######## design 1 ########
==> design_1/layer_met2.png <==
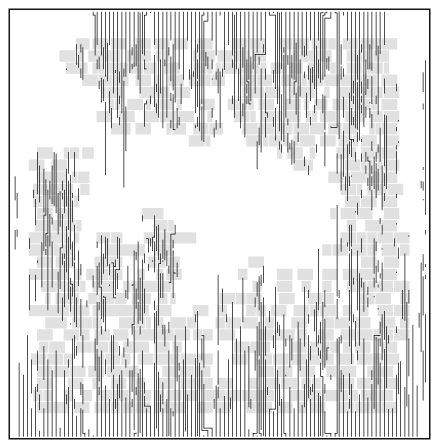

==> src/rtl/md_issue_ctrl.sv <==
// Execute-stage issue controller for the multiply/divide unit: turns decoded MD instructions
// into unit strobes, tracks the BUSY window, stalls on hazards and returns HI/LO read data.
module md_issue_ctrl #(
  parameter int unsigned MAX_WAIT = 15
) (
  input  logic        CLK,
  input  logic        RESET_N,
  input  logic        MD_VALID,
  input  logic [2:0]  MD_FUNC,
  input  logic [31:0] RS_DATA,
  input  logic [31:0] RT_DATA,
  input  logic        FLUSH,
  input  logic        MD_BUSY,
  input  logic [31:0] MD_HI,
  input  logic [31:0] MD_LO,
  output logic        MD_START,
  output logic [1:0]  MD_OP,
  output logic        MD_WE_HI,
  output logic        MD_WE_LO,
  output logic [31:0] MD_D1,
  output logic [31:0] MD_D2,
  output logic        STALL,
  output logic        RD_VALID,
  output logic [31:0] RD_DATA,
  output logic        DIV0,
  output logic        ERR
);

  typedef enum logic [1:0] {StIdle, StArm, StWait} state_e;

  localparam logic [3:0] WdMax = 4'(MAX_WAIT);

  state_e      state_q, state_d;
  logic [3:0]  wd_q, wd_d;
  logic        err_q, err_d;

  logic        valid;
  logic        in_idle;
  logic        is_muldiv;
  logic        start;
  logic [3:0]  wd_inc;

  always_ff @(posedge CLK or negedge RESET_N) begin
    if (!RESET_N) begin
      state_q <= StIdle;
      wd_q    <= 4'd0;
      err_q   <= 1'b0;
    end else begin
      state_q <= state_d;
      wd_q    <= wd_d;
      err_q   <= err_d;
    end
  end

  always_comb begin
    state_d   = state_q;
    wd_d      = wd_q;
    err_d     = err_q;
    wd_inc    = wd_q + 4'd1;
    valid     = MD_VALID & ~FLUSH;
    in_idle   = (state_q == StIdle);
    is_muldiv = ~MD_FUNC[2];
    // A unit still busy after a watchdog abort must not re-latch operands.
    start     = valid & in_idle & is_muldiv & ~MD_BUSY;

    MD_START = 1'b0;
    MD_OP    = 2'd0;
    MD_WE_HI = 1'b0;
    MD_WE_LO = 1'b0;
    MD_D1    = 32'd0;
    MD_D2    = 32'd0;
    STALL    = 1'b0;
    RD_VALID = 1'b0;
    RD_DATA  = 32'd0;
    DIV0     = 1'b0;
    ERR      = 1'b0;

    unique case (state_q)
      StIdle: begin
        if (start) state_d = StArm;
      end
      StArm: begin
        state_d = StWait;
        wd_d    = 4'd0;
      end
      StWait: begin
        if (!MD_BUSY) begin
          state_d = StIdle;
          wd_d    = 4'd0;
        end else if (wd_inc == WdMax) begin
          state_d = StIdle;
          wd_d    = 4'd0;
          err_d   = 1'b1;
        end else begin
          wd_d = wd_inc;
        end
      end
      default: state_d = StIdle;
    endcase

    // Every output is held low while reset is asserted.
    if (RESET_N) begin
      MD_START = start;
      MD_OP    = start ? MD_FUNC[1:0] : 2'd0;
      MD_WE_HI = valid & in_idle & (MD_FUNC == 3'd6);
      MD_WE_LO = valid & in_idle & (MD_FUNC == 3'd7);
      MD_D1    = RS_DATA;
      MD_D2    = RT_DATA;
      STALL    = valid & (~in_idle | (is_muldiv & MD_BUSY));
      RD_VALID = valid & in_idle & (MD_FUNC == 3'd4 || MD_FUNC == 3'd5);
      if (RD_VALID) RD_DATA = (MD_FUNC == 3'd4) ? MD_HI : MD_LO;
      DIV0     = start & MD_FUNC[1] & (RT_DATA == 32'd0);
      ERR      = err_q;
    end
  end

endmodule

==> config.mk <==
export PLATFORM = sky130hd
export DESIGN_NAME = md_issue_ctrl
export DESIGN_NICKNAME = d
export VERILOG_FILES = /design/src/rtl/md_issue_ctrl.sv
export SDC_FILE = /design/constraint.sdc
export NUM_CORES = 1
export LEC_CHECK = 0
export ABC_CLOCK_PERIOD_IN_PS = 4900
export CAP_MARGIN = 0
export CORE_AREA = 4 4 90 92
export DETAILED_ROUTE_END_ITERATION = 12
export DIE_AREA = 0 0 94 96
export PLACE_DENSITY = 0.85
export REMOVE_ABC_BUFFERS = 1
export SYNTH_ARGS = -nofsm -noshare
export SYNTH_HDL_FRONTEND = slang
export SYNTH_SLANG_ARGS = --single-unit
==> constraint.sdc <==
create_clock -name CLK -period 4.9 [get_ports CLK]
set_clock_uncertainty 0.1 [all_clocks]
set_input_delay 0.735 -clock CLK [delete_from_list [all_inputs] [get_ports CLK]]
set_output_delay 0.735 -clock CLK [all_outputs]
set_load 0.05 [all_outputs]
######## design 2 ########
--- config.mk ---
export PLATFORM = sky130hd
export DESIGN_NAME = loop_group_scheduler
export DESIGN_NICKNAME = d
export VERILOG_FILES = /design/src/rtl/loop_group_scheduler_pkg.sv /design/src/rtl/rr_next_group.sv /design/src/rtl/loop_group_scheduler.sv
export SDC_FILE = /design/constraint.sdc
export NUM_CORES = 1
export LEC_CHECK = 0
export ABC_AREA = 0
export CORE_MARGIN = 2
export CORE_UTILIZATION = 40
export DETAILED_ROUTE_END_ITERATION = 7
export SLEW_MARGIN = 15
export SYNTH_ARGS = -nofsm -noshare
export SYNTH_HDL_FRONTEND = slang
export SYNTH_SLANG_ARGS = --single-unit
--- constraint.sdc ---
create_clock -name clk -period 3 [get_ports clk]
set_clock_uncertainty 0.1 [all_clocks]
set_input_delay 0.9 -clock clk [delete_from_list [all_inputs] [get_ports clk]]
set_output_delay 0.9 -clock clk [all_outputs]
set_load 0.01 [all_outputs]
--- src/rtl/loop_group_scheduler_pkg.sv ---
// Shared types and defaults for the loop-group scheduler.
package loop_group_scheduler_pkg;

    localparam int unsigned GROUP_ID_W_DEFAULT = 2;

    typedef enum logic [2:0] {
        StIdle,
        StLaunch,
        StRun,
        StSwitch,
        StFinish
    } sched_state_t;

endpackage

--- src/rtl/rr_next_group.sv ---
// Round-robin picker: first pending group strictly after cur, wrapping modulo NUM_GROUPS.
module rr_next_group
    import loop_group_scheduler_pkg::*;
#(
    parameter int unsigned GROUP_ID_W = GROUP_ID_W_DEFAULT,
    parameter int unsigned NUM_GROUPS = 1 << GROUP_ID_W
) (
    input  logic [NUM_GROUPS-1:0] pending,
    input  logic [GROUP_ID_W-1:0] cur,
    output logic [GROUP_ID_W-1:0] next_id,
    output logic                  any_other_pending
);

    always_comb begin
        int unsigned j;
        next_id           = cur;
        any_other_pending = 1'b0;
        // Scan farthest-first so the nearest pending group is the last one written.
        for (int unsigned k = NUM_GROUPS - 1; k >= 1; k--) begin
            j = (int'(cur) + k) % NUM_GROUPS;
            if (pending[j[GROUP_ID_W-1:0]]) begin
                next_id           = j[GROUP_ID_W-1:0];
                any_other_pending = 1'b1;
            end
        end
    end

endmodule

--- src/rtl/loop_group_scheduler.sv ---
// Time-slices the shared loop-iteration FSM between loop groups with round-robin preemption.
module loop_group_scheduler
    import loop_group_scheduler_pkg::*;
#(
    parameter int unsigned GROUP_ID_W = GROUP_ID_W_DEFAULT,
    parameter int unsigned NUM_GROUPS = 1 << GROUP_ID_W,
    parameter int unsigned QUANTUM_W  = 8
) (
    input  logic                  clk,
    input  logic                  reset,
    input  logic                  cfg_quantum_v,
    input  logic [QUANTUM_W-1:0]  cfg_quantum,
    input  logic                  block_start,
    input  logic [NUM_GROUPS-1:0] group_en,
    input  logic                  ext_stall,
    input  logic                  fsm_done,
    output logic                  fsm_start,
    output logic                  fsm_stall,
    output logic [GROUP_ID_W-1:0] loop_group_id,
    output logic [NUM_GROUPS-1:0] group_done,
    output logic                  block_done,
    output logic                  busy
);

    sched_state_t          state_q;
    logic [NUM_GROUPS-1:0] pending_q;
    logic [QUANTUM_W-1:0]  qcnt_q;
    logic [QUANTUM_W-1:0]  quantum_q;
    logic [GROUP_ID_W-1:0] gid_q;
    logic [NUM_GROUPS-1:0] group_done_q;
    logic [GROUP_ID_W-1:0] first_id;
    logic [GROUP_ID_W-1:0] next_id;
    logic                  any_other;
    logic                  slice_end;

    rr_next_group #(
        .GROUP_ID_W(GROUP_ID_W),
        .NUM_GROUPS(NUM_GROUPS)
    ) u_rr (
        .pending          (pending_q),
        .cur              (gid_q),
        .next_id          (next_id),
        .any_other_pending(any_other)
    );

    always_comb begin
        first_id = '0;
        for (int i = NUM_GROUPS - 1; i >= 0; i--) begin
            if (group_en[i]) first_id = GROUP_ID_W'(i);
        end
    end

    assign slice_end = (quantum_q != '0) && (qcnt_q == quantum_q - QUANTUM_W'(1)) && !ext_stall;

    always_ff @(posedge clk) begin
        if (!reset) begin
            state_q      <= StIdle;
            pending_q    <= '0;
            qcnt_q       <= '0;
            quantum_q    <= '0;
            gid_q        <= '0;
            group_done_q <= '0;
        end else begin
            if (cfg_quantum_v) quantum_q <= cfg_quantum;
            group_done_q <= '0;
            unique case (state_q)
                StIdle: begin
                    if (block_start) begin
                        if (group_en != '0) begin
                            pending_q <= group_en;
                            gid_q     <= first_id;
                            state_q   <= StLaunch;
                        end else begin
                            state_q <= StFinish;
                        end
                    end
                end
                StLaunch, StSwitch: begin
                    qcnt_q  <= '0;
                    state_q <= StRun;
                end
                StRun: begin
                    if (!ext_stall) qcnt_q <= qcnt_q + QUANTUM_W'(1);
                    // Completion takes priority over a coincident quantum expiry.
                    if (fsm_done) begin
                        group_done_q      <= NUM_GROUPS'(1) << gid_q;
                        pending_q[gid_q]  <= 1'b0;
                        if (any_other) begin
                            gid_q   <= next_id;
                            state_q <= StSwitch;
                        end else begin
                            state_q <= StFinish;
                        end
                    end else if (slice_end) begin
                        if (any_other) begin
                            gid_q   <= next_id;
                            state_q <= StSwitch;
                        end else begin
                            qcnt_q <= '0;
                        end
                    end
                end
                StFinish: state_q <= StIdle;
                default:  state_q <= StIdle;
            endcase
        end
    end

    assign fsm_start     = (state_q == StLaunch);
    assign fsm_stall     = (state_q == StLaunch) || (state_q == StSwitch) ||
                           ((state_q == StRun) && ext_stall);
    assign loop_group_id = gid_q;
    assign group_done    = group_done_q;
    assign block_done    = (state_q == StFinish);
    assign busy          = (state_q != StIdle);

endmodule

######## design 3 ########
## src/rtl/id_ex_fifo_if.sv

```systemverilog
// ID/EX queue bus: the master side (ID push, EX pop, flush) drives requests,
// the queue (slave) returns the show-ahead head and status flags.
interface id_ex_fifo_if #(
  parameter int WIDTH = 180,
  parameter int DEPTH = 4,
  parameter int CNTW  = $clog2(DEPTH) + 1
);
  logic             flush;
  logic [WIDTH-1:0] wData;
  logic             wen;
  logic             pop;
  logic [WIDTH-1:0] rData;
  logic             isFull;
  logic             isEmpty;
  logic [CNTW-1:0]  count;
  logic             overflow;
  logic             underflow;

  modport master (
    output flush, wData, wen, pop,
    input  rData, isFull, isEmpty, count, overflow, underflow
  );

  modport slave (
    input  flush, wData, wen, pop,
    output rData, isFull, isEmpty, count, overflow, underflow
  );
endinterface

```

## src/rtl/id_ex_fifo.sv

```systemverilog
// Circular ID/EX decoupling queue with show-ahead head; empty reads return an
// all-zero bubble so EX sees a NOP with every write-enable deasserted.
module id_ex_fifo #(
  parameter int WIDTH = 180,
  parameter int DEPTH = 4,
  parameter int CNTW  = $clog2(DEPTH) + 1
) (
  input logic        clk,
  input logic        rst_n,
  id_ex_fifo_if.slave bus
);
  localparam int AW = $clog2(DEPTH);
  localparam int PW = AW + 1;

  logic [WIDTH-1:0] r_mem [DEPTH];
  logic [PW-1:0]    r_wptr;
  logic [PW-1:0]    r_rptr;
  logic             r_overflow;
  logic             r_underflow;

  logic             w_empty;
  logic             w_full;
  logic             w_push;
  logic             w_pop;
  logic [PW-1:0]    w_count;

  // The extra MSB on each pointer is a wrap bit: equal index with differing
  // wrap bits means the writer has lapped the reader exactly once.
  assign w_empty = (r_wptr == r_rptr);
  assign w_full  = (r_wptr[AW-1:0] == r_rptr[AW-1:0]) && (r_wptr[AW] != r_rptr[AW]);
  assign w_push  = bus.wen && !w_full && !bus.flush;
  assign w_pop   = bus.pop && !w_empty && !bus.flush;
  assign w_count = r_wptr - r_rptr;

  always_ff @(posedge clk) begin
    if (w_push) begin
      r_mem[r_wptr[AW-1:0]] <= bus.wData;
    end
  end

  always_ff @(posedge clk or negedge rst_n) begin
    if (!rst_n) begin
      r_wptr      <= '0;
      r_rptr      <= '0;
      r_overflow  <= 1'b0;
      r_underflow <= 1'b0;
    end else if (bus.flush) begin
      r_wptr <= '0;
      r_rptr <= '0;
    end else begin
      if (w_push) begin
        r_wptr <= r_wptr + PW'(1);
      end
      if (w_pop) begin
        r_rptr <= r_rptr + PW'(1);
      end
      if (bus.wen && w_full) begin
        r_overflow <= 1'b1;
      end
      if (bus.pop && w_empty) begin
        r_underflow <= 1'b1;
      end
    end
  end

  assign bus.rData     = w_empty ? '0 : r_mem[r_rptr[AW-1:0]];
  assign bus.isFull    = w_full;
  assign bus.isEmpty   = w_empty;
  assign bus.count     = CNTW'(w_count);
  assign bus.overflow  = r_overflow;
  assign bus.underflow = r_underflow;
endmodule

```

## src/flat_wrapper.sv

```systemverilog
// flat-port wrapper written by rule: the top's interface ports become plain ports
module id_ex_fifo_flat 
#(
  parameter int WIDTH = 180,
  parameter int DEPTH = 4,
  parameter int CNTW  = $clog2(DEPTH) + 1
)
  (clk, rst_n, bus_flush, bus_wData, bus_wen, bus_pop, bus_rData, bus_isFull, bus_isEmpty, bus_count, bus_overflow, bus_underflow);
  id_ex_fifo_if #(.WIDTH(WIDTH), .DEPTH(DEPTH), .CNTW(CNTW)) bus_i ();
  input logic clk;
  input logic rst_n;
  input wire logic [$bits(bus_i.flush)-1:0] bus_flush;
  input wire logic [$bits(bus_i.wData)-1:0] bus_wData;
  input wire logic [$bits(bus_i.wen)-1:0] bus_wen;
  input wire logic [$bits(bus_i.pop)-1:0] bus_pop;
  output wire logic [$bits(bus_i.rData)-1:0] bus_rData;
  output wire logic [$bits(bus_i.isFull)-1:0] bus_isFull;
  output wire logic [$bits(bus_i.isEmpty)-1:0] bus_isEmpty;
  output wire logic [$bits(bus_i.count)-1:0] bus_count;
  output wire logic [$bits(bus_i.overflow)-1:0] bus_overflow;
  output wire logic [$bits(bus_i.underflow)-1:0] bus_underflow;
  assign bus_i.flush = bus_flush;
  assign bus_i.wData = bus_wData;
  assign bus_i.wen = bus_wen;
  assign bus_i.pop = bus_pop;
  assign bus_rData = bus_i.rData;
  assign bus_isFull = bus_i.isFull;
  assign bus_isEmpty = bus_i.isEmpty;
  assign bus_count = bus_i.count;
  assign bus_overflow = bus_i.overflow;
  assign bus_underflow = bus_i.underflow;
  id_ex_fifo #(.WIDTH(WIDTH), .DEPTH(DEPTH), .CNTW(CNTW)) u_core (.clk(clk), .rst_n(rst_n), .bus(bus_i));
endmodule
```

## config.mk

```make
export PLATFORM = sky130hd
export DESIGN_NAME = id_ex_fifo_flat
export DESIGN_NICKNAME = d
export VERILOG_FILES = /design/src/rtl/id_ex_fifo_if.sv /design/src/rtl/id_ex_fifo.sv /design/src/flat_wrapper.sv
export SDC_FILE = /design/constraint.sdc
export NUM_CORES = 1
export LEC_CHECK = 0
export ABC_AREA = 1
export CAP_MARGIN = 20
export CORE_MARGIN = 2
export CORE_UTILIZATION = 40
export DETAILED_ROUTE_END_ITERATION = 16
export GPL_TIMING_DRIVEN = 0
export PLACE_DENSITY = 0.59
export SLEW_MARGIN = 20
export SYNTH_ARGS = -nofsm -noshare
export SYNTH_HDL_FRONTEND = slang
export SYNTH_SLANG_ARGS = --single-unit
```

## constraint.sdc

```tcl
create_clock -name clk -period 8.85 [get_ports clk]
set_clock_uncertainty 0.15 [all_clocks]
set_input_delay 1.77 -clock clk [delete_from_list [all_inputs] [get_ports clk]]
set_output_delay 1.77 -clock clk [all_outputs]
set_load 0.03 [all_outputs]
```

######## design 4 ########
`config.mk`:
```
export PLATFORM = sky130hd
export DESIGN_NAME = alarm_timer_ctrl
export DESIGN_NICKNAME = d
export VERILOG_FILES = /design/src/rtl/alarm_timer_ctrl.sv
export SDC_FILE = /design/constraint.sdc
export NUM_CORES = 1
export LEC_CHECK = 0
export ABC_AREA = 1
export CAP_MARGIN = 15
export CORE_MARGIN = 5
export CORE_UTILIZATION = 58
export DETAILED_ROUTE_END_ITERATION = 8
export MAX_ROUTING_LAYER = met4
export PLACE_DENSITY = 0.91
export SLEW_MARGIN = 5
export SYNTH_ARGS = -nofsm -noshare
export SYNTH_HDL_FRONTEND = slang
export SYNTH_SLANG_ARGS = --single-unit
```
`constraint.sdc`:
```
create_clock -name clk -period 1.6 [get_ports clk]
set_input_delay 0.24 -clock clk [delete_from_list [all_inputs] [get_ports clk]]
set_output_delay 0.24 -clock clk [all_outputs]
set_load 0.01 [all_outputs]
```
`src/rtl/alarm_timer_ctrl.sv`:
```
// Alarm timer: four reprogrammable 4-bit second slots feeding a one-shot countdown.
// Optional macro ALARM_TIMER_ZERO_REJECT_EN makes a reprogram with time_value == 0 leave the slot unchanged.
module alarm_timer_ctrl #(
   parameter int DIVIDER             = 27000000,
   parameter int T_ARM_DEFAULT       = 6,
   parameter int T_DRIVER_DEFAULT    = 8,
   parameter int T_PASSENGER_DEFAULT = 15,
   parameter int T_ALARM_DEFAULT     = 10
) (
   input  logic       clk,
   input  logic       reset,
   input  logic       start_timer,
   input  logic [1:0] interval,
   input  logic       reprogram,
   input  logic [1:0] time_param_sel,
   input  logic [3:0] time_value,
   output logic       expired,
   output logic [3:0] count,
   output logic       one_hz
);

   localparam int               DIV_W    = $clog2(DIVIDER);
   localparam logic [DIV_W-1:0] DIV_LAST = DIV_W'(DIVIDER - 1);

   typedef enum logic {
      IDLE,
      COUNT
   } state_t;

   state_t           state, state_nxt;
   logic [DIV_W-1:0] div_cnt, div_nxt;
   logic [3:0]       count_nxt;
   logic             expired_nxt;
   logic [3:0]       slot [4];
   logic [3:0]       load_val;
   logic             slot_we;

   // The load reads the slot before any same-cycle reprogram lands.
   assign load_val = slot[interval];

`ifdef ALARM_TIMER_ZERO_REJECT_EN
   assign slot_we = reprogram && (time_value != 4'd0);
`else
   assign slot_we = reprogram;
`endif

   // NOTE: the slot file is only four registers with defined power-up values, so it is
   // reset like ordinary state; large RAM-style arrays would be left unreset instead.
   always_ff @(posedge clk) begin
      if (reset) begin
         slot[0] <= 4'(T_ARM_DEFAULT);
         slot[1] <= 4'(T_DRIVER_DEFAULT);
         slot[2] <= 4'(T_PASSENGER_DEFAULT);
         slot[3] <= 4'(T_ALARM_DEFAULT);
      end else if (slot_we) begin
         slot[time_param_sel] <= time_value;
      end
   end

   // NOTE: state registers use non-blocking assignments so every flop samples
   // pre-edge values; blocking assignments here would create ordering races.
   always_ff @(posedge clk) begin
      if (reset) begin
         state   <= IDLE;
         div_cnt <= '0;
         count   <= 4'd0;
         expired <= 1'b0;
      end else begin
         state   <= state_nxt;
         div_cnt <= div_nxt;
         count   <= count_nxt;
         expired <= expired_nxt;
      end
   end

   // NOTE: every signal written below gets a default first, so no path leaves
   // one unassigned and no latch is inferred.
   always_comb begin
      state_nxt   = state;
      div_nxt     = '0;
      count_nxt   = count;
      expired_nxt = 1'b0;
      one_hz      = (state == COUNT) && (div_cnt == DIV_LAST);

      if (start_timer) begin
         // A restart wins over a coincident tick; a zero load expires at once.
         count_nxt = load_val;
         if (load_val == 4'd0) begin
            expired_nxt = 1'b1;
            state_nxt   = IDLE;
         end else begin
            state_nxt   = COUNT;
         end
      end else if (state == COUNT) begin
         if (one_hz) begin
            if (count > 4'd1) begin
               count_nxt = count - 4'd1;
            end else begin
               count_nxt   = 4'd0;
               expired_nxt = 1'b1;
               state_nxt   = IDLE;
            end
         end else begin
            div_nxt = div_cnt + 1'b1;
         end
      end
   end

endmodule
```
==> design_3/layer_met2.png <==
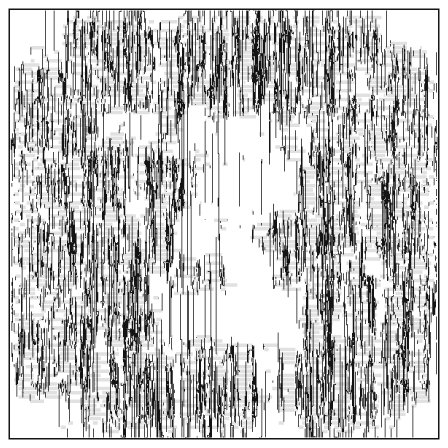
- nets with wire on the layer: 2266
- longest straight run: 113 um
via count: 18900
M2 GR Usage: 34.4%
final WL: 79000 um

==> CHANGELOG.md, design 3 <==
### Physical design

* FF/Latch Area at 21800 sq um
* Status: finished clean
* ANT cells at 5
* Worst slew margin at 40.4%
* Antenna violations before repair at 13
* CP required at 6.93 ns
* Critical Path End: bus_rData[51]
* Late-Pin Clk Latency at 0.61 ns
* Pwr dens at 255 nW/um^2
* Post-synth ARST share at 1.10%
* Inverters at 18
* Reg2Reg Depth at 13
* Flip-flop count of the largest register after layout at 720
* P_clk at 3.15 mW
* Setup violators final at 0
* Yosys stat chip area at 28300 sq um
* RSZ-0062 raised after global routing: no
* Count of tool warnings at 31
* Synth-to-layout area growth at 29.7%
* CTS tree: built
* Sw Ratio at 30.4%
* Top delay family on crit path: buffers and inverters
* Crit path depth at 11
* R2R Setup Slk at 4.52 ns
* Iter 0 DRT Violations at 1651
* Full die area at 72900 sq um
* DIE WIDTH at 270 um
* Startpoint types: flip-flop
* Crit end category: output port
* Sink Count at 728
* Root buffer cell: clkbuf_16
* Mapped cell area at 28300 sq um
* Fin Hold WS at 0.305 ns
* Core Util at FP at 40.4%
* Logic cell area at 5730 sq um
* Placement row count at 97
* Global Route Usage Sum at 21.3%
* Number of cells after detailed placement at 3545
* Vias in the first global route at 18800
* Largest area class, layout: sequential cells
* Cycle use final at 68.8%
* Fin worst setup slack at 2.76 ns
* Top_reg_cell synth: edfxtp_1
* CTS resizes at 0
* Most common logic cells in the final layout: nor2_1, edfxtp_1, clkdlybuf4s50_1
* Hold Fails Final Rpt at 0
* Max Freq at 164 MHz
* Tot Pwr at 9.36 mW
* Ys Warns at 0
* RD Place Congestion at 0.792
* Via density at 5.12
* Post-route cell area at 36700 sq um
* Largest Pwr Group: registers
* Buf/Inv on CP at 7
* R2r startpoint: u_core.r_rptr[1]$_DFFE_PN0P_
* Nets at Floorplan at 2386
* P_seq at 3.91 mW
* DRC errors left at 0
* Syn Area/Cell at 12.9 sq um
* CP startpoint: u_core.r_rptr[1]$_DFFE_PN0P_
* EDFF count, synth at 720
[design 3: metal layers]
metal	vias up	wire [um]	GRT usage [%]
met5	-	142	0
met3	142	6340	6.15
met1	9285	33100	27.9
met4	22	1870	6.21
li1	8834	-	-
met2	618	37500	34.4
[design 3: kinds of logic (layout without fill, tap and decap cells)]
kind of cell	after synthesis	count (layout)	share of synthesized area, %
compound gates	542	542	9.61
xor+xnor	2	2	0.0619
fa+ha+maj	8	8	0.380
buf+inv	156	710	2.71
flops	728	728	77.1
other cells	0	5	0
simple gates	757	757	10.1
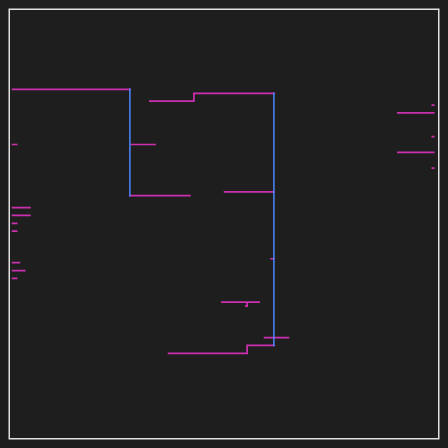
(design_2/wires.png)
Only two layers are drawn.
- magenta: metal 3 (wire length 122 um)
- blue: metal 4 (wire length 61.9 um)
Global Route Usage Sum: 17.4%
final WL: 4310 um
WL/cell: 13.2 um
via count: 1736

==> CHANGELOG.md, design 2 <==
### Physical design

* Status: finished clean
* Worst-margin pin slew at 0.717 ns
* Nets at Floorplan at 251
* Synth flops at 29
* FF/Latch Area at 581 sq um
* WHS Path Cells at 2
* Largest Pwr Group: registers
* Met1 Usage GRT at 23.0%
* Cts hold-fix bufs at 0
* Most frequent cell after synthesis: dfxtp_1
* Setup violators final at 0
* Detail Placement HPWL at 3270 um
* CP required at 2.00 ns
* Seq share, synth at 29.7%
* Hold Startpoint: qcnt_q[1]$_SDFFE_PN0P_
* Dpl ws at -0.0828 ns
* Pwr dens at 523 nW/um^2
* Iter 0 DRT Violations at 93
* Plain + repair buffers at 37
* Slowest CP cell: clkdlybuf4s50_1
* Yosys stat chip area at 1950 sq um
* CP max FO at 2
* Crit end category: output port
* Max Cap Violations at 0
* Max Freq at 358 MHz
* Port Buffer Count at 27
* Metal2 WL at 2010 um
* Cell Int Power at 0.825 mW
* Buf/Inv on CP at 2
* Combinational fraction of design power at 34.5%
* XOR-XNOR Cells, Area Fraction at 4.48%
* P_seq at 0.497 mW
* # Cells Yosys at 226
* Crit path kind: in -> out
* GRT met3 Usage at 4.53%
* Leak at 0.911 nW
* Cells after synthesis at 226
* Tapcells at 67
* Non-clock buffer share of cell area at 14.3%
* RR Endpoint: qcnt_q[7]$_SDFFE_PN0P_
* Adder Area Share at 4.48%
* Sink Count at 29
* Logic share of the area at 52.0%
* Count of tool warnings at 30
* Worst slew margin at 51.7%
* Part of the power in registers at 39.4%
* Via density at 5.33
* Clkbuf count at 7
* P_clk at 0.329 mW
* Met3 WL at 122 um
* Top_reg_cell synth: dfxtp_1
* Fin worst setup slack at 0.204 ns
[design 2: stage by stage]
stage          utilization [%]  hold slack [ns]
2_1_floorplan                -            0.374
3_3_place_gp              49.3            0.408
3_5_place_dp              49.3            0.414
4_1_cts                   51.1            0.424
5_1_grt                   51.1            0.471
6_report                  51.1            0.418
[design 2: tightest hold or removal path: cells and delay by family (launching register included)]
kind / cells / cell delay [ns]
AND-OR/OR-AND: 1 / 0.05
flip-flops: 1 / 0.34
AND/OR/NAND/NOR: 1 / 0.07
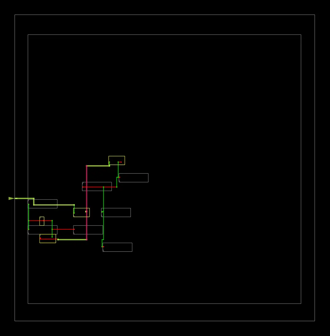
(design_1/clocks.png)
Late-Pin Clk Latency: 0.23 ns
Sink Count: 7

About design_1/layer_met2.png:
- main direction: vertical
- nets with wire on the layer: 514
- share of all routed wire: 53%
final WL: 9330 um
M2 GR Usage: 35.0%

==> CHANGELOG.md, design 1 <==
### Physical design

* Largest type area fraction at 25.5%
* RSZ-0062 raised after global routing: no
* Status: finished clean
* P_comb at 0.447 mW
* Startpoint types: input port
* Leak at 1.58 nW
* Routed met1 length at 3650 um
* Crit path kind: in -> out
* Logic share of the area at 32.3%
* DP Area at 4100 sq um
* Ratio of cells with drive above 1 in the final layout at 8.92%
* TritonRoute pass-1 iters at 4
* H-tree depth at 1
* Compound-Gate Fraction of Synth Area at 20.8%
* Vias in the first global route at 2533
* Core area at 7210 sq um
* Simple share at 52.5%
* CTS resizes at 0
* Post-route cell area at 4140 sq um
* Seq cells at 7
* Combinational Gates at 217
* Worst slew margin at 36.8%
* Cycle use final at 83.8%
* DRC errors left at 0
* Full die area at 9020 sq um
* Max Cap Violations at 0
==> design 1: synthesized netlist by cell type (all sizes together) <==
master   n
o22ai    2
xnor2    1
clkbuf  11
mux2     2
dfrtp    7
a21bo    1
o21ai    3
o41ai    1
and3     2
inv     11
nand2   66
nor3b    2
buf      7
a41o     1
and2    68
and3b    1
ha       6
and4     1
nand4b   2
mux2i    1
o221ai   1
nand4    2
a21oi   33
and4b    1
nor4     8
or2      1
nor3     1
o31ai    1
nor2     2
nand3    5
nand3b   2
==> design 1: state kept, by name, indices dropped and copies added, names as in the netlist <==
signal and flops:
err_q 1, state_q 2, wd_q 4
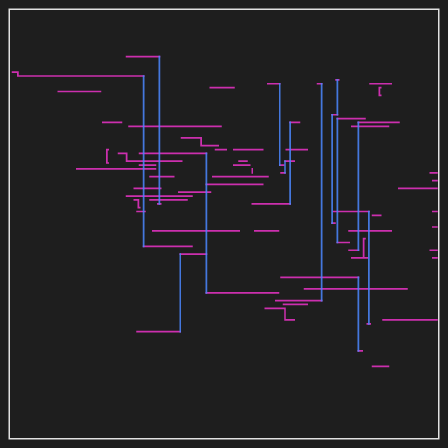
(design_4/wires.png)
Only two layers are drawn.
- blue: metal 4 (wire length 265 um)
- magenta: metal 3 (wire length 375 um)
via count: 2443
Global Route Usage Sum: 25.4%
WL/cell: 15.9 um
final WL: 7160 um

==> CHANGELOG.md, design 4 <==
### Physical design

* M2 GR Usage at 45.6%
* Finished Core Util at 80.0%
* Root buffer cell: clkbuf_8
* Status: complete, but fails checks
* Routed met1 length at 2680 um
* Most common logic cells in the final layout: nand2_1, nor2_1, buf_4
* Fin worst setup slack at -0.0358 ns
* Part of the power in registers at 55.9%
* Failing checks: negative setup slack
* Hold Fails Final Rpt at 0
* Nets at Floorplan at 343
* R2r startpoint: count[0]$_SDFFE_PP0P_
* Setup violators final at 4
* EDFF count, synth at 16
* Clk cell area share at 2.81%
* Seq/total area at 34.3%
* Max clock buf depth at 2
* Startpoint types: flip-flop
* Worst-margin pin slew at 0.336 ns
* Max Freq at 611 MHz
* Die height at 75.2 um
==> design 4: power by group through the flow <==
stage / Clock (mW) / Combinational [mW] / Sequential [mW]
2_1_floorplan: 0 / 0.137 / 1.33
3_3_place_gp: 0 / 0.245 / 1.33
3_5_place_dp: 0 / 0.262 / 1.33
4_1_cts: 0.731 / 0.271 / 1.31
5_1_grt: 0.776 / 0.319 / 1.31
6_report: 0.735 / 0.298 / 1.31
==> design 4: worst min-delay path: stages (launching register included) <==
cell     delay (ns)
dfxtp_2        0.34
nand3_1        0.09
a21oi_1        0.08

######## design 5 ########
==> design_5/layer_met1.png <==
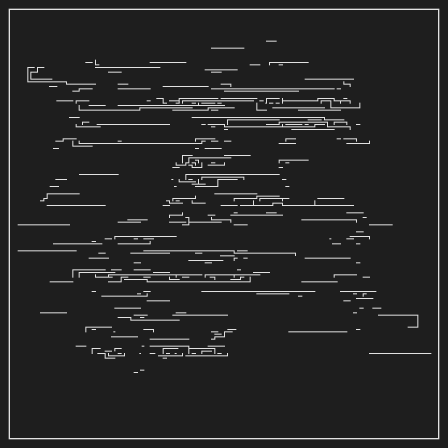

==> src/rtl/dvfs_mode_controller_if.sv <==
// Signal bundle between the DVFS mode controller and its environment
// (workload request, regulator handshake, mode enable and status).
interface dvfs_mode_controller_if;
  logic       perf_req;
  logic       vreg_ack;
  logic       vreg_req_high;
  logic       high_perf_en;
  logic       busy;
  logic       fault;
  logic [2:0] state_o;

  // Controller side
  modport master (
    input  perf_req, vreg_ack,
    output vreg_req_high, high_perf_en, busy, fault, state_o
  );

  // Environment side (workload source and regulator)
  modport slave (
    output perf_req, vreg_ack,
    input  vreg_req_high, high_perf_en, busy, fault, state_o
  );
endinterface

==> src/rtl/dvfs_mode_controller.sv <==
// DVFS mode controller: debounces the workload request and sequences the
// supply so voltage is raised before fast mode is enabled, and fast mode is
// dropped before voltage is lowered. Regulator timeouts pulse fault.
module dvfs_mode_controller #(
  parameter int HYST_CYCLES    = 4,
  parameter int SETTLE_CYCLES  = 8,
  parameter int DRAIN_CYCLES   = 2,
  parameter int TIMEOUT_CYCLES = 16
) (
  input  logic                   clk,
  input  logic                   reset,
  dvfs_mode_controller_if.master bus
);

  // One timer is shared by all timed states; it is sized for the longest wait.
  localparam int TMAX_SD = (SETTLE_CYCLES > DRAIN_CYCLES) ? SETTLE_CYCLES : DRAIN_CYCLES;
  localparam int TMAX    = (TMAX_SD > TIMEOUT_CYCLES) ? TMAX_SD : TIMEOUT_CYCLES;
  localparam int TW      = $clog2(TMAX + 1);
  localparam int HW      = $clog2(HYST_CYCLES + 1);

  typedef enum logic [2:0] {
    LOW    = 3'd0,
    VUP    = 3'd1,
    SETTLE = 3'd2,
    HIGH   = 3'd3,
    FDN    = 3'd4,
    VDN    = 3'd5
  } state_t;

  typedef struct packed {
    logic vreg_req_high;
    logic high_perf_en;
    logic busy;
  } outs_t;

  // Output values a state presents from the cycle it is entered.
  function automatic outs_t decode(state_t s);
    outs_t o;
    o.vreg_req_high = (s == VUP) || (s == SETTLE) || (s == HIGH) || (s == FDN);
    o.high_perf_en  = (s == HIGH);
    o.busy          = (s != LOW) && (s != HIGH);
    return o;
  endfunction

  logic          req_f;
  logic [HW-1:0] hyst_cnt;
  state_t        state;
  state_t        nxt;
  outs_t         outs;
  logic          fault_q;
  logic          fault_set;
  logic [TW-1:0] tmr;
  logic          timeout;
  logic          settle_done;
  logic          drain_done;

  assign timeout     = (tmr == TW'(TIMEOUT_CYCLES - 1));
  assign settle_done = (tmr == TW'(SETTLE_CYCLES - 1));
  assign drain_done  = (tmr == TW'(DRAIN_CYCLES - 1));

  // Request filter: req_f follows perf_req only after a sustained mismatch.
  // NOTE: state registers use non-blocking assignments so every flop samples
  // pre-edge values, independent of the order the always blocks run in.
  always_ff @(posedge clk or negedge reset) begin
    if (!reset) begin
      req_f    <= 1'b0;
      hyst_cnt <= '0;
    end else if (bus.perf_req == req_f) begin
      hyst_cnt <= '0;
    end else if (hyst_cnt == HW'(HYST_CYCLES - 1)) begin
      req_f    <= bus.perf_req;
      hyst_cnt <= '0;
    end else begin
      hyst_cnt <= hyst_cnt + 1'b1;
    end
  end

  // Next-state decision; timeout is tested first so it wins over a late ack.
  // NOTE: defaults come first so every path assigns nxt and fault_set and no
  // latch is inferred.
  always_comb begin
    nxt       = state;
    fault_set = 1'b0;
    case (state)
      LOW:    if (req_f) nxt = VUP;
      VUP: begin
        if (timeout) begin
          nxt       = VDN;
          fault_set = 1'b1;
        end else if (!req_f) begin
          nxt = VDN;
        end else if (bus.vreg_ack) begin
          nxt = SETTLE;
        end
      end
      SETTLE: begin
        if (!req_f)           nxt = VDN;
        else if (settle_done) nxt = HIGH;
      end
      HIGH:   if (!req_f) nxt = FDN;
      FDN:    if (drain_done) nxt = VDN;
      VDN: begin
        if (timeout)            fault_set = 1'b1;
        else if (!bus.vreg_ack) nxt = LOW;
      end
      default: nxt = LOW;
    endcase
  end

  // State, registered outputs and the shared timer, which reloads on every
  // state entry and on a VDN timeout restart, and saturates otherwise.
  always_ff @(posedge clk or negedge reset) begin
    if (!reset) begin
      state   <= LOW;
      outs    <= '0;
      fault_q <= 1'b0;
      tmr     <= '0;
    end else begin
      state   <= nxt;
      outs    <= decode(nxt);
      fault_q <= fault_set;
      if ((nxt != state) || fault_set) begin
        tmr <= '0;
      end else if (tmr != TW'(TMAX)) begin
        tmr <= tmr + 1'b1;
      end
    end
  end

  assign bus.vreg_req_high = outs.vreg_req_high;
  assign bus.high_perf_en  = outs.high_perf_en;
  assign bus.busy          = outs.busy;
  assign bus.fault         = fault_q;
  assign bus.state_o       = state;

endmodule

==> src/flat_wrapper.sv <==
// flat-port wrapper written by rule: the top's interface ports become plain ports
module dvfs_mode_controller_flat 
#(
  parameter int HYST_CYCLES    = 4,
  parameter int SETTLE_CYCLES  = 8,
  parameter int DRAIN_CYCLES   = 2,
  parameter int TIMEOUT_CYCLES = 16
)
  (clk, reset, bus_perf_req, bus_vreg_ack, bus_vreg_req_high, bus_high_perf_en, bus_busy, bus_fault, bus_state_o);
  dvfs_mode_controller_if bus_i ();
  input  logic clk;
  input  logic reset;
  input wire logic [$bits(bus_i.perf_req)-1:0] bus_perf_req;
  input wire logic [$bits(bus_i.vreg_ack)-1:0] bus_vreg_ack;
  output wire logic [$bits(bus_i.vreg_req_high)-1:0] bus_vreg_req_high;
  output wire logic [$bits(bus_i.high_perf_en)-1:0] bus_high_perf_en;
  output wire logic [$bits(bus_i.busy)-1:0] bus_busy;
  output wire logic [$bits(bus_i.fault)-1:0] bus_fault;
  output wire logic [$bits(bus_i.state_o)-1:0] bus_state_o;
  assign bus_i.perf_req = bus_perf_req;
  assign bus_i.vreg_ack = bus_vreg_ack;
  assign bus_vreg_req_high = bus_i.vreg_req_high;
  assign bus_high_perf_en = bus_i.high_perf_en;
  assign bus_busy = bus_i.busy;
  assign bus_fault = bus_i.fault;
  assign bus_state_o = bus_i.state_o;
  dvfs_mode_controller #(.HYST_CYCLES(HYST_CYCLES), .SETTLE_CYCLES(SETTLE_CYCLES), .DRAIN_CYCLES(DRAIN_CYCLES), .TIMEOUT_CYCLES(TIMEOUT_CYCLES)) u_core (.clk(clk), .reset(reset), .bus(bus_i));
endmodule
==> config.mk <==
export PLATFORM = sky130hd
export DESIGN_NAME = dvfs_mode_controller_flat
export DESIGN_NICKNAME = d
export VERILOG_FILES = /design/src/rtl/dvfs_mode_controller_if.sv /design/src/rtl/dvfs_mode_controller.sv /design/src/flat_wrapper.sv
export SDC_FILE = /design/constraint.sdc
export NUM_CORES = 1
export LEC_CHECK = 0
export ABC_AREA = 1
export CAP_MARGIN = 20
export CELL_PAD_IN_SITES_DETAIL_PLACEMENT = 0
export CELL_PAD_IN_SITES_GLOBAL_PLACEMENT = 2
export CORE_MARGIN = 3
export CORE_UTILIZATION = 31
export DETAILED_ROUTE_END_ITERATION = 16
export GPL_ROUTABILITY_DRIVEN = 1
export GPL_TIMING_DRIVEN = 0
export PLACE_DENSITY = 0.78
export SETUP_SLACK_MARGIN = 0.3
export SLEW_MARGIN = 20
export SYNTH_ARGS = -nofsm -noshare
export SYNTH_HDL_FRONTEND = slang
export SYNTH_SLANG_ARGS = --single-unit
==> constraint.sdc <==
create_clock -name clk -period 2.3 [get_ports clk]
set_input_delay 0.23 -clock clk [delete_from_list [all_inputs] [get_ports clk]]
set_output_delay 0.23 -clock clk [all_outputs]
set_load 0.02 [all_outputs]
######## design 6 ########
`src/rtl/uart_pkg.sv`:
```
`default_nettype none
// ============================================================================
// Package : uart_pkg
// Shared state encoding, parity-mode constants and parameter legality check
// for the parametrised UART receiver.
// Revision: 1.0 - initial release
// ============================================================================
package uart_pkg;

  typedef enum logic [2:0] {
    ST_IDLE      = 3'd0,
    ST_START     = 3'd1,
    ST_DATA      = 3'd2,
    ST_PARITY    = 3'd3,
    ST_STOP      = 3'd4,
    ST_WAIT_HIGH = 3'd5
  } rx_state_t;

  localparam int PAR_NONE = 0;
  localparam int PAR_EVEN = 1;
  localparam int PAR_ODD  = 2;

  // Wide enough for the largest field: 9 data bits or 2 stop bits.
  localparam int C_BIT_CNT_W = 4;

  function automatic bit cfg_ok(input int width, input int parity,
                                input int stop_bits, input int oversample);
    return (width >= 5) && (width <= 9) &&
           (parity >= PAR_NONE) && (parity <= PAR_ODD) &&
           ((stop_bits == 1) || (stop_bits == 2)) &&
           (oversample >= 4) && ((oversample % 2) == 0);
  endfunction

endpackage
`default_nettype wire

```
`src/rtl/uart_rx_sync.sv`:
```
`default_nettype none
// ============================================================================
// Module  : uart_rx_sync
// Two-flop synchroniser for the asynchronous serial line plus falling-edge
// detect on the synchronised value. All flops reset to the idle level (1).
// Revision: 1.0 - initial release
// ============================================================================
module uart_rx_sync (
  input  logic clk,
  input  logic rst,
  input  logic rx_in,
  output logic rxs,
  output logic fall
);

  logic r_s1;
  logic r_s2;
  logic r_s2_d;

  always_ff @(posedge clk or posedge rst) begin
    if (rst) begin
      r_s1   <= 1'b1;
      r_s2   <= 1'b1;
      r_s2_d <= 1'b1;
    end else begin
      r_s1   <= rx_in;
      r_s2   <= r_s1;
      r_s2_d <= r_s2;
    end
  end

  assign rxs  = r_s2;
  assign fall = r_s2_d & ~r_s2;

endmodule
`default_nettype wire

```
`src/rtl/uart_rx_param.sv`:
```
`default_nettype none
// ============================================================================
// Module  : uart_rx_param
// Oversampling UART receive engine with configurable width, parity, stop bits
// and oversampling ratio; false-start rejection and break handling.
// Revision: 1.0 - initial release
// ============================================================================
module uart_rx_param
  import uart_pkg::*;
#(
  parameter int WIDTH      = 8,
  parameter int PARITY     = 0,
  parameter int STOP_BITS  = 1,
  parameter int OVERSAMPLE = 16
) (
  input  logic             clk,
  input  logic             rst,
  input  logic             baud_tick,
  input  logic             rx_in,
  output logic [WIDTH-1:0] d_out,
  output logic             fifo_we,
  output logic             parity_err,
  output logic             frame_err,
  output logic             busy
);

  if (!cfg_ok(WIDTH, PARITY, STOP_BITS, OVERSAMPLE)) begin : g_cfg_bad
    $error("uart_rx_param: illegal WIDTH/PARITY/STOP_BITS/OVERSAMPLE");
  end

  localparam int C_TICK_W = $clog2(OVERSAMPLE);

  localparam logic [C_TICK_W-1:0]    C_HALF_LAST = C_TICK_W'(OVERSAMPLE / 2 - 1);
  localparam logic [C_TICK_W-1:0]    C_FULL_LAST = C_TICK_W'(OVERSAMPLE - 1);
  localparam logic [C_BIT_CNT_W-1:0] C_DATA_LAST = C_BIT_CNT_W'(WIDTH - 1);
  localparam logic [C_BIT_CNT_W-1:0] C_STOP_LAST = C_BIT_CNT_W'(STOP_BITS - 1);
  localparam logic                   C_ODD       = (PARITY == PAR_ODD);
  localparam logic                   C_HAS_PAR   = (PARITY != PAR_NONE);

  logic w_rxs;
  logic w_fall;
  logic w_stop_bad;
  logic w_full_tick;

  rx_state_t              r_state;
  logic [C_TICK_W-1:0]    r_tick;
  logic [C_BIT_CNT_W-1:0] r_bit;
  logic [WIDTH-1:0]       r_shift;
  logic                   r_par;
  logic                   r_par_bad;
  logic                   r_frame_bad;
  logic [WIDTH-1:0]       r_d_out;
  logic                   r_we;
  logic                   r_perr;
  logic                   r_ferr;
  logic                   r_busy;

  uart_rx_sync u_sync (
    .clk   (clk),
    .rst   (rst),
    .rx_in (rx_in),
    .rxs   (w_rxs),
    .fall  (w_fall)
  );

  // Mid-bit sample strobe for data, parity and stop fields.
  assign w_full_tick = baud_tick && (r_tick == C_FULL_LAST);
  assign w_stop_bad  = r_frame_bad | ~w_rxs;

  always_ff @(posedge clk or posedge rst) begin
    if (rst) begin
      r_state     <= ST_IDLE;
      r_tick      <= '0;
      r_bit       <= '0;
      r_shift     <= '0;
      r_par       <= 1'b0;
      r_par_bad   <= 1'b0;
      r_frame_bad <= 1'b0;
      r_d_out     <= '0;
      r_we        <= 1'b0;
      r_perr      <= 1'b0;
      r_ferr      <= 1'b0;
      r_busy      <= 1'b0;
    end else begin
      r_we   <= 1'b0;
      r_perr <= 1'b0;
      r_ferr <= 1'b0;

      case (r_state)
        ST_IDLE: begin
          if (w_fall) begin
            r_state     <= ST_START;
            r_busy      <= 1'b1;
            r_tick      <= '0;
            r_bit       <= '0;
            r_par       <= 1'b0;
            r_par_bad   <= 1'b0;
            r_frame_bad <= 1'b0;
          end
        end

        ST_START: begin
          if (baud_tick) begin
            if (r_tick == C_HALF_LAST) begin
              r_tick <= '0;
              if (w_rxs) begin
                r_state <= ST_IDLE;
                r_busy  <= 1'b0;
              end else begin
                r_state <= ST_DATA;
              end
            end else begin
              r_tick <= r_tick + 1'b1;
            end
          end
        end

        ST_DATA: begin
          if (w_full_tick) begin
            r_tick  <= '0;
            r_shift <= {w_rxs, r_shift[WIDTH-1:1]};
            r_par   <= r_par ^ w_rxs;
            if (r_bit == C_DATA_LAST) begin
              r_bit   <= '0;
              r_state <= C_HAS_PAR ? ST_PARITY : ST_STOP;
            end else begin
              r_bit <= r_bit + 1'b1;
            end
          end else if (baud_tick) begin
            r_tick <= r_tick + 1'b1;
          end
        end

        ST_PARITY: begin
          if (w_full_tick) begin
            r_tick    <= '0;
            r_par_bad <= ((r_par ^ w_rxs) != C_ODD);
            r_state   <= ST_STOP;
          end else if (baud_tick) begin
            r_tick <= r_tick + 1'b1;
          end
        end

        ST_STOP: begin
          if (w_full_tick) begin
            r_tick      <= '0;
            r_frame_bad <= w_stop_bad;
            if (r_bit == C_STOP_LAST) begin
              r_bit <= '0;
              if (!(r_par_bad || w_stop_bad)) begin
                r_d_out <= r_shift;
                r_we    <= 1'b1;
              end else begin
                r_perr <= r_par_bad;
                r_ferr <= w_stop_bad;
              end
              // A low final stop sample means break/stuck line: hold off new starts.
              r_state <= w_rxs ? ST_IDLE : ST_WAIT_HIGH;
              r_busy  <= ~w_rxs;
            end else begin
              r_bit <= r_bit + 1'b1;
            end
          end else if (baud_tick) begin
            r_tick <= r_tick + 1'b1;
          end
        end

        ST_WAIT_HIGH: begin
          if (w_rxs) begin
            r_state <= ST_IDLE;
            r_busy  <= 1'b0;
          end
        end

        default: begin
          r_state <= ST_IDLE;
          r_busy  <= 1'b0;
        end
      endcase
    end
  end

  assign d_out      = r_d_out;
  assign fifo_we    = r_we;
  assign parity_err = r_perr;
  assign frame_err  = r_ferr;
  assign busy       = r_busy;

endmodule
`default_nettype wire

```
`config.mk`:
```
export PLATFORM = sky130hd
export DESIGN_NAME = uart_rx_param
export DESIGN_NICKNAME = d
export VERILOG_FILES = /design/src/rtl/uart_pkg.sv /design/src/rtl/uart_rx_sync.sv /design/src/rtl/uart_rx_param.sv
export SDC_FILE = /design/constraint.sdc
export NUM_CORES = 1
export LEC_CHECK = 0
export ABC_AREA = 1
export CORE_UTILIZATION = 40
export CTS_CLUSTER_DIAMETER = 100
export CTS_CLUSTER_SIZE = 12
export DETAILED_ROUTE_END_ITERATION = 8
export GPL_TIMING_DRIVEN = 0
export PLACE_DENSITY = 0.59
export SETUP_SLACK_MARGIN = 0.4
export SLEW_MARGIN = 0
export SYNTH_ARGS = -nofsm -noshare
export SYNTH_HDL_FRONTEND = slang
export SYNTH_SLANG_ARGS = --single-unit
export TNS_END_PERCENT = 1
```
`constraint.sdc`:
```
create_clock -name clk -period 1.7 [get_ports clk]
set_input_delay 0.425 -clock clk [delete_from_list [all_inputs] [get_ports clk]]
set_output_delay 0.425 -clock clk [all_outputs]
set_load 0.05 [all_outputs]
```
######## design 7 ########
<file path="config.mk">
export PLATFORM = sky130hd
export DESIGN_NAME = jpu_bus_arb
export DESIGN_NICKNAME = d
export VERILOG_FILES = /design/src/rtl/jpu_pkg.sv /design/src/rtl/jpu_bus_arb_lane.sv /design/src/rtl/jpu_bus_arb.sv
export SDC_FILE = /design/constraint.sdc
export NUM_CORES = 1
export LEC_CHECK = 0
export CAP_MARGIN = 15
export CORE_AREA = 2 2 146 112
export DETAILED_ROUTE_END_ITERATION = 10
export DIE_AREA = 0 0 148 114
export PLACE_DENSITY = 0.83
export SETUP_SLACK_MARGIN = 0.02
export SLEW_MARGIN = 20
export SYNTH_ARGS = -nofsm -noshare
export SYNTH_HDL_FRONTEND = slang
export SYNTH_SLANG_ARGS = --single-unit
</file>
<file path="constraint.sdc">
create_clock -name clk -period 2.8 [get_ports clk]
set_clock_uncertainty 0.15 [all_clocks]
set_input_delay 0.42 -clock clk [delete_from_list [all_inputs] [get_ports clk]]
set_output_delay 0.42 -clock clk [all_outputs]
set_load 0.05 [all_outputs]
</file>
<file path="src/rtl/jpu_pkg.sv">
// Shared jpu core types: memory access sizes, bus arbiter state/grant
// encodings and the misalignment rule used by both the arbiter and decode.
package jpu;

    typedef enum logic [1:0] {
        BYTE = 2'd0,
        HALF = 2'd1,
        WORD = 2'd2
    } memsize_s;

    typedef enum logic [1:0] {
        IDLE = 2'd0,
        BUS  = 2'd1,
        DONE = 2'd2
    } arbstate_s;

    typedef enum logic {
        GNT_IF = 1'b0,
        GNT_DM = 1'b1
    } arbgnt_s;

    // Byte accesses are always aligned; halves need addr[0]=0; words need addr[1:0]=0.
    // An undefined size encoding is treated like a word.
    function automatic logic misaligned(memsize_s sz, logic [1:0] a);
        case (sz)
            BYTE:    return 1'b0;
            HALF:    return a[0];
            default: return a != 2'b00;
        endcase
    endfunction

endpackage

</file>
<file path="src/rtl/jpu_bus_arb_lane.sv">
// Big-endian lane steering: byte selects, store-data replication and
// load-data extraction (zero-extended) from access size and address low bits.
module jpu_lane_align
    import jpu::*;
(
    input  memsize_s    i_size,
    input  logic [1:0]  i_alo,
    input  logic        i_we,
    input  logic [31:0] i_wdata,
    input  logic [31:0] i_bus_rdata,
    output logic [3:0]  o_sel,
    output logic [31:0] o_wdata,
    output logic [31:0] o_rdata
);

    logic [31:0] w_byte_shift;

    // Byte lane k sits at bits [31-8k -: 8]; shifting by (3-k)*8 brings it to [7:0].
    assign w_byte_shift = i_bus_rdata >> {~i_alo, 3'b000};

    // Decode lane selects and steer data in both directions
    always_comb begin
        o_sel   = 4'b1111;
        o_wdata = i_wdata;
        o_rdata = i_bus_rdata;
        case (i_size)
            BYTE: begin
                o_sel   = 4'b1000 >> i_alo;
                o_wdata = {4{i_wdata[7:0]}};
                o_rdata = {24'h0, w_byte_shift[7:0]};
            end
            HALF: begin
                o_sel   = i_alo[1] ? 4'b0011 : 4'b1100;
                o_wdata = {2{i_wdata[15:0]}};
                o_rdata = {16'h0, (i_alo[1] ? i_bus_rdata[15:0] : i_bus_rdata[31:16])};
            end
            default: ;
        endcase
        // Loads drive no data so the bus does not see stale store values
        if (!i_we)
            o_wdata = '0;
    end

endmodule

</file>
<file path="src/rtl/jpu_bus_arb.sv">
// Two-requester Wishbone B4 classic arbiter: shares one master port between
// instruction fetch and load/store, flags misaligned accesses without a bus
// cycle, and turns slave errors / watchdog expiry into IBE/DBE pulses.
module jpu_bus_arb
    import jpu::*;
#(
    parameter int TIMEOUT = 255
) (
    input  logic        clk,
    input  logic        rst_n,
    input  logic        if_req,
    input  logic [31:0] if_addr,
    output logic        if_ack,
    output logic [31:0] if_rdata,
    output logic        if_err,
    output logic        if_adel,
    input  logic        dm_req,
    input  logic        dm_we,
    input  logic [1:0]  dm_size,
    input  logic [31:0] dm_addr,
    input  logic [31:0] dm_wdata,
    output logic        dm_ack,
    output logic [31:0] dm_rdata,
    output logic        dm_err,
    output logic        dm_adel,
    output logic        dm_ades,
    output logic        wb_cyc_o,
    output logic        wb_stb_o,
    output logic        wb_we_o,
    output logic [31:0] wb_adr_o,
    output logic [3:0]  wb_sel_o,
    output logic [31:0] wb_dat_o,
    input  logic [31:0] wb_dat_i,
    input  logic        wb_ack_i,
    input  logic        wb_err_i
);

    localparam int WDW = ($clog2(TIMEOUT + 1) > 8) ? $clog2(TIMEOUT + 1) : 8;
    localparam logic [WDW-1:0] WD_LIMIT = WDW'(TIMEOUT);

    arbstate_s      r_state;
    arbgnt_s        r_last;
    arbgnt_s        r_gnt;
    memsize_s       r_size;
    logic [1:0]     r_alo;
    logic [WDW-1:0] r_wdog;
    logic           r_cyc, r_we;
    logic [31:0]    r_adr, r_dat;
    logic [3:0]     r_sel;
    logic           r_if_ack, r_if_err, r_if_adel;
    logic           r_dm_ack, r_dm_err, r_dm_adel, r_dm_ades;
    logic [31:0]    r_if_rdata, r_dm_rdata;

    arbgnt_s        w_gnt;
    memsize_s       w_g_size, w_la_size;
    logic [31:0]    w_g_addr;
    logic           w_g_we, w_mis, w_wdog_hit;
    logic [1:0]     w_la_alo;
    logic [3:0]     w_sel;
    logic [31:0]    w_wdat, w_rdat;

    // DM wins by default; IF wins if DM had the previous grant and IF is waiting
    always_comb begin
        w_gnt = GNT_DM;
        if (if_req && (!dm_req || r_last == GNT_DM))
            w_gnt = GNT_IF;
    end

    assign w_g_size   = (w_gnt == GNT_IF) ? WORD : memsize_s'(dm_size);
    assign w_g_addr   = (w_gnt == GNT_IF) ? if_addr : dm_addr;
    assign w_g_we     = (w_gnt == GNT_DM) && dm_we;
    assign w_mis      = misaligned(w_g_size, w_g_addr[1:0]);
    assign w_wdog_hit = (TIMEOUT != 0) && (r_wdog == WD_LIMIT);

    // In IDLE the aligner shapes the incoming request; afterwards it
    // extracts read data using the latched size/offset.
    assign w_la_size = (r_state == IDLE) ? w_g_size : r_size;
    assign w_la_alo  = (r_state == IDLE) ? w_g_addr[1:0] : r_alo;

    jpu_lane_align u_lane (
        .i_size      (w_la_size),
        .i_alo       (w_la_alo),
        .i_we        (w_g_we),
        .i_wdata     (dm_wdata),
        .i_bus_rdata (wb_dat_i),
        .o_sel       (w_sel),
        .o_wdata     (w_wdat),
        .o_rdata     (w_rdat)
    );

    // Arbiter FSM with registered bus outputs and completion pulses
    always_ff @(posedge clk) begin
        if (!rst_n) begin
            r_state    <= IDLE;
            r_last     <= GNT_IF;
            r_gnt      <= GNT_IF;
            r_size     <= BYTE;
            r_alo      <= '0;
            r_wdog     <= '0;
            r_cyc      <= 1'b0;
            r_we       <= 1'b0;
            r_adr      <= '0;
            r_sel      <= '0;
            r_dat      <= '0;
            r_if_ack   <= 1'b0;
            r_if_err   <= 1'b0;
            r_if_adel  <= 1'b0;
            r_dm_ack   <= 1'b0;
            r_dm_err   <= 1'b0;
            r_dm_adel  <= 1'b0;
            r_dm_ades  <= 1'b0;
            r_if_rdata <= '0;
            r_dm_rdata <= '0;
        end else begin
            // Pulses and read data live for exactly the DONE cycle
            r_if_ack   <= 1'b0;
            r_if_err   <= 1'b0;
            r_if_adel  <= 1'b0;
            r_dm_ack   <= 1'b0;
            r_dm_err   <= 1'b0;
            r_dm_adel  <= 1'b0;
            r_dm_ades  <= 1'b0;
            r_if_rdata <= '0;
            r_dm_rdata <= '0;
            case (r_state)
                IDLE: begin
                    if (if_req || dm_req) begin
                        r_gnt  <= w_gnt;
                        r_last <= w_gnt;
                        if (w_mis) begin
                            r_state <= DONE;
                            if (w_gnt == GNT_IF) r_if_adel <= 1'b1;
                            else if (dm_we)      r_dm_ades <= 1'b1;
                            else                 r_dm_adel <= 1'b1;
                        end else begin
                            r_state <= BUS;
                            r_cyc   <= 1'b1;
                            r_we    <= w_g_we;
                            r_adr   <= {w_g_addr[31:2], 2'b00};
                            r_sel   <= w_sel;
                            r_dat   <= w_wdat;
                            r_size  <= w_g_size;
                            r_alo   <= w_g_addr[1:0];
                            r_wdog  <= '0;
                        end
                    end
                end
                BUS: begin
                    if (wb_err_i || wb_ack_i || w_wdog_hit) begin
                        r_state <= DONE;
                        r_cyc   <= 1'b0;
                        r_we    <= 1'b0;
                        // Error outranks a simultaneous ack; no ack means watchdog
                        if (wb_err_i || !wb_ack_i) begin
                            if (r_gnt == GNT_IF) r_if_err <= 1'b1;
                            else                 r_dm_err <= 1'b1;
                        end else if (r_gnt == GNT_IF) begin
                            r_if_ack   <= 1'b1;
                            r_if_rdata <= w_rdat;
                        end else begin
                            r_dm_ack   <= 1'b1;
                            r_dm_rdata <= w_rdat;
                        end
                    end else begin
                        r_wdog <= r_wdog + WDW'(1);
                    end
                end
                DONE:    r_state <= IDLE;
                default: r_state <= IDLE;
            endcase
        end
    end

    assign wb_cyc_o = r_cyc;
    assign wb_stb_o = r_cyc;
    assign wb_we_o  = r_we;
    assign wb_adr_o = r_adr;
    assign wb_sel_o = r_sel;
    assign wb_dat_o = r_dat;
    assign if_ack   = r_if_ack;
    assign if_err   = r_if_err;
    assign if_adel  = r_if_adel;
    assign if_rdata = r_if_rdata;
    assign dm_ack   = r_dm_ack;
    assign dm_err   = r_dm_err;
    assign dm_adel  = r_dm_adel;
    assign dm_ades  = r_dm_ades;
    assign dm_rdata = r_dm_rdata;

endmodule

</file>

## Gallery

Signal wires on met2.
picture 1
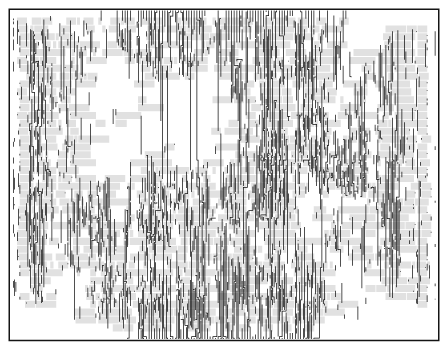
picture 2
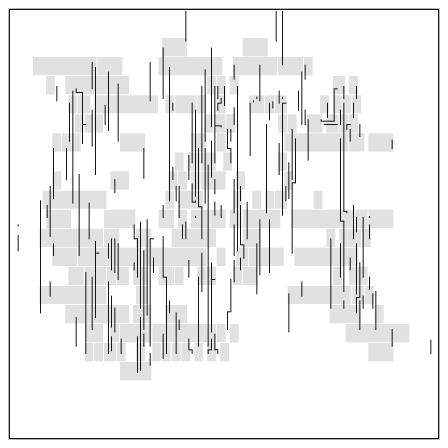
picture 3
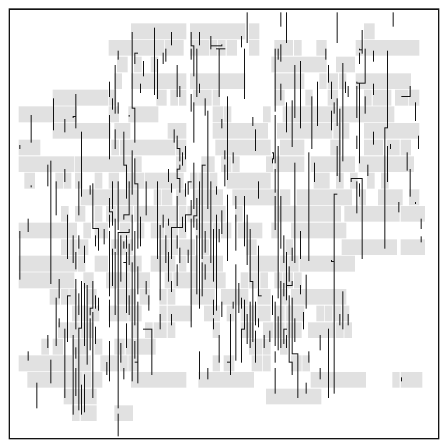
design 6 -> picture 3
design 5 -> picture 2
design 7 -> picture 1

Key to picture 1:
- nets with wire on the layer: 929
- share of all routed wire: 45%
- longest straight run: 47.9 um
- main direction: vertical
- wire length on this layer: 9330 um

==> design_6/wires.png <==
Only two layers are drawn.
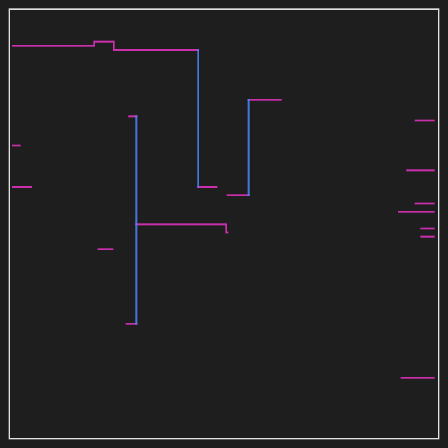
- blue: metal 4 (wire length 72.1 um)
- magenta: metal 3 (wire length 95.2 um)
final WL: 3600 um
Global Route Usage Sum: 16.6%

==> CHANGELOG.md, design 6 <==
### Physical design

* Buf/Inv on CP at 2
* Late-Pin Clk Latency at 0.29 ns
* Mapped cell area at 1860 sq um
* Via count at 1446
* Status: finished clean
* Final Skew at 0.00200 ns
* Plain + repair buffers at 27
* Leak at 1.16 nW
* Fin Hold WS at 0.358 ns
* Inverters at 23
* Grt total ovfl at 0
* GRT met3 Usage at 3.46%
* WP data arrival at 1.60 ns
* Clkbuf count at 6
* Cycle use final at 82.8%
* # Cells Yosys at 218
* Ratio of cells with drive above 1 in the final layout at 31.9%
* P_sw at 1.06 mW
* R2R Setup Slk at 0.29 ns
* Cts hold-fix bufs at 0
* CP startpoint: r_tick[0]$_DFFE_PP0P_
* Max Cap Violations at 0
* Simple share at 28.8%
* Antenna violations before repair at 0
* Dpl ws at -0.380 ns
* RSZ-0062 raised after global routing: yes
* CP required at 1.89 ns
* TritonRoute pass-1 iters at 4
* Syn Area/Cell at 8.52 sq um
* Full die area at 4920 sq um
* Most common logic cells in the final layout: nand2_1, dfrtp_1, inv_1
* RD Place Congestion at 0.781
* Combinational Gates at 156
* Synth area leader: dfrtp_1
* Seq share, synth at 50.1%
* Sink Count at 37
* Post-synth top cells: nand2_1, dfrtp_1, inv_1
* Vias in the first global route at 1436
* Via density at 4.77
* Fillers at 423
* Nets at Floorplan at 225
* WHS Path Cells at 0
* Final non-filler cell total at 303
* Crit path depth at 9
* Setup TNS at 0 ns
* Hold endpoint: u_sync.rxs$_DFF_PP1_
* Largest net degree at the start of global routing at 38
* Synth-to-layout area growth at 25.4%
* Post-synth ARST share at 100%
* Largest area class, layout: sequential cells
* Clock Power Share at 28.1%
* Hold Fails Final Rpt at 0
* Largest logic family: simple AND/OR/NAND/NOR gates
* Iter 0 DRT Violations at 68
* Worst-margin pin slew at 0.748 ns
* Largest type area fraction at 45.8%
* Final-stage net count at 257
* Top sig layer: met4
* Adder Area Share at 2.02%
* Max Freq at 710 MHz
* Finished Core Util at 52.7%
* Setup violators final at 0
* Fin worst setup slack at 0.292 ns
* P_clk at 0.801 mW
* CTS clk-pin slew, worst paths at 0.07 ns
* Routed met1 length at 1820 um
* Number of cells after detailed placement at 285
* WL/cell at 11.9 um
* Worst slew margin at 50.0%
* Port Buffer Count at 15
==> design 6: timing repair <==
action | in CTS | in global routing
cloned | 0 | 0
endpoints found under the setup margin | 45 | 46
buffers inserted | 8 | 2
gates resized | 67 | 12
pin swaps | 1 | 4
==> design 6: cells by family (layout without fill, tap and decap cells) <==
logic type,count (synthesis),after routing
AND-OR/OR-AND,35,35
XOR/XNOR,4,4
adder cells (fa/ha/maj),3,3
buffers and inverters,25,58
flip-flops,37,37
AND/OR/NAND/NOR,114,114
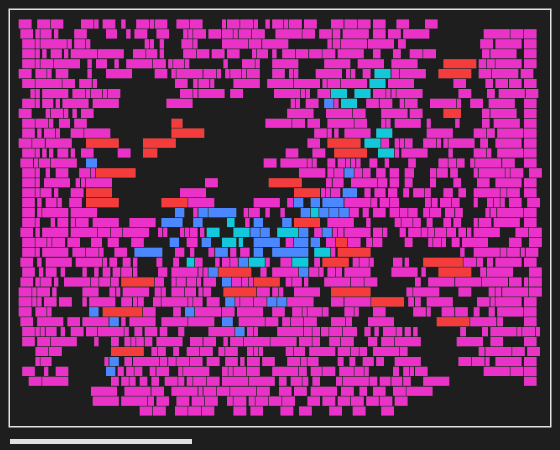
(design_7/sizes.png)
Bar = 50 um.
- blue: _3 and _4 cells (cells 45; share 4.5%; most used buf_4)
- magenta: _0 and _1 cells (cells 914; share 91%; most used clkdlybuf4s50_1)
- cyan: _2 cells (cells 19; share 1.9%; most used a22oi_2)
- red: _6 and larger (cells 31; share 3.1%; most used clkbuf_16)
post-route cell area: 10100 sq um
fin worst setup slack: 0.260 ns
synth-to-layout area growth: 58.8%

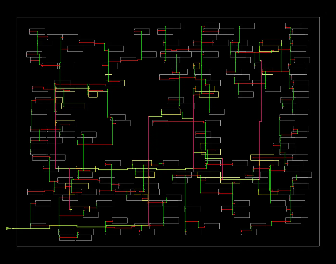
(design_7/clocks.png)
P_clk: 2.47 mW
Sink Count: 154
clkbuf count: 19
CTS Buf Count: 17

==> CHANGELOG.md, design 7 <==
### Physical design

* Status: finished clean
* Routed Antenna Nets at 0
* M2 GR Usage at 38.9%
* WP data arrival at 2.70 ns
* Max Freq at 394 MHz
* Critical Path End: dm_rdata[5]$_SDFF_PP0_
* Largest area class, layout: buffers
* Placement row count at 40
* Largest type area fraction at 48.4%
* Count of tool warnings at 26
* Leak at 3.82 nW
* Hold endpoint: wb_dat_o[29]$_SDFFE_PN0P_
* CTS clk-pin slew, worst paths at 0.06 ns
* Antenna violations before repair at 2
* Final-stage net count at 1135
* RSZ-0062 raised after global routing: no
* Post-synth top cells: dfxtp_1, nand2_1, nor2_1
* Core Util at FP at 40.8%
* Port Buffer Count at 276
* Largest logic family: simple AND/OR/NAND/NOR gates
* Seq/total area at 30.5%
* Startpoint types: flip-flop
* CTS tree: built
* Top cells by area: dfxtp_1, nand2_1, nor2_1
* Combinational fraction of design power at 28.7%
* # Cells Yosys at 716
* Wire length of the first global-routing pass at 31900 um
* Sw Ratio at 32.2%
* WHS Path Cells at 2
* Via density at 5.20
* P_sw at 2.20 mW
* RD Place Congestion at 0.884
* DIE WIDTH at 148 um
* Largest net degree at the start of global routing at 39
* Mux share at 1.41%
* Finished Core Util at 64.8%
* Core area at 15600 sq um
* Iter 0 DRT Violations at 478
* Hold Path Class: reg -> reg
* Met1 Usage GRT at 31.0%
* CP max FO at 27
* Metal2 WL at 9330 um
* Post-synth ARST share at 0%
* Most frequent cell after synthesis: dfxtp_1
* P_comb at 1.96 mW
* FF/Latch Area at 3080 sq um
* Crit end category: flip-flop
* Adder Area Share at 0.196%
* Routed met1 length at 8620 um
* Setup TNS at 0 ns
* Synth cell types at 64
* Tapcells at 210
* Setup Fix Bufs, Post-CTS at 0
* Clk cell area share at 6.24%
* Syn Area/Cell at 8.91 sq um
* Global Route Usage Sum at 24.4%
* Most common logic cells in the final layout: clkdlybuf4s50_1, dfxtp_1, nand2_1
* Late-Pin Clk Latency at 0.42 ns
* Clock Power Share at 36.1%
* Worst vdd ir at 0.462 mV
* Crit path kind: reg -> reg
* WL/cell at 16.8 um
* Yosys stat chip area at 6380 sq um
* Setup violators final at 0
* Fin crit period at 2.54 ns
* Top Ports at 279
[design 7: worst max-delay path, stage by stage, from the launching register on]
cell	delay (ns)
dfxtp_1	0.40
or2_1	0.45
a211oi_2	0.14
or3_1	0.44
buf_12	0.18
or3_1	0.35
a31oi_1	0.24
nor2_1	0.07
[design 7: flip-flops by register name (all words and copies together) (netlist names), 2 cells and up]
signal    flops
r_state       2
r_alo         2
r_wdog        8
r_size        2
wb_adr_o     30
if_rdata     32
wb_dat_o     32
dm_rdata     32
wb_sel_o      4
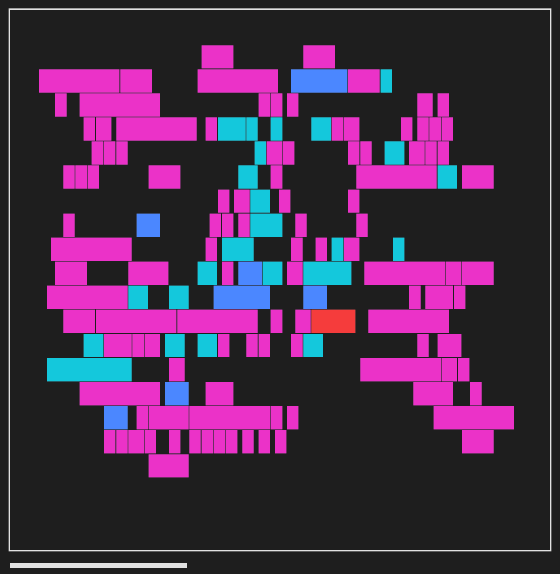
(design_5/sizes.png)
Bar = 20 um.
- red: _6 and larger (cells 1; share 0.71%; most used clkbuf_8)
- magenta: _0 and _1 cells (cells 109; share 77%; most used nand2_1)
- cyan: _2 cells (cells 24; share 17%; most used nor2_2)
- blue: _3 and _4 cells (cells 7; share 5.0%; most used clkbuf_4)
fin worst setup slack: 0.448 ns
Plain + repair buffers: 12
synth-to-layout area growth: 23.6%
post-route cell area: 1160 sq um

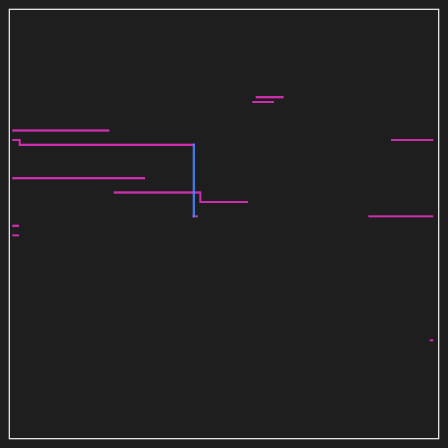
(design_5/wires.png)
Only two layers are drawn.
- blue: metal 4 (wire length 10.2 um)
- magenta: metal 3 (wire length 102 um)
via count: 783
WL/cell: 11.1 um
Global Route Usage Sum: 11.9%
final WL: 1910 um

About design_5/layer_met1.png:
- main direction: horizontal
- nets with wire on the layer: 134
- wire length on this layer: 903 um
met1 Usage GRT: 15.9%

==> CHANGELOG.md, design 5 <==
### Physical design

* Status: finished clean
* Mux share at 0%
* Ratio of cells with drive above 1 in the final layout at 22.7%
* Core area at 2830 sq um
* Max Cap Violations at 0
* Final Skew at 0.00442 ns
* Final slew viol count at 0
* Top delay family on crit path: simple AND/OR/NAND/NOR gates
* Detail Placement HPWL at 1490 um
* Post-synth ARST share at 100%
* EDFF count, synth at 0
* Clock Power Share at 11.8%
* CTS clk-pin slew, worst paths at 0.10 ns
* Part of the power in registers at 29.8%
* R2R Setup Slk at 0.45 ns
* Cells after synthesis at 125
* Syn Area/Cell at 7.52 sq um
* Crit path depth at 13
* Late-Pin Clk Latency at 0.29 ns
* Top cells by area: dfrtp_1, nor2_1, nand2_1
* Final-stage net count at 151
* Worst vdd ir at 0.690 mV
* CP max FO at 5
* Hold Fails Final Rpt at 0
* Top sig layer: met4
* Finished Core Util at 41.0%
* RSZ-0062 raised after global routing: no
* Metal2 WL at 894 um
* Die height at 61.1 um
* Fin crit period at 1.85 ns
* Synth flops at 16
* DP Area at 1080 sq um
-- design 5: flip-flops by register name (all words and copies together), names as in the netlist --
register	count
u_core.tmr	5
u_core.bus.state_o	3
u_core.hyst_cnt	3
u_core.bus.busy	1
u_core.bus.fault	1
u_core.bus.high_perf_en	1
u_core.bus.vreg_req_high	1
u_core.req_f	1
-- design 5: final cells by class --
cell class	instances	area (sq um)	area share, %
Timing Repair Buffer	12	115	9.91
Sequential cell	16	402	34.6
Tap cell	31	38.8	3.34
Clock buffer	4	36.3	3.13
Inverter	23	86.3	7.44
Multi-Input combinational cell	86	483	41.6

######## design 8 ########
==> design_8/sizes.png <==
Bar = 50 um.
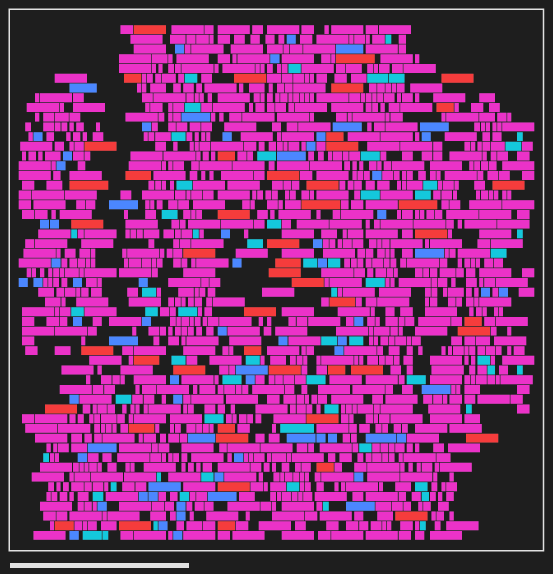

**src/rtl/keypad_conditioner.sv**
```systemverilog
// rtl/keypad_conditioner.sv - per-key sync, tick-sampled debounce, press/release pulses, long-press hold
// Optional auto-repeat of key_press while held: define KEY_REPEAT_EN.
module keypad_conditioner #(
    parameter int N_KEYS       = 12,
    parameter int DEB_TICKS    = 4,
    parameter int HOLD_TICKS   = 100,
    parameter int REPEAT_TICKS = 20,
    parameter int CNT_W        = 8
) (
    input  logic              clk,
    input  logic              rst,
    input  logic              tick_smp,
    input  logic [N_KEYS-1:0] key_raw,
    output logic [N_KEYS-1:0] key_level,
    output logic [N_KEYS-1:0] key_press,
    output logic [N_KEYS-1:0] key_release,
    output logic [N_KEYS-1:0] key_hold,
    output logic              any_key
);

    localparam logic [CNT_W-1:0] DEB_LAST = CNT_W'(DEB_TICKS - 1);
    localparam logic [CNT_W-1:0] HOLD_MAX = CNT_W'(HOLD_TICKS);
    localparam logic [CNT_W-1:0] CNT_ONE  = CNT_W'(1);

    logic [N_KEYS-1:0] sync1_q, sync2_q;
    logic [N_KEYS-1:0] level_q, level_d;
    logic [N_KEYS-1:0] press_q, press_d;
    logic [N_KEYS-1:0] release_q, release_d;
    logic [CNT_W-1:0]  deb_cnt_q  [N_KEYS];
    logic [CNT_W-1:0]  deb_cnt_d  [N_KEYS];
    logic [CNT_W-1:0]  hold_cnt_q [N_KEYS];
    logic [CNT_W-1:0]  hold_cnt_d [N_KEYS];
`ifdef KEY_REPEAT_EN
    localparam logic [CNT_W-1:0] REP_LAST = CNT_W'(REPEAT_TICKS - 1);
    logic [CNT_W-1:0]  rep_cnt_q  [N_KEYS];
    logic [CNT_W-1:0]  rep_cnt_d  [N_KEYS];
`endif

    always_comb begin
        for (int i = 0; i < N_KEYS; i++) begin
            level_d[i]    = level_q[i];
            press_d[i]    = 1'b0;
            release_d[i]  = 1'b0;
            deb_cnt_d[i]  = deb_cnt_q[i];
            hold_cnt_d[i] = hold_cnt_q[i];
`ifdef KEY_REPEAT_EN
            rep_cnt_d[i]  = rep_cnt_q[i];
`endif
            if (tick_smp) begin
                // Any agreeing sample restarts the count, so glitches shorter than DEB_TICKS are dropped.
                if (sync2_q[i] == level_q[i]) begin
                    deb_cnt_d[i] = '0;
                end else if (deb_cnt_q[i] == DEB_LAST) begin
                    level_d[i]   = ~level_q[i];
                    deb_cnt_d[i] = '0;
                    press_d[i]   = sync2_q[i];
                    release_d[i] = ~sync2_q[i];
                end else begin
                    deb_cnt_d[i] = deb_cnt_q[i] + CNT_ONE;
                end
                if (level_q[i] && level_d[i] && (hold_cnt_q[i] != HOLD_MAX))
                    hold_cnt_d[i] = hold_cnt_q[i] + CNT_ONE;
`ifdef KEY_REPEAT_EN
                if (level_q[i] && level_d[i] && (hold_cnt_q[i] == HOLD_MAX)) begin
                    if (rep_cnt_q[i] == REP_LAST) begin
                        rep_cnt_d[i] = '0;
                        press_d[i]   = 1'b1;
                    end else begin
                        rep_cnt_d[i] = rep_cnt_q[i] + CNT_ONE;
                    end
                end
`endif
            end
            // Clearing on the next level drops key_hold on the same edge the level falls.
            if (!level_d[i]) begin
                hold_cnt_d[i] = '0;
`ifdef KEY_REPEAT_EN
                rep_cnt_d[i]  = '0;
`endif
            end
        end
    end

    always_ff @(posedge clk or negedge rst) begin
        if (!rst) begin
            sync1_q   <= '0;
            sync2_q   <= '0;
            level_q   <= '0;
            press_q   <= '0;
            release_q <= '0;
            for (int i = 0; i < N_KEYS; i++) begin
                deb_cnt_q[i]  <= '0;
                hold_cnt_q[i] <= '0;
`ifdef KEY_REPEAT_EN
                rep_cnt_q[i]  <= '0;
`endif
            end
        end else begin
            sync1_q   <= key_raw;
            sync2_q   <= sync1_q;
            level_q   <= level_d;
            press_q   <= press_d;
            release_q <= release_d;
            for (int i = 0; i < N_KEYS; i++) begin
                deb_cnt_q[i]  <= deb_cnt_d[i];
                hold_cnt_q[i] <= hold_cnt_d[i];
`ifdef KEY_REPEAT_EN
                rep_cnt_q[i]  <= rep_cnt_d[i];
`endif
            end
        end
    end

    always_comb begin
        for (int i = 0; i < N_KEYS; i++)
            key_hold[i] = (hold_cnt_q[i] == HOLD_MAX);
    end

    assign key_level   = level_q;
    assign key_press   = press_q;
    assign key_release = release_q;
    assign any_key     = |level_q;

endmodule

```
**config.mk**
```make
export PLATFORM = sky130hd
export DESIGN_NAME = keypad_conditioner
export DESIGN_NICKNAME = d
export VERILOG_FILES = /design/src/rtl/keypad_conditioner.sv
export SDC_FILE = /design/constraint.sdc
export NUM_CORES = 1
export LEC_CHECK = 0
export ABC_AREA = 0
export CAP_MARGIN = 25
export CORE_AREA = 2 2 147 149
export DETAILED_ROUTE_END_ITERATION = 12
export DIE_AREA = 0 0 149 151
export PLACE_DENSITY = 0.9
export SLEW_MARGIN = 20
export SYNTH_ARGS = -nofsm -noshare
export SYNTH_HDL_FRONTEND = slang
export SYNTH_SLANG_ARGS = --single-unit
```
**constraint.sdc**
```tcl
create_clock -name clk -period 2.2 [get_ports clk]
set_input_delay 0.44 -clock clk [delete_from_list [all_inputs] [get_ports clk]]
set_output_delay 0.44 -clock clk [all_outputs]
set_load 0.02 [all_outputs]
```
######## design 9 ########
===== src/rtl/riscv_fetch.sv =====
// Instruction fetch front end: sequential PC generation, req/gnt imem interface, in-order prefetch FIFO.
// Optional macro FETCH_STALL_CNT_EN adds o_stall_cycles, a saturating count of cycles with no valid instruction.
module riscv_fetch #(
   parameter logic [31:0] RESET_PC   = 32'h0000_0000,
   parameter int unsigned FIFO_DEPTH = 2
) (
   input  logic        i_clk,
   input  logic        i_rst,
   output logic        o_imem_req,
   output logic [31:0] o_imem_addr,
   input  logic        i_imem_gnt,
   input  logic        i_imem_rvalid,
   input  logic [31:0] i_imem_rdata,
   input  logic        i_redirect,
   input  logic [31:0] i_redirect_pc,
   output logic        o_instr_valid,
   output logic [31:0] o_instr,
   output logic [31:0] o_instr_pc,
   input  logic        i_instr_ready
`ifdef FETCH_STALL_CNT_EN
   ,
   output logic [31:0] o_stall_cycles
`endif
);

   localparam int unsigned PTR_W = $clog2(FIFO_DEPTH);
   localparam int unsigned CNT_W = PTR_W + 1;
   localparam logic [CNT_W:0] DEPTH_W = FIFO_DEPTH[CNT_W:0];

   typedef enum logic [1:0] {
      S_BOOT  = 2'd0,
      S_RUN   = 2'd1,
      S_DRAIN = 2'd2
   } state_e;

   state_e             state_q, state_d;
   logic [31:0]        fetch_pc_q, fetch_pc_d;
   logic [31:0]        resp_pc_q, resp_pc_d;
   logic [CNT_W-1:0]   outstanding_q, outstanding_d;
   logic [CNT_W-1:0]   count_q, count_d;
   logic [PTR_W-1:0]   wr_ptr_q, wr_ptr_d;
   logic [PTR_W-1:0]   rd_ptr_q, rd_ptr_d;

   logic               req_fire;
   logic               rsp_live;
   logic               pop;
   logic               push;
   logic [CNT_W:0]     credit_used;
   logic [31:0]        redirect_pc_aligned;
   logic               unused_redirect_lsbs;

   logic [FIFO_DEPTH-1:0][31:0] entry_pc_vec;
   logic [FIFO_DEPTH-1:0][31:0] entry_instr_vec;

   assign redirect_pc_aligned  = {i_redirect_pc[31:2], 2'b00};
   assign unused_redirect_lsbs = ^i_redirect_pc[1:0];

   // Every in-flight request already owns a FIFO slot, so responses can never overflow.
   assign credit_used   = {1'b0, outstanding_q} + {1'b0, count_q};
   assign o_imem_req    = (state_q == S_RUN) && (credit_used < DEPTH_W);
   assign o_imem_addr   = fetch_pc_q;

   assign req_fire      = o_imem_req & i_imem_gnt;
   assign rsp_live      = i_imem_rvalid & (outstanding_q != '0);
   assign o_instr_valid = (count_q != '0);
   assign pop           = o_instr_valid & i_instr_ready;

   assign o_instr       = o_instr_valid ? entry_instr_vec[rd_ptr_q] : 32'h0;
   assign o_instr_pc    = o_instr_valid ? entry_pc_vec[rd_ptr_q]    : 32'h0;

   always_comb begin
      state_d       = state_q;
      fetch_pc_d    = fetch_pc_q;
      resp_pc_d     = resp_pc_q;
      outstanding_d = outstanding_q;
      count_d       = count_q;
      wr_ptr_d      = wr_ptr_q;
      rd_ptr_d      = rd_ptr_q;
      push          = 1'b0;

      if (req_fire) begin
         fetch_pc_d    = fetch_pc_q + 32'd4;
         outstanding_d = outstanding_d + CNT_W'(1);
      end
      if (rsp_live) begin
         outstanding_d = outstanding_d - CNT_W'(1);
      end

      // A redirect voids any same-cycle push or pop; granted requests stay counted to be drained.
      if (i_redirect) begin
         fetch_pc_d = redirect_pc_aligned;
         resp_pc_d  = redirect_pc_aligned;
         count_d    = '0;
         wr_ptr_d   = '0;
         rd_ptr_d   = '0;
         state_d    = (outstanding_d != '0) ? S_DRAIN : S_RUN;
      end else begin
         case (state_q)
            S_BOOT: begin
               state_d = S_RUN;
            end
            S_RUN: begin
               push = rsp_live;
               if (push) begin
                  wr_ptr_d  = wr_ptr_q + PTR_W'(1);
                  resp_pc_d = resp_pc_q + 32'd4;
               end
               if (pop) begin
                  rd_ptr_d = rd_ptr_q + PTR_W'(1);
               end
               case ({push, pop})
                  2'b10:   count_d = count_q + CNT_W'(1);
                  2'b01:   count_d = count_q - CNT_W'(1);
                  default: count_d = count_q;
               endcase
            end
            S_DRAIN: begin
               if (outstanding_d == '0) begin
                  state_d = S_RUN;
               end
            end
            default: begin
               state_d = S_BOOT;
            end
         endcase
      end
   end

   always_ff @(posedge i_clk) begin
      if (i_rst) begin
         state_q       <= S_BOOT;
         fetch_pc_q    <= RESET_PC;
         resp_pc_q     <= RESET_PC;
         outstanding_q <= '0;
         count_q       <= '0;
         wr_ptr_q      <= '0;
         rd_ptr_q      <= '0;
      end else begin
         state_q       <= state_d;
         fetch_pc_q    <= fetch_pc_d;
         resp_pc_q     <= resp_pc_d;
         outstanding_q <= outstanding_d;
         count_q       <= count_d;
         wr_ptr_q      <= wr_ptr_d;
         rd_ptr_q      <= rd_ptr_d;
      end
   end

   // Storage needs no reset: outputs are gated by o_instr_valid.
   genvar gi;
   generate
      for (gi = 0; gi < FIFO_DEPTH; gi++) begin : g_entry
         logic [31:0] pc_q, pc_d;
         logic [31:0] instr_q, instr_d;

         always_comb begin
            pc_d    = pc_q;
            instr_d = instr_q;
            if (push && (wr_ptr_q == PTR_W'(gi))) begin
               pc_d    = resp_pc_q;
               instr_d = i_imem_rdata;
            end
         end

         always_ff @(posedge i_clk) begin
            pc_q    <= pc_d;
            instr_q <= instr_d;
         end

         assign entry_pc_vec[gi]    = pc_q;
         assign entry_instr_vec[gi] = instr_q;
      end
   endgenerate

`ifdef FETCH_STALL_CNT_EN
   logic [31:0] stall_cnt_q, stall_cnt_d;

   always_comb begin
      stall_cnt_d = stall_cnt_q;
      if (!o_instr_valid && (stall_cnt_q != 32'hFFFF_FFFF)) begin
         stall_cnt_d = stall_cnt_q + 32'd1;
      end
   end

   always_ff @(posedge i_clk) begin
      if (i_rst) begin
         stall_cnt_q <= 32'h0;
      end else begin
         stall_cnt_q <= stall_cnt_d;
      end
   end

   assign o_stall_cycles = stall_cnt_q;
`endif

endmodule


===== config.mk =====
export PLATFORM = sky130hd
export DESIGN_NAME = riscv_fetch
export DESIGN_NICKNAME = d
export VERILOG_FILES = /design/src/rtl/riscv_fetch.sv
export SDC_FILE = /design/constraint.sdc
export NUM_CORES = 1
export LEC_CHECK = 0
export CAP_MARGIN = 10
export CORE_MARGIN = 2
export CORE_UTILIZATION = 31
export CTS_CLUSTER_DIAMETER = 50
export DETAILED_ROUTE_END_ITERATION = 16
export DONT_BUFFER_PORTS = 1
export SYNTH_ARGS = -nofsm -noshare
export SYNTH_HDL_FRONTEND = slang
export SYNTH_SLANG_ARGS = --single-unit

===== constraint.sdc =====
create_clock -name i_clk -period 10.37 [get_ports i_clk]
set_input_delay 2.074 -clock i_clk [delete_from_list [all_inputs] [get_ports i_clk]]
set_output_delay 2.074 -clock i_clk [all_outputs]
set_load 0.1 [all_outputs]

######## design 10 ########
==> src/rtl/int_ascii_encoder.sv <==
`default_nettype none
// ============================================================================
// Module      : int_ascii_encoder
// Description : Streams a signed 32-bit integer as ASCII decimal, plus an
//               optional separator, through a tx_start/tx_done byte handshake.
// Revision    : 1.0 - initial release
// ============================================================================
module int_ascii_encoder #(
    parameter int CLK_GUARD = 0
) (
    input  logic        clk,
    input  logic        rst,
    input  logic        start,
    input  logic [31:0] value,
    input  logic [1:0]  sep,
    output logic [7:0]  tx_data,
    output logic        tx_start,
    input  logic        tx_done,
    output logic        busy,
    output logic        done
);

    localparam int GW = (CLK_GUARD > 0) ? $clog2(CLK_GUARD + 1) : 1;

    localparam logic [1:0] c_SEP_SPACE = 2'b01;
    localparam logic [1:0] c_SEP_CRLF  = 2'b10;

    typedef enum logic [3:0] {
        S_IDLE   = 4'd0,
        S_SIGN   = 4'd1,
        S_SIGN_W = 4'd2,
        S_DIGIT  = 4'd3,
        S_EMIT   = 4'd4,
        S_EMIT_W = 4'd5,
        S_SEP1   = 4'd6,
        S_SEP1_W = 4'd7,
        S_SEP2   = 4'd8,
        S_SEP2_W = 4'd9,
        S_FIN    = 4'd10
    } state_t;

    state_t          r_state;
    logic [31:0]     r_mag;
    logic [3:0]      r_k;
    logic [3:0]      r_digit;
    logic            r_lead;
    logic [1:0]      r_sep;
    logic [GW-1:0]   r_gcnt;
    logic            r_gact;
    logic [7:0]      r_tx_data;
    logic            r_tx_start;
    logic            r_busy;
    logic            r_done;

    logic [31:0]     w_pow;
    logic            w_wait;
    logic            w_adv;

    function automatic logic [31:0] f_pow10(input logic [3:0] k);
        case (k)
            4'd0:    f_pow10 = 32'd1;
            4'd1:    f_pow10 = 32'd10;
            4'd2:    f_pow10 = 32'd100;
            4'd3:    f_pow10 = 32'd1000;
            4'd4:    f_pow10 = 32'd10000;
            4'd5:    f_pow10 = 32'd100000;
            4'd6:    f_pow10 = 32'd1000000;
            4'd7:    f_pow10 = 32'd10000000;
            4'd8:    f_pow10 = 32'd100000000;
            4'd9:    f_pow10 = 32'd1000000000;
            default: f_pow10 = 32'd1;
        endcase
    endfunction

    assign w_pow  = f_pow10(r_k);
    assign w_wait = (r_state == S_SIGN_W) || (r_state == S_EMIT_W) ||
                    (r_state == S_SEP1_W) || (r_state == S_SEP2_W);

    // Advance strobe for the *_W states: tx_done directly, or the last guard cycle.
    assign w_adv  = (CLK_GUARD == 0) ? tx_done : (r_gact && (r_gcnt == GW'(1)));

    always_ff @(posedge clk or negedge rst) begin
        if (!rst) begin
            r_state    <= S_IDLE;
            r_mag      <= 32'd0;
            r_k        <= 4'd0;
            r_digit    <= 4'd0;
            r_lead     <= 1'b0;
            r_sep      <= 2'b00;
            r_gcnt     <= '0;
            r_gact     <= 1'b0;
            r_tx_data  <= 8'h00;
            r_tx_start <= 1'b0;
            r_busy     <= 1'b0;
            r_done     <= 1'b0;
        end else begin
            if (CLK_GUARD != 0) begin
                if (r_gact) begin
                    if (r_gcnt == GW'(1)) begin
                        r_gact <= 1'b0;
                    end else begin
                        r_gcnt <= r_gcnt - GW'(1);
                    end
                end else if (w_wait && tx_done) begin
                    r_gact <= 1'b1;
                    r_gcnt <= GW'(CLK_GUARD);
                end
            end

            case (r_state)
                S_IDLE: begin
                    if (start) begin
                        r_sep   <= sep;
                        r_mag   <= value[31] ? (~value + 32'd1) : value;
                        r_k     <= 4'd9;
                        r_digit <= 4'd0;
                        r_lead  <= 1'b0;
                        r_busy  <= 1'b1;
                        if (value[31]) begin
                            r_tx_data  <= 8'h2D;
                            r_tx_start <= 1'b1;
                            r_state    <= S_SIGN;
                        end else begin
                            r_state    <= S_DIGIT;
                        end
                    end
                end

                S_SIGN: begin
                    r_tx_start <= 1'b0;
                    r_state    <= S_SIGN_W;
                end

                S_SIGN_W: begin
                    if (w_adv) begin
                        r_state <= S_DIGIT;
                    end
                end

                // Repeated subtraction of 10^k; leading zeros are skipped until lead is set.
                S_DIGIT: begin
                    if (r_mag >= w_pow) begin
                        r_mag   <= r_mag - w_pow;
                        r_digit <= r_digit + 4'd1;
                    end else if ((r_digit != 4'd0) || r_lead || (r_k == 4'd0)) begin
                        r_lead     <= 1'b1;
                        r_tx_data  <= 8'h30 + {4'h0, r_digit};
                        r_tx_start <= 1'b1;
                        r_state    <= S_EMIT;
                    end else begin
                        r_k <= r_k - 4'd1;
                    end
                end

                S_EMIT: begin
                    r_tx_start <= 1'b0;
                    r_state    <= S_EMIT_W;
                end

                S_EMIT_W: begin
                    if (w_adv) begin
                        if (r_k != 4'd0) begin
                            r_k     <= r_k - 4'd1;
                            r_digit <= 4'd0;
                            r_state <= S_DIGIT;
                        end else if (r_sep == c_SEP_SPACE) begin
                            r_tx_data  <= 8'h20;
                            r_tx_start <= 1'b1;
                            r_state    <= S_SEP1;
                        end else if (r_sep == c_SEP_CRLF) begin
                            r_tx_data  <= 8'h0D;
                            r_tx_start <= 1'b1;
                            r_state    <= S_SEP1;
                        end else begin
                            r_done  <= 1'b1;
                            r_state <= S_FIN;
                        end
                    end
                end

                S_SEP1: begin
                    r_tx_start <= 1'b0;
                    r_state    <= S_SEP1_W;
                end

                S_SEP1_W: begin
                    if (w_adv) begin
                        if (r_sep == c_SEP_CRLF) begin
                            r_tx_data  <= 8'h0A;
                            r_tx_start <= 1'b1;
                            r_state    <= S_SEP2;
                        end else begin
                            r_done  <= 1'b1;
                            r_state <= S_FIN;
                        end
                    end
                end

                S_SEP2: begin
                    r_tx_start <= 1'b0;
                    r_state    <= S_SEP2_W;
                end

                S_SEP2_W: begin
                    if (w_adv) begin
                        r_done  <= 1'b1;
                        r_state <= S_FIN;
                    end
                end

                S_FIN: begin
                    r_done  <= 1'b0;
                    r_busy  <= 1'b0;
                    r_state <= S_IDLE;
                end

                default: begin
                    r_state <= S_IDLE;
                end
            endcase
        end
    end

    assign tx_data  = r_tx_data;
    assign tx_start = r_tx_start;
    assign busy     = r_busy;
    assign done     = r_done;

endmodule
`default_nettype wire

==> config.mk <==
export PLATFORM = sky130hd
export DESIGN_NAME = int_ascii_encoder
export DESIGN_NICKNAME = d
export VERILOG_FILES = /design/src/rtl/int_ascii_encoder.sv
export SDC_FILE = /design/constraint.sdc
export NUM_CORES = 1
export LEC_CHECK = 0
export ABC_CLOCK_PERIOD_IN_PS = 4320
export CORE_MARGIN = 2
export CORE_UTILIZATION = 40
export DETAILED_ROUTE_END_ITERATION = 8
export HOLD_SLACK_MARGIN = 0.15
export PLACE_DENSITY = 0.57
export SKIP_CTS_REPAIR_TIMING = 1
export SLEW_MARGIN = 5
export SYNTH_ARGS = -nofsm -noshare
export SYNTH_HDL_FRONTEND = slang
export SYNTH_SLANG_ARGS = --single-unit
==> constraint.sdc <==
create_clock -name clk -period 4.32 [get_ports clk]
set_clock_uncertainty 0.1 [all_clocks]
set_input_delay 0.864 -clock clk [delete_from_list [all_inputs] [get_ports clk]]
set_output_delay 0.864 -clock clk [all_outputs]
set_load 0.02 [all_outputs]
######## design 11 ########
==> src/rtl/multicycle_sequencer.sv <==
// multicycle_sequencer: per-cycle control for the multi-cycle processor.
// Steps FETCH -> DECODE -> EXEC -> MEM -> WB and turns the static decode
// fields into one-cycle strobes. It also counts retired instructions.
module multicycle_sequencer #(
    parameter int CNT_W = 16
) (
    input  logic             clk,
    input  logic             reset,
    input  logic [1:0]       instr_type,
    input  logic [4:0]       opcode,
    input  logic             mem_ready,
    input  logic             alu_zero,
    output logic             imem_req,
    output logic             ir_we,
    output logic             dmem_req,
    output logic             dmem_wr,
    output logic             alu_en,
    output logic             rf_we,
    output logic             link_we,
    output logic             pc_we,
    output logic [1:0]       pc_src,
    output logic [2:0]       state,
    output logic             error,
    output logic [CNT_W-1:0] retired
);

    typedef enum logic [2:0] {
        ST_FETCH  = 3'd0,
        ST_DECODE = 3'd1,
        ST_EXEC   = 3'd2,
        ST_MEM    = 3'd3,
        ST_WB     = 3'd4,
        ST_ERROR  = 3'd5
    } state_t;

    localparam logic [1:0] T_R = 2'b00;
    localparam logic [1:0] T_I = 2'b01;
    localparam logic [1:0] T_J = 2'b10;
    localparam logic [1:0] T_S = 2'b11;

    localparam logic [1:0] SRC_INC = 2'b00;
    localparam logic [1:0] SRC_BR  = 2'b01;
    localparam logic [1:0] SRC_JMP = 2'b10;

    state_t           state_r;
    state_t           state_nxt_s;
    logic [CNT_W-1:0] retired_r;

    logic imem_req_s, ir_we_s, dmem_req_s, dmem_wr_s;
    logic alu_en_s, rf_we_s, link_we_s, pc_we_s;
    logic [1:0] pc_src_s;

    logic is_beq_s, is_cmp_s, is_lw_s, is_sw_s, is_jal_s;

    // Legal opcode ranges for each instruction type.
    function automatic logic is_legal(input logic [1:0] t, input logic [4:0] op);
        logic ok;
        case (t)
            T_R:     ok = (op <= 5'd3);
            T_I:     ok = (op <= 5'd4);
            T_J:     ok = (op <= 5'd1);
            T_S:     ok = (op <= 5'd3);
            default: ok = 1'b0;
        endcase
        return ok;
    endfunction

    assign is_beq_s = (instr_type == T_I) && (opcode == 5'd4);
    assign is_cmp_s = (instr_type == T_R) && (opcode == 5'd3);
    assign is_lw_s  = (instr_type == T_I) && (opcode == 5'd2);
    assign is_sw_s  = (instr_type == T_I) && (opcode == 5'd3);
    assign is_jal_s = (instr_type == T_J) && (opcode == 5'd1);

    // State register; reset abandons any instruction in flight.
    always_ff @(posedge clk or posedge reset) begin
        if (reset) begin
            state_r <= ST_FETCH;
        end else begin
            state_r <= state_nxt_s;
        end
    end

    // Next-state and raw strobe decode for the current state.
    always_comb begin
        state_nxt_s = state_r;
        imem_req_s  = 1'b0;
        ir_we_s     = 1'b0;
        dmem_req_s  = 1'b0;
        dmem_wr_s   = 1'b0;
        alu_en_s    = 1'b0;
        rf_we_s     = 1'b0;
        link_we_s   = 1'b0;
        pc_we_s     = 1'b0;
        pc_src_s    = SRC_INC;
        case (state_r)
            ST_FETCH: begin
                imem_req_s = 1'b1;
                if (mem_ready) begin
                    ir_we_s     = 1'b1;
                    state_nxt_s = ST_DECODE;
                end else begin
                    state_nxt_s = ST_FETCH;
                end
            end
            ST_DECODE: begin
                if (!is_legal(instr_type, opcode)) begin
                    state_nxt_s = ST_ERROR;
                end else if (instr_type == T_J) begin
                    pc_we_s     = 1'b1;
                    pc_src_s    = SRC_JMP;
                    link_we_s   = is_jal_s;
                    state_nxt_s = ST_FETCH;
                end else begin
                    state_nxt_s = ST_EXEC;
                end
            end
            ST_EXEC: begin
                alu_en_s = 1'b1;
                if (is_beq_s) begin
                    pc_we_s     = 1'b1;
                    pc_src_s    = alu_zero ? SRC_BR : SRC_INC;
                    state_nxt_s = ST_FETCH;
                end else if (is_cmp_s) begin
                    pc_we_s     = 1'b1;
                    state_nxt_s = ST_FETCH;
                end else if (is_lw_s || is_sw_s) begin
                    state_nxt_s = ST_MEM;
                end else begin
                    state_nxt_s = ST_WB;
                end
            end
            ST_MEM: begin
                dmem_req_s = 1'b1;
                dmem_wr_s  = is_sw_s;
                if (!mem_ready) begin
                    state_nxt_s = ST_MEM;
                end else if (is_sw_s) begin
                    pc_we_s     = 1'b1;
                    state_nxt_s = ST_FETCH;
                end else begin
                    state_nxt_s = ST_WB;
                end
            end
            ST_WB: begin
                rf_we_s     = 1'b1;
                pc_we_s     = 1'b1;
                state_nxt_s = ST_FETCH;
            end
            ST_ERROR: begin
                state_nxt_s = ST_ERROR;
            end
            default: begin
                state_nxt_s = ST_FETCH;
            end
        endcase
    end

    // Strobes are forced low while reset is held, even though state reads FETCH.
    assign imem_req = imem_req_s & ~reset;
    assign ir_we    = ir_we_s    & ~reset;
    assign dmem_req = dmem_req_s & ~reset;
    assign dmem_wr  = dmem_wr_s  & ~reset;
    assign alu_en   = alu_en_s   & ~reset;
    assign rf_we    = rf_we_s    & ~reset;
    assign link_we  = link_we_s  & ~reset;
    assign pc_we    = pc_we_s    & ~reset;
    assign pc_src   = reset ? SRC_INC : pc_src_s;
    assign state    = state_r;
    assign error    = (state_r == ST_ERROR);
    assign retired  = retired_r;

    // Retired counter: one count per PC update, wrapping naturally.
    always_ff @(posedge clk or posedge reset) begin
        if (reset) begin
            retired_r <= {CNT_W{1'b0}};
        end else if (pc_we) begin
            retired_r <= retired_r + {{(CNT_W-1){1'b0}}, 1'b1};
        end else begin
            retired_r <= retired_r;
        end
    end

endmodule

==> config.mk <==
export PLATFORM = sky130hd
export DESIGN_NAME = multicycle_sequencer
export DESIGN_NICKNAME = d
export VERILOG_FILES = /design/src/rtl/multicycle_sequencer.sv
export SDC_FILE = /design/constraint.sdc
export NUM_CORES = 1
export LEC_CHECK = 0
export ABC_AREA = 1
export CAP_MARGIN = 20
export CORE_MARGIN = 5
export CORE_UTILIZATION = 35
export DETAILED_ROUTE_END_ITERATION = 16
export PLACE_DENSITY = 0.69
export SLEW_MARGIN = 20
export SYNTH_ARGS = -nofsm -noshare
export SYNTH_HDL_FRONTEND = slang
export SYNTH_SLANG_ARGS = --single-unit
==> constraint.sdc <==
create_clock -name clk -period 2.9 [get_ports clk]
set_input_delay 0.58 -clock clk [delete_from_list [all_inputs] [get_ports clk]]
set_output_delay 0.58 -clock clk [all_outputs]
set_load 0.1 [all_outputs]

==> gallery <==
Cell sizes after repair.
shot_01.png
Bar = 20 um.
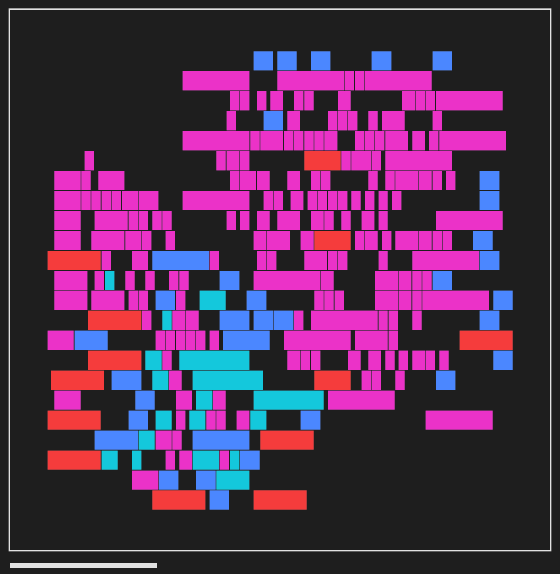
shot_02.png
Bar = 50 um.
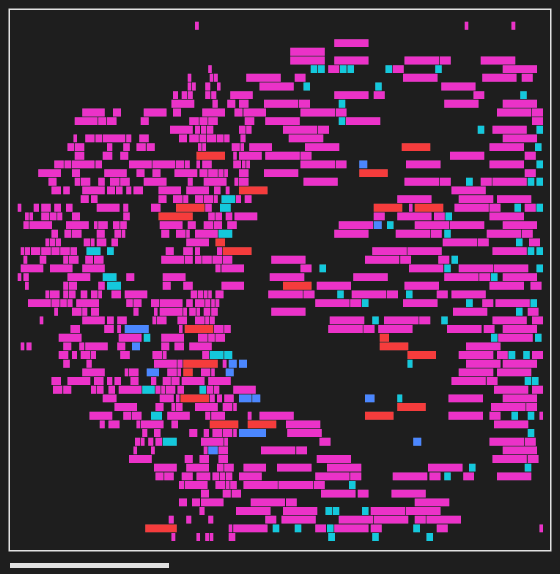
shot_03.png
Bar = 20 um.
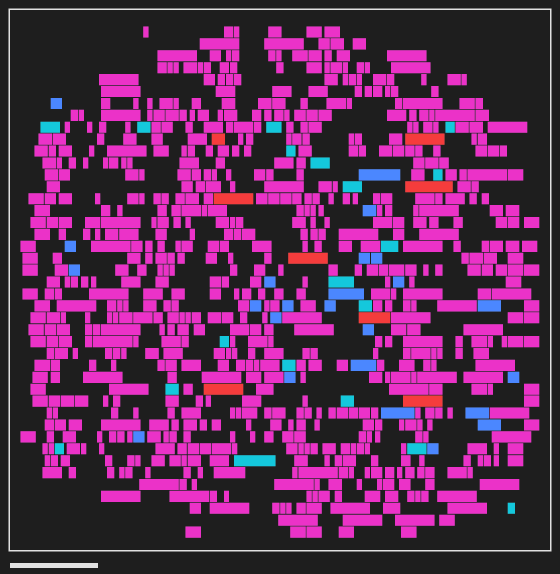
- shot_01.png = design 11
- shot_02.png = design 9
- shot_03.png = design 10
- smallest die: shot_01.png

==> design_11/wires.png <==
Only two layers are drawn.
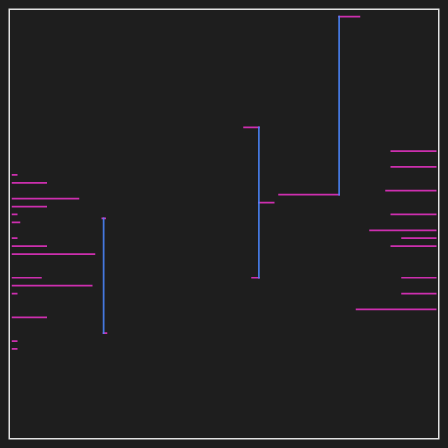
- blue: metal 4 (wire length 76.2 um)
- magenta: metal 3 (wire length 173 um)
WL/cell: 10.8 um
Global Route Usage Sum: 13.4%

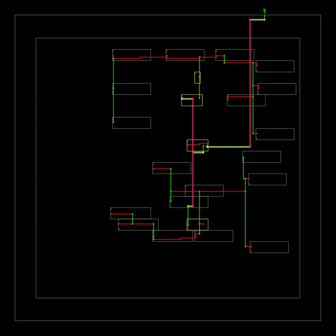
(design_11/clocks.png)
Final Skew: 0.00213 ns
P_clk: 0.186 mW

==> CHANGELOG.md, design 11 <==
### Physical design

* Status: finished clean
* Seq share, synth at 33.6%
* Top Ports at 41
* CTS tree: built
* Crit path kind: in -> out
* R2r startpoint: retired[0]$_DFFE_PP0P_
* Die height at 73.6 um
* Inverters at 28
* Combinational fraction of design power at 61.4%
* Nets at Floorplan at 228
* Final WL at 3340 um
* DP Area at 2020 sq um
* Most common logic cells in the final layout: nand2_1, buf_4, nor2_1, nand3_1, inv_1
* Finished Core Util at 52.3%
* Top cells by area: dfrtp_1, nand2_1, nand3_1
* Final slew viol count at 0
* Setup TNS at 0 ns
* Part of the power in registers at 25.7%
* Count of tool warnings at 29
* # Cells Yosys at 213
* Late-Pin Clk Latency at 0.26 ns
* Largest area class, layout: logic gates
* Mapped cell area at 1410 sq um
* Critical Path End: pc_we
* Antenna violations before repair at 0
* Adder Area Share at 3.54%
* Number of cells after detailed placement at 305
* RR Endpoint: retired[10]$_DFFE_PP0P_
* Most numerous logic cell after layout: nand2_1
* Slowest stage delay, CP at 0.41 ns
* Hold Fails Final Rpt at 0
* Root buffer cell: clkbuf_8
* Final non-filler cell total at 309
* Ratio of cells with drive above 1 in the final layout at 25.1%
* WHS Path Cells at 2
* Synth-to-layout area growth at 46.9%
* Worst vdd ir at 0.555 mV
* Max Freq at 381 MHz
* Non-clock buffer share of cell area at 24.1%
* Synth area leader: dfrtp_1
* Logic cell area at 881 sq um
* Startpoint types: input port
* Placement row count at 23
* Final-stage net count at 275
* Mux share at 0%
* Tot Pwr at 1.45 mW
* Sink Count at 19
* Port Buffer Count at 40
* Clkbuf count at 4
* Clock Power Share at 12.9%
* Combinational Gates at 162
* Most frequent cell after synthesis: nand2_1
* Sw Ratio at 56.4%
* Seq cells at 19
* Seq/total area at 23.1%
* CP required at 2.32 ns
* Buf/Inv on CP at 3
* Top delay family on crit path: simple AND/OR/NAND/NOR gates
* Max Cap Violations at 0
* TritonRoute pass-1 iters at 4
* DRC errors left at 0
[design 11: what timing repair did]
action	4_1_cts	5_1_grt
hold buffers	0	0
setup endpoints to repair	0	2
resized	0	5
[design 11: sequential cells by signal, summed over array words and instances, names as in the netlist]
register,flops
state,3
retired,16
[design 11: routing by layer]
layer  GRT usage (%)  wire, um  up-vias
met4            4.83        76        0
met5               0         0        -
met3            2.19       173        7
met1            16.1      1530      621
met2            23.7      1560       32
li1                -         -      760
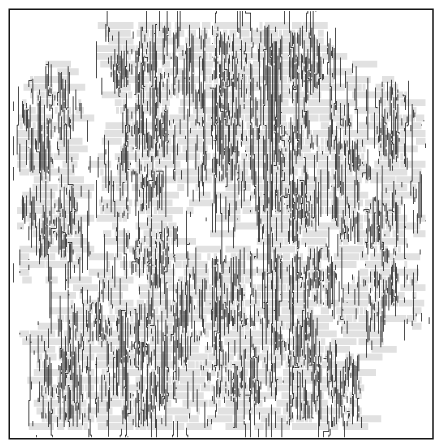
(design_8/layer_met2.png)
- main direction: vertical
- longest straight run: 72.8 um
- share of all routed wire: 51%
- wire length on this layer: 12900 um
M2 GR Usage: 41.0%
via count: 9367

About design_8/sizes.png:
- red: _6 and larger (cells 49; share 3.6%; most used clkbuf_16)
- cyan: _2 cells (cells 60; share 4.4%; most used nor4b_2)
- blue: _3 and _4 cells (cells 70; share 5.2%; most used buf_4)
- magenta: _0 and _1 cells (cells 1176; share 87%; most used dfrtp_1)
synth-to-layout area growth: 18.7%
post-route cell area: 14900 sq um

==> CHANGELOG.md, design 8 <==
### Physical design

* Via density at 5.75
* Finished Core Util at 71.5%
* Mux share at 3.98%
* Syn Area/Cell at 10.3 sq um
* Metal2 WL at 12900 um
* Setup violators final at 1
* Cell Int Power at 9.92 mW
* Placement row count at 53
* Fin crit period at 2.25 ns
* Setup Fix Bufs, Post-CTS at 3
* Leak at 6.49 nW
* Full die area at 22500 sq um
* Antenna violations before repair at 0
* P_sw at 4.76 mW
* Fillers at 1412
* Failing checks: negative setup slack
* Final-stage net count at 1385
* RR Endpoint: hold_cnt_q[82]$_DFFE_PN0P_
* TritonRoute pass-1 iters at 5
* Vias in the first global route at 9390
* Max clock buf depth at 3
* Crit end category: output port
* R2R Setup Slk at 0.27 ns
* Hold Fails Final Rpt at 0
* Routed Antenna Nets at 0
* Final Skew at 0.00912 ns
* GRT met3 Usage at 2.95%
* Top Ports at 64
* CTS tree: built
* Crit path kind: reg -> out
* Most frequent cell after synthesis: dfrtp_1
* Grt total ovfl at 0
* FF/Latch Area at 6310 sq um
* Top_reg_cell synth: dfrtp_1
* Status: complete, but fails checks
* CP max FO at 3
* Met3 WL at 904 um
* Ratio of cells with drive above 1 in the final layout at 13.2%
* Fin worst setup slack at -0.0510 ns
* Cells after synthesis at 1223
* Slowest CP cell: dfrtp_1
* Root buffer cell: clkbuf_16
* Dpl ws at 0.00762 ns
* Worst slew margin at 64.7%
* Top flop regs: deb_cnt_q: 96 flops, hold_cnt_q: 96 flops
* Final non-filler cell total at 1630
* Hold Startpoint: tick_smp
* DP Area at 13700 sq um
* WL/cell at 15.6 um
* Final slew viol count at 0
* Top cells by area: dfrtp_1, nor2_1, xnor2_1
* Tot Pwr at 14.7 mW
* Post-synth ARST share at 100%
* RD Place Congestion at 0.886
* CTS resizes at 66
* Max Cap Violations at 0
* Grt peak-use layer: met2
* Core area at 20800 sq um
* Seq share, synth at 50.3%
* Setup TNS at -0.0510 ns
* RSZ-0062 raised after global routing: yes
* Core Util at FP at 60.2%
* Yosys stat chip area at 12500 sq um
* Largest logic family: simple AND/OR/NAND/NOR gates
## design 8: cell type report
class                   instances  area share (%)
clock buffers                  40            5.83
clock inverters                11            1.06
inverters                      66            1.66
multi-input cells             873            39.8
flip-flops and latches        252            42.4
well taps                     275            2.31
repair buffers                113            6.95
## design 8: cells by family (layout without fill, tap and decap cells)
group / count (synthesis) / count (layout)
multiplexers: 34 / 34
buffers and inverters: 98 / 230
AND/OR/NAND/NOR: 545 / 545
AND-OR/OR-AND: 148 / 148
flip-flops: 252 / 252
XOR/XNOR: 110 / 110
adder cells (fa/ha/maj): 36 / 36
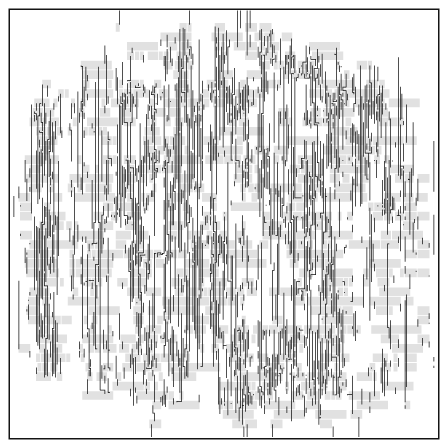
(design_10/layer_met2.png)
- wire length on this layer: 8170 um
- main direction: vertical
- nets with wire on the layer: 675
via count: 5574
M2 GR Usage: 40.2%
final WL: 17200 um

==> CHANGELOG.md, design 10 <==
### Physical design

* Worst slew margin at 53.2%
* Seq/total area at 21.4%
* Via density at 5.92
* Critical Path End: r_k[0]$_DFFE_PN0P_
* Hold Path Class: reg -> reg
* Largest type area fraction at 24.6%
* Logic cell area at 4070 sq um
* Fin crit period at 4.02 ns
* Reg with most FFs: r_mag
* Compound-Gate Fraction of Synth Area at 28.5%
* Reg2Reg Depth at 12
* Grt total ovfl at 0
* Synth-to-layout area growth at 14.8%
* Leak at 2.64 nW
* Die height at 123 um
* Yosys stat chip area at 5700 sq um
* Cells after synthesis at 731
* Iter 0 DRT Violations at 415
* Largest net degree at the start of global routing at 34
* Sw Ratio at 52.9%
* Non-clock buffer share of cell area at 9.11%
* Status: finished clean
* Count of tool warnings at 33
* XOR-XNOR Cells, Area Fraction at 7.99%
* Combinational Gates at 613
* Most frequent cell after synthesis: nand2_1
* Clock Power Share at 7.9%
* Plain + repair buffers at 63
* Dpl ws at 0.254 ns
* Global Route Usage Sum at 23.5%
* Top delay family on crit path: AND-OR/OR-AND gates
* Flip-flop count of the largest register after layout at 32
## design 10: power groups by stage
| stage | clock [mW] | sequential (mW) | combinational (mW) |
|---|---|---|---|
| finish | 0.487 | 1.03 | 4.66 |
| floorplan | 0 | 0.933 | 3.49 |
| CTS | 0.501 | 1.02 | 4.60 |
| detailed placement | 0 | 1.03 | 4.57 |
| global placement | 0 | 1.03 | 4.54 |
| global route | 0.524 | 1.07 | 5.15 |
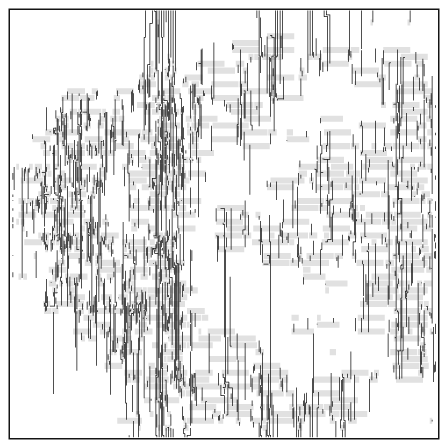
(design_9/layer_met2.png)
- wire length on this layer: 8610 um
- nets with wire on the layer: 625
- share of all routed wire: 43%
- longest straight run: 65.6 um
- main direction: vertical
M2 GR Usage: 20.6%
final WL: 20000 um
via count: 5276

==> CHANGELOG.md, design 9 <==
### Physical design

* WP data arrival at 2.88 ns
* Logic cell area at 3280 sq um
* R2R Setup Slk at 7.09 ns
* Ratio of cells with drive above 1 in the final layout at 16.1%
* Status: finished clean
* Yosys stat chip area at 8490 sq um
* Largest area class, layout: sequential cells
* Top cells by area: edfxtp_1, dfxtp_1, mux2i_1
* Crit path kind: reg -> out
* Core area at 27000 sq um
* CTS tree: built
* CP required at 8.30 ns
* Detail Placement HPWL at 13700 um
* Reg with most FFs: g_entry.instr_q
* Synth cell types at 51
* Top flop regs: g_entry.instr_q: 64 flops, g_entry.pc_q: 60 flops
* Ys Warns at 0
* FF/Latch Area at 5090 sq um
* Max Freq at 202 MHz
* Worst slew margin at 21.6%
* Sink Count at 192
* Inverters at 32
* Worst-margin pin slew at 1.17 ns
* Largest net degree at the start of global routing at 64
* Clkbuf count at 19
* Vias in the first global route at 5166
* WL/cell at 18.9 um
* Full die area at 28700 sq um
* Critical Path End: o_instr_pc[27]
* Clk cell area share at 5.95%
* Sw Ratio at 30.3%
* P_comb at 0.239 mW
* Largest type area fraction at 43.8%
* Hold Fails Final Rpt at 0
* Placement row count at 60
* Compound-Gate Fraction of Synth Area at 7.93%
* ANT cells at 0
* Slowest CP cell: nor2_2
* Root buffer cell: clkbuf_16
* RD Place Congestion at 0.779
* Slowest stage delay, CP at 0.91 ns
* Synth flops at 192
* Mapped cell area at 8490 sq um
* Cells after synthesis at 714
* Cts hold-fix bufs at 0
* Reg2Reg Depth at 7
* Core Util at FP at 31.5%
* Setup TNS at 0 ns
* Grt peak-use layer: met2
* EDFF count, synth at 124
* Setup Fix Bufs, Post-CTS at 0
* Top_reg_cell synth: edfxtp_1
* Antenna violations before repair at 0
* Logic share of the area at 34.3%
* Max clock buf depth at 2
* Clock Power Share at 35.2%
* # Cells Yosys at 714
* TritonRoute pass-1 iters at 4
* Global Route Usage Sum at 13.8%
* Hold endpoint: g_entry[0].pc_q[15]$_DFFE_PP_
* H-tree depth at 4
* Cell Int Power at 1.28 mW
* Top delay family on crit path: simple AND/OR/NAND/NOR gates
* DIE WIDTH at 170 um
* Die height at 170 um
* CP startpoint: rd_ptr_q$_SDFFE_PP0P_
* Tot Pwr at 1.83 mW
* Cycle use final at 47.8%
## design 9: routing by layer
layer,part of all wire (%),vias up,wire [um]
li1,-,2545,-
met1,46,2483,9160
met2,43,217,8610
met3,9.0,31,1810
met4,2.1,0,430
met5,0,-,0
## design 9: through the flow
stage	hold slack [ns]	worst slack, ns	instance area, sq um
global placement	0.490	5.86	8990
finish	0.506	5.41	9560
detailed placement	0.490	5.83	8990
floorplan	0.448	1.27	8500
global route	0.527	5.28	9560
CTS	0.509	5.37	9560

######## design 12 ########
[config.mk]
export PLATFORM = sky130hd
export DESIGN_NAME = bf_sequencer
export DESIGN_NICKNAME = d
export VERILOG_FILES = /design/src/rtl/bf_pkg.sv /design/src/rtl/bf_sequencer.sv
export SDC_FILE = /design/constraint.sdc
export NUM_CORES = 1
export LEC_CHECK = 0
export CORE_MARGIN = 4
export CORE_UTILIZATION = 35
export CTS_CLUSTER_DIAMETER = 120
export DETAILED_ROUTE_END_ITERATION = 8
export GPL_TIMING_DRIVEN = 0
export SYNTH_ARGS = -nofsm -noshare
export SYNTH_HDL_FRONTEND = slang
export SYNTH_SLANG_ARGS = --single-unit
[constraint.sdc]
create_clock -name clk -period 3.8 [get_ports clk]
set_input_delay 0.76 -clock clk [delete_from_list [all_inputs] [get_ports clk]]
set_output_delay 0.76 -clock clk [all_outputs]
set_load 0.005 [all_outputs]
[src/rtl/bf_pkg.sv]
`default_nettype none
// ---------------------------------------------------------------------------
// bf_pkg : opcode constants and state encoding for the Brainfuck sequencer
// Revision: 1.0
// ---------------------------------------------------------------------------
package bf_pkg;

  localparam logic [7:0] OP_INC   = 8'h2B;
  localparam logic [7:0] OP_DEC   = 8'h2D;
  localparam logic [7:0] OP_RIGHT = 8'h3E;
  localparam logic [7:0] OP_LEFT  = 8'h3C;
  localparam logic [7:0] OP_OUT   = 8'h2E;
  localparam logic [7:0] OP_IN    = 8'h2C;
  localparam logic [7:0] OP_JZ    = 8'h5B;
  localparam logic [7:0] OP_JNZ   = 8'h5D;
  localparam logic [7:0] OP_END   = 8'h00;

  typedef enum logic [2:0] {
    ST_FETCH     = 3'd0,
    ST_DECODE    = 3'd1,
    ST_EXEC      = 3'd2,
    ST_OUT_WAIT  = 3'd3,
    ST_IN_WAIT   = 3'd4,
    ST_SCAN_FWD  = 3'd5,
    ST_SCAN_BACK = 3'd6,
    ST_HALT      = 3'd7
  } state_e;

endpackage
`default_nettype wire

[src/rtl/bf_sequencer.sv]
`default_nettype none
// ---------------------------------------------------------------------------
// bf_sequencer : Brainfuck control FSM - fetch/decode, tape access, I/O
//                handshakes and bracket matching by scanning.
// Revision: 1.0
// ---------------------------------------------------------------------------
module bf_sequencer
  import bf_pkg::*;
#(
  parameter int PC_WIDTH    = 10,
  parameter int DP_WIDTH    = 8,
  parameter int DEPTH_WIDTH = 8
) (
  input  logic                clk,
  input  logic                reset,
  output logic [PC_WIDTH-1:0] prog_addr,
  input  logic [7:0]          prog_data,
  output logic [DP_WIDTH-1:0] data_addr,
  input  logic [7:0]          data_rdata,
  output logic [7:0]          data_wdata,
  output logic                data_we,
  output logic [7:0]          out_data,
  output logic                out_valid,
  input  logic                out_ready,
  input  logic [7:0]          in_data,
  input  logic                in_valid,
  output logic                in_ready,
  output logic                halted,
  output logic                error
);

  state_e                 state_q, state_d;
  logic [PC_WIDTH-1:0]    pc_q, pc_d;
  logic [DP_WIDTH-1:0]    dp_q, dp_d;
  logic [DEPTH_WIDTH-1:0] depth_q, depth_d;
  logic [7:0]             op_q, op_d;
  logic [7:0]             out_data_q, out_data_d;
  logic                   error_q, error_d;
  logic                   scan_smp_q, scan_smp_d;

  logic [PC_WIDTH-1:0]    w_pc_inc, w_pc_dec;
  logic                   w_pc_last, w_pc_zero, w_depth_full, w_depth_one;
  logic                   w_fault;

  assign w_pc_inc     = pc_q + PC_WIDTH'(1);
  assign w_pc_dec     = pc_q - PC_WIDTH'(1);
  assign w_pc_last    = &pc_q;
  assign w_pc_zero    = (pc_q == '0);
  assign w_depth_full = &depth_q;
  assign w_depth_one  = (depth_q == DEPTH_WIDTH'(1));

  always_ff @(posedge clk or posedge reset) begin
    if (reset) begin
      state_q    <= ST_FETCH;
      pc_q       <= '0;
      dp_q       <= '0;
      depth_q    <= '0;
      op_q       <= 8'h00;
      out_data_q <= 8'h00;
      error_q    <= 1'b0;
      scan_smp_q <= 1'b0;
    end else begin
      state_q    <= state_d;
      pc_q       <= pc_d;
      dp_q       <= dp_d;
      depth_q    <= depth_d;
      op_q       <= op_d;
      out_data_q <= out_data_d;
      error_q    <= error_d;
      scan_smp_q <= scan_smp_d;
    end
  end

  // Any pc step that would leave the ROM raises w_fault; it overrides state last.
  always_comb begin
    state_d    = state_q;
    pc_d       = pc_q;
    dp_d       = dp_q;
    depth_d    = depth_q;
    op_d       = op_q;
    out_data_d = out_data_q;
    error_d    = error_q;
    scan_smp_d = 1'b0;
    w_fault    = 1'b0;
    unique case (state_q)
      ST_FETCH: state_d = ST_DECODE;
      ST_DECODE: begin
        op_d = prog_data;
        case (prog_data)
          OP_INC, OP_DEC, OP_OUT, OP_JZ, OP_JNZ: state_d = ST_EXEC;
          OP_IN:  state_d = ST_IN_WAIT;
          OP_END: state_d = ST_HALT;
          default: begin
            if (prog_data == OP_RIGHT) dp_d = dp_q + DP_WIDTH'(1);
            if (prog_data == OP_LEFT)  dp_d = dp_q - DP_WIDTH'(1);
            pc_d    = w_pc_inc;
            w_fault = w_pc_last;
            state_d = ST_FETCH;
          end
        endcase
      end
      ST_EXEC: begin
        if (op_q == OP_OUT) begin
          out_data_d = data_rdata;
          state_d    = ST_OUT_WAIT;
        end else if (op_q == OP_JNZ && data_rdata != 8'h00) begin
          pc_d    = w_pc_dec;
          w_fault = w_pc_zero;
          depth_d = DEPTH_WIDTH'(1);
          state_d = ST_SCAN_BACK;
        end else begin
          pc_d    = w_pc_inc;
          w_fault = w_pc_last;
          state_d = ST_FETCH;
          if (op_q == OP_JZ && data_rdata == 8'h00) begin
            depth_d = DEPTH_WIDTH'(1);
            state_d = ST_SCAN_FWD;
          end
        end
      end
      ST_OUT_WAIT: if (out_ready) begin
        pc_d    = w_pc_inc;
        w_fault = w_pc_last;
        state_d = ST_FETCH;
      end
      ST_IN_WAIT: if (in_valid) begin
        pc_d    = w_pc_inc;
        w_fault = w_pc_last;
        state_d = ST_FETCH;
      end
      ST_SCAN_FWD: begin
        if (!scan_smp_q) begin
          scan_smp_d = 1'b1;
        end else begin
          pc_d    = w_pc_inc;
          w_fault = w_pc_last || (prog_data == OP_END) ||
                    (prog_data == OP_JZ && w_depth_full);
          if (prog_data == OP_JZ) depth_d = depth_q + DEPTH_WIDTH'(1);
          if (prog_data == OP_JNZ) begin
            depth_d = depth_q - DEPTH_WIDTH'(1);
            if (w_depth_one) state_d = ST_FETCH;
          end
        end
      end
      ST_SCAN_BACK: begin
        if (!scan_smp_q) begin
          scan_smp_d = 1'b1;
        end else if (prog_data == OP_JZ && w_depth_one) begin
          depth_d = '0;
          pc_d    = w_pc_inc;
          w_fault = w_pc_last;
          state_d = ST_FETCH;
        end else begin
          pc_d    = w_pc_dec;
          w_fault = w_pc_zero || (prog_data == OP_END) ||
                    (prog_data == OP_JNZ && w_depth_full);
          if (prog_data == OP_JNZ) depth_d = depth_q + DEPTH_WIDTH'(1);
          if (prog_data == OP_JZ)  depth_d = depth_q - DEPTH_WIDTH'(1);
        end
      end
      ST_HALT: state_d = ST_HALT;
      default: state_d = ST_HALT;
    endcase
    if (w_fault) begin
      state_d = ST_HALT;
      error_d = 1'b1;
    end
  end

  always_comb begin
    data_we    = 1'b0;
    data_wdata = 8'h00;
    if (state_q == ST_EXEC && (op_q == OP_INC || op_q == OP_DEC)) begin
      data_we    = 1'b1;
      data_wdata = (op_q == OP_INC) ? data_rdata + 8'd1 : data_rdata - 8'd1;
    end else if (state_q == ST_IN_WAIT && in_valid) begin
      data_we    = 1'b1;
      data_wdata = in_data;
    end
    out_valid = (state_q == ST_OUT_WAIT);
    in_ready  = (state_q == ST_IN_WAIT);
    halted    = (state_q == ST_HALT);
    error     = error_q;
    out_data  = out_data_q;
    prog_addr = pc_q;
    data_addr = dp_q;
  end

endmodule
`default_nettype wire

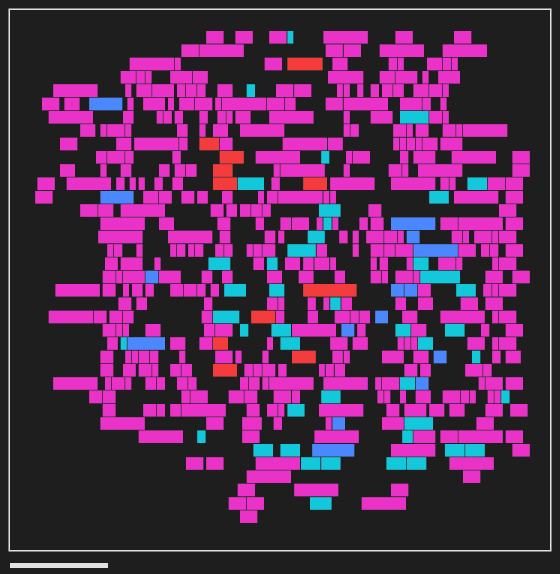
(design_12/sizes.png)
Bar = 20 um.
- red: _6 and larger (cells 11; share 2.2%; most used clkbuf_8)
- cyan: _2 cells (cells 44; share 8.9%; most used mux2_2)
- blue: _3 and _4 cells (cells 15; share 3.0%; most used buf_4)
- magenta: _0 and _1 cells (cells 422; share 86%; most used clkdlybuf4s50_1)
Plain + repair buffers: 90
synth-to-layout area growth: 29.4%
fin worst setup slack: 0.174 ns
post-route cell area: 4740 sq um

==> CHANGELOG.md <==
### Physical design

* Status: finished clean
* Final-stage net count at 539
* Combinational Gates at 330
* Synth cell types at 68
* Clkbuf count at 6
* Setup TNS at 0 ns
* Sink Count at 47
* Met1 Usage GRT at 22.0%
* Worst slew margin at 63.5%
* Nets at Floorplan at 459
* Clk cell area share at 2.56%
* Seq cells at 47
* Via count at 3388
* Hold Path Class: reg -> reg
* Worst-margin pin slew at 0.544 ns
* CTS resizes at 11
* Tapcells at 136
* Cycle use final at 95.4%
* EDFF count, synth at 0
* Non-clock buffer share of cell area at 17.0%
* Final Skew at 0.00736 ns
* Root buffer cell: clkbuf_8
* DIE WIDTH at 110 um
* DRC errors left at 0
* Inverters at 17
* Leak at 2.04 nW
* Core Util at FP at 35.6%
* Top Ports at 67
* R2r startpoint: prog_addr[0]$_DFFE_PP0P_
* P_seq at 0.747 mW
* Ys Warns at 0
* Post-synth top cells: dfrtp_1, nor2_1, nand2_1
* Final WL at 9840 um
* CP required at 3.04 ns
* Reg2Reg Depth at 9
* Part of the power in registers at 39.7%
* Logic cell area at 2400 sq um
* Critical Path End: data_wdata[7]
* GRT met3 Usage at 2.62%
* RD Place Congestion at 0.875
* Setup Fix Bufs, Post-CTS at 7
* Hold endpoint: error$_DFFE_PP0P_
* P_comb at 0.724 mW
* R2R Setup Slk at 1.30 ns
* Top cells by area: dfrtp_1, ha_1, mux2_2
* Full die area at 12200 sq um
* P_sw at 0.670 mW
* Largest Pwr Group: registers
* Final slew viol count at 0
* Worst-path cell chain: nor4b_4, nand4_1, buf_4, ha_4, a21oi_2, nor2b_2, o31a_1, o41ai_2, xnor2_1, o21ai_1, buf_2
* Clock Power Share at 21.8%
* Most numerous logic cell after layout: clkdlybuf4s50_1
* Post-synth ARST share at 100%
* M2 GR Usage at 28.7%
[stage by stage]
step | instance area (sq um) | worst slack [ns] | utilization [%] | hold WS [ns]
after floorplan | 3660 | 0.586 | - | 0.459
after global placement | 4480 | -0.291 | 43.6 | 0.455
after detailed placement | 4500 | -0.410 | 43.8 | 0.458
after CTS | 4700 | -0.000304 | 45.7 | 0.483
after global routing | 4740 | -0.0190 | 46.1 | 0.515
final | 4740 | 0.174 | 46.1 | 0.473
[cell families after synthesis]
logic type	share of synthesized area, %
compound gates	18.4
xor+xnor	5.50
fa+ha+maj	7.24
buf+inv	4.27
flops	32.1
mux	6.52
simple gates	26.0


==> gallery <==
Cell sizes after repair.
image #1
Bar = 20 um.
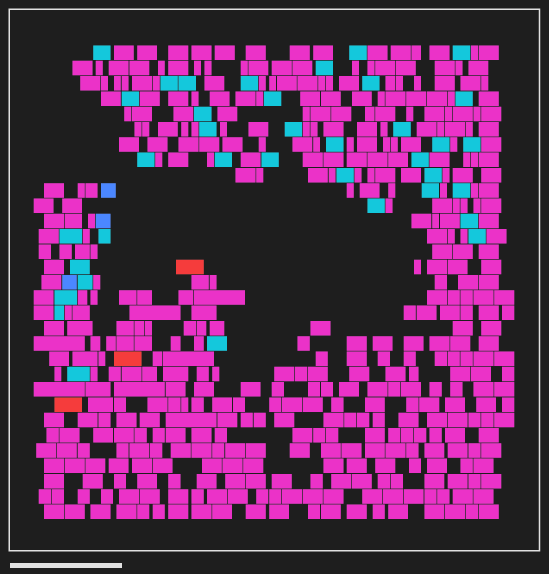
image #2
Bar = 20 um.
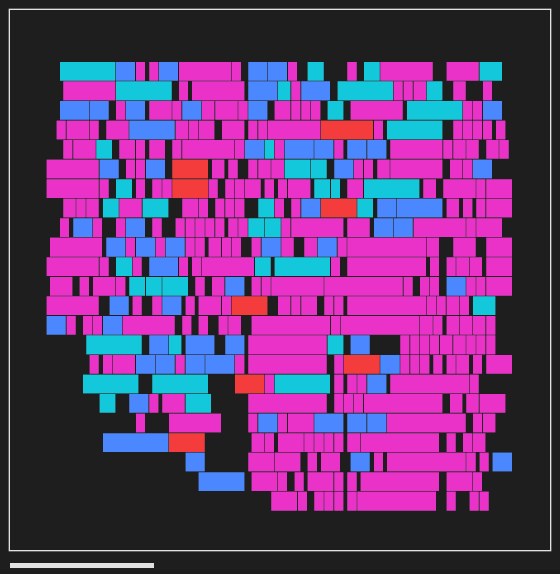
image #3
Bar = 20 um.
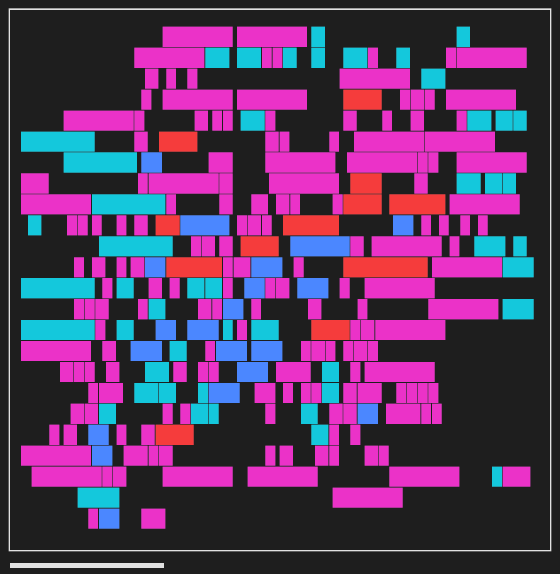
image #4
Bar = 100 um.
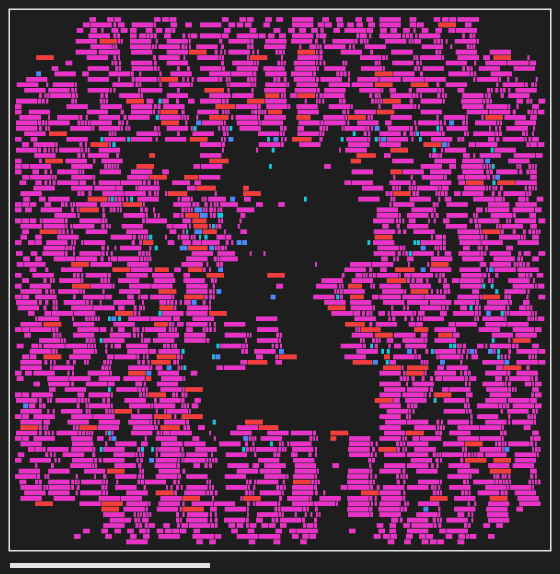
image #5
Bar = 20 um.
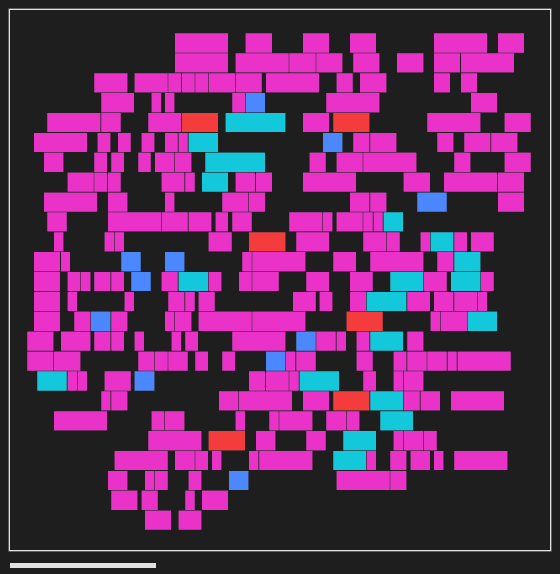
- image #3 = design 6
- image #1 = design 1
- image #4 = design 3
- image #2 = design 4
- image #5 = design 2
Of these, largest die: image #4
Of these, most cells: image #4


==> layout pictures side by side <==
Clock nets.
panel A
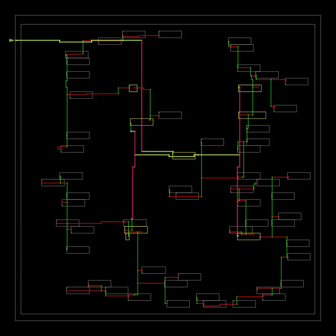
panel B
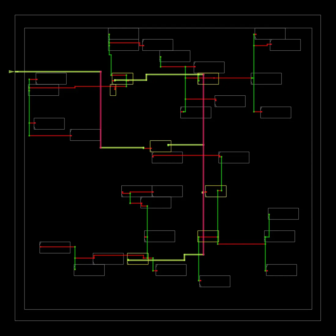
panel C
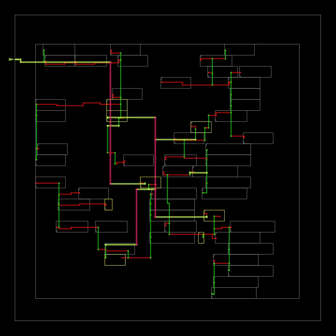
panel D
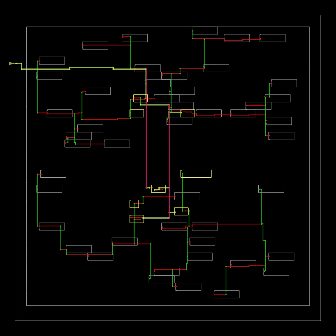
panel E
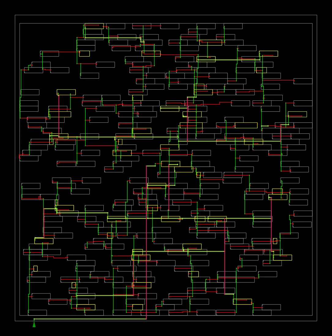
panel F
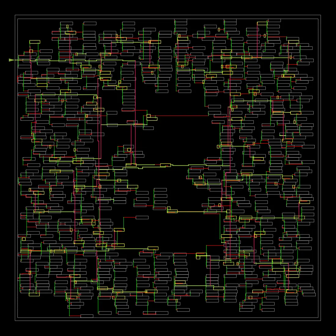
The one with the most clock buffers is panel F.
| from | picture |
|---|---|
| design 4 | panel C |
| design 8 | panel E |
| design 12 | panel D |
| design 3 | panel F |
| design 2 | panel B |
| design 10 | panel A |

Power figures rest on the tool's default switching activity, not on a simulated workload.
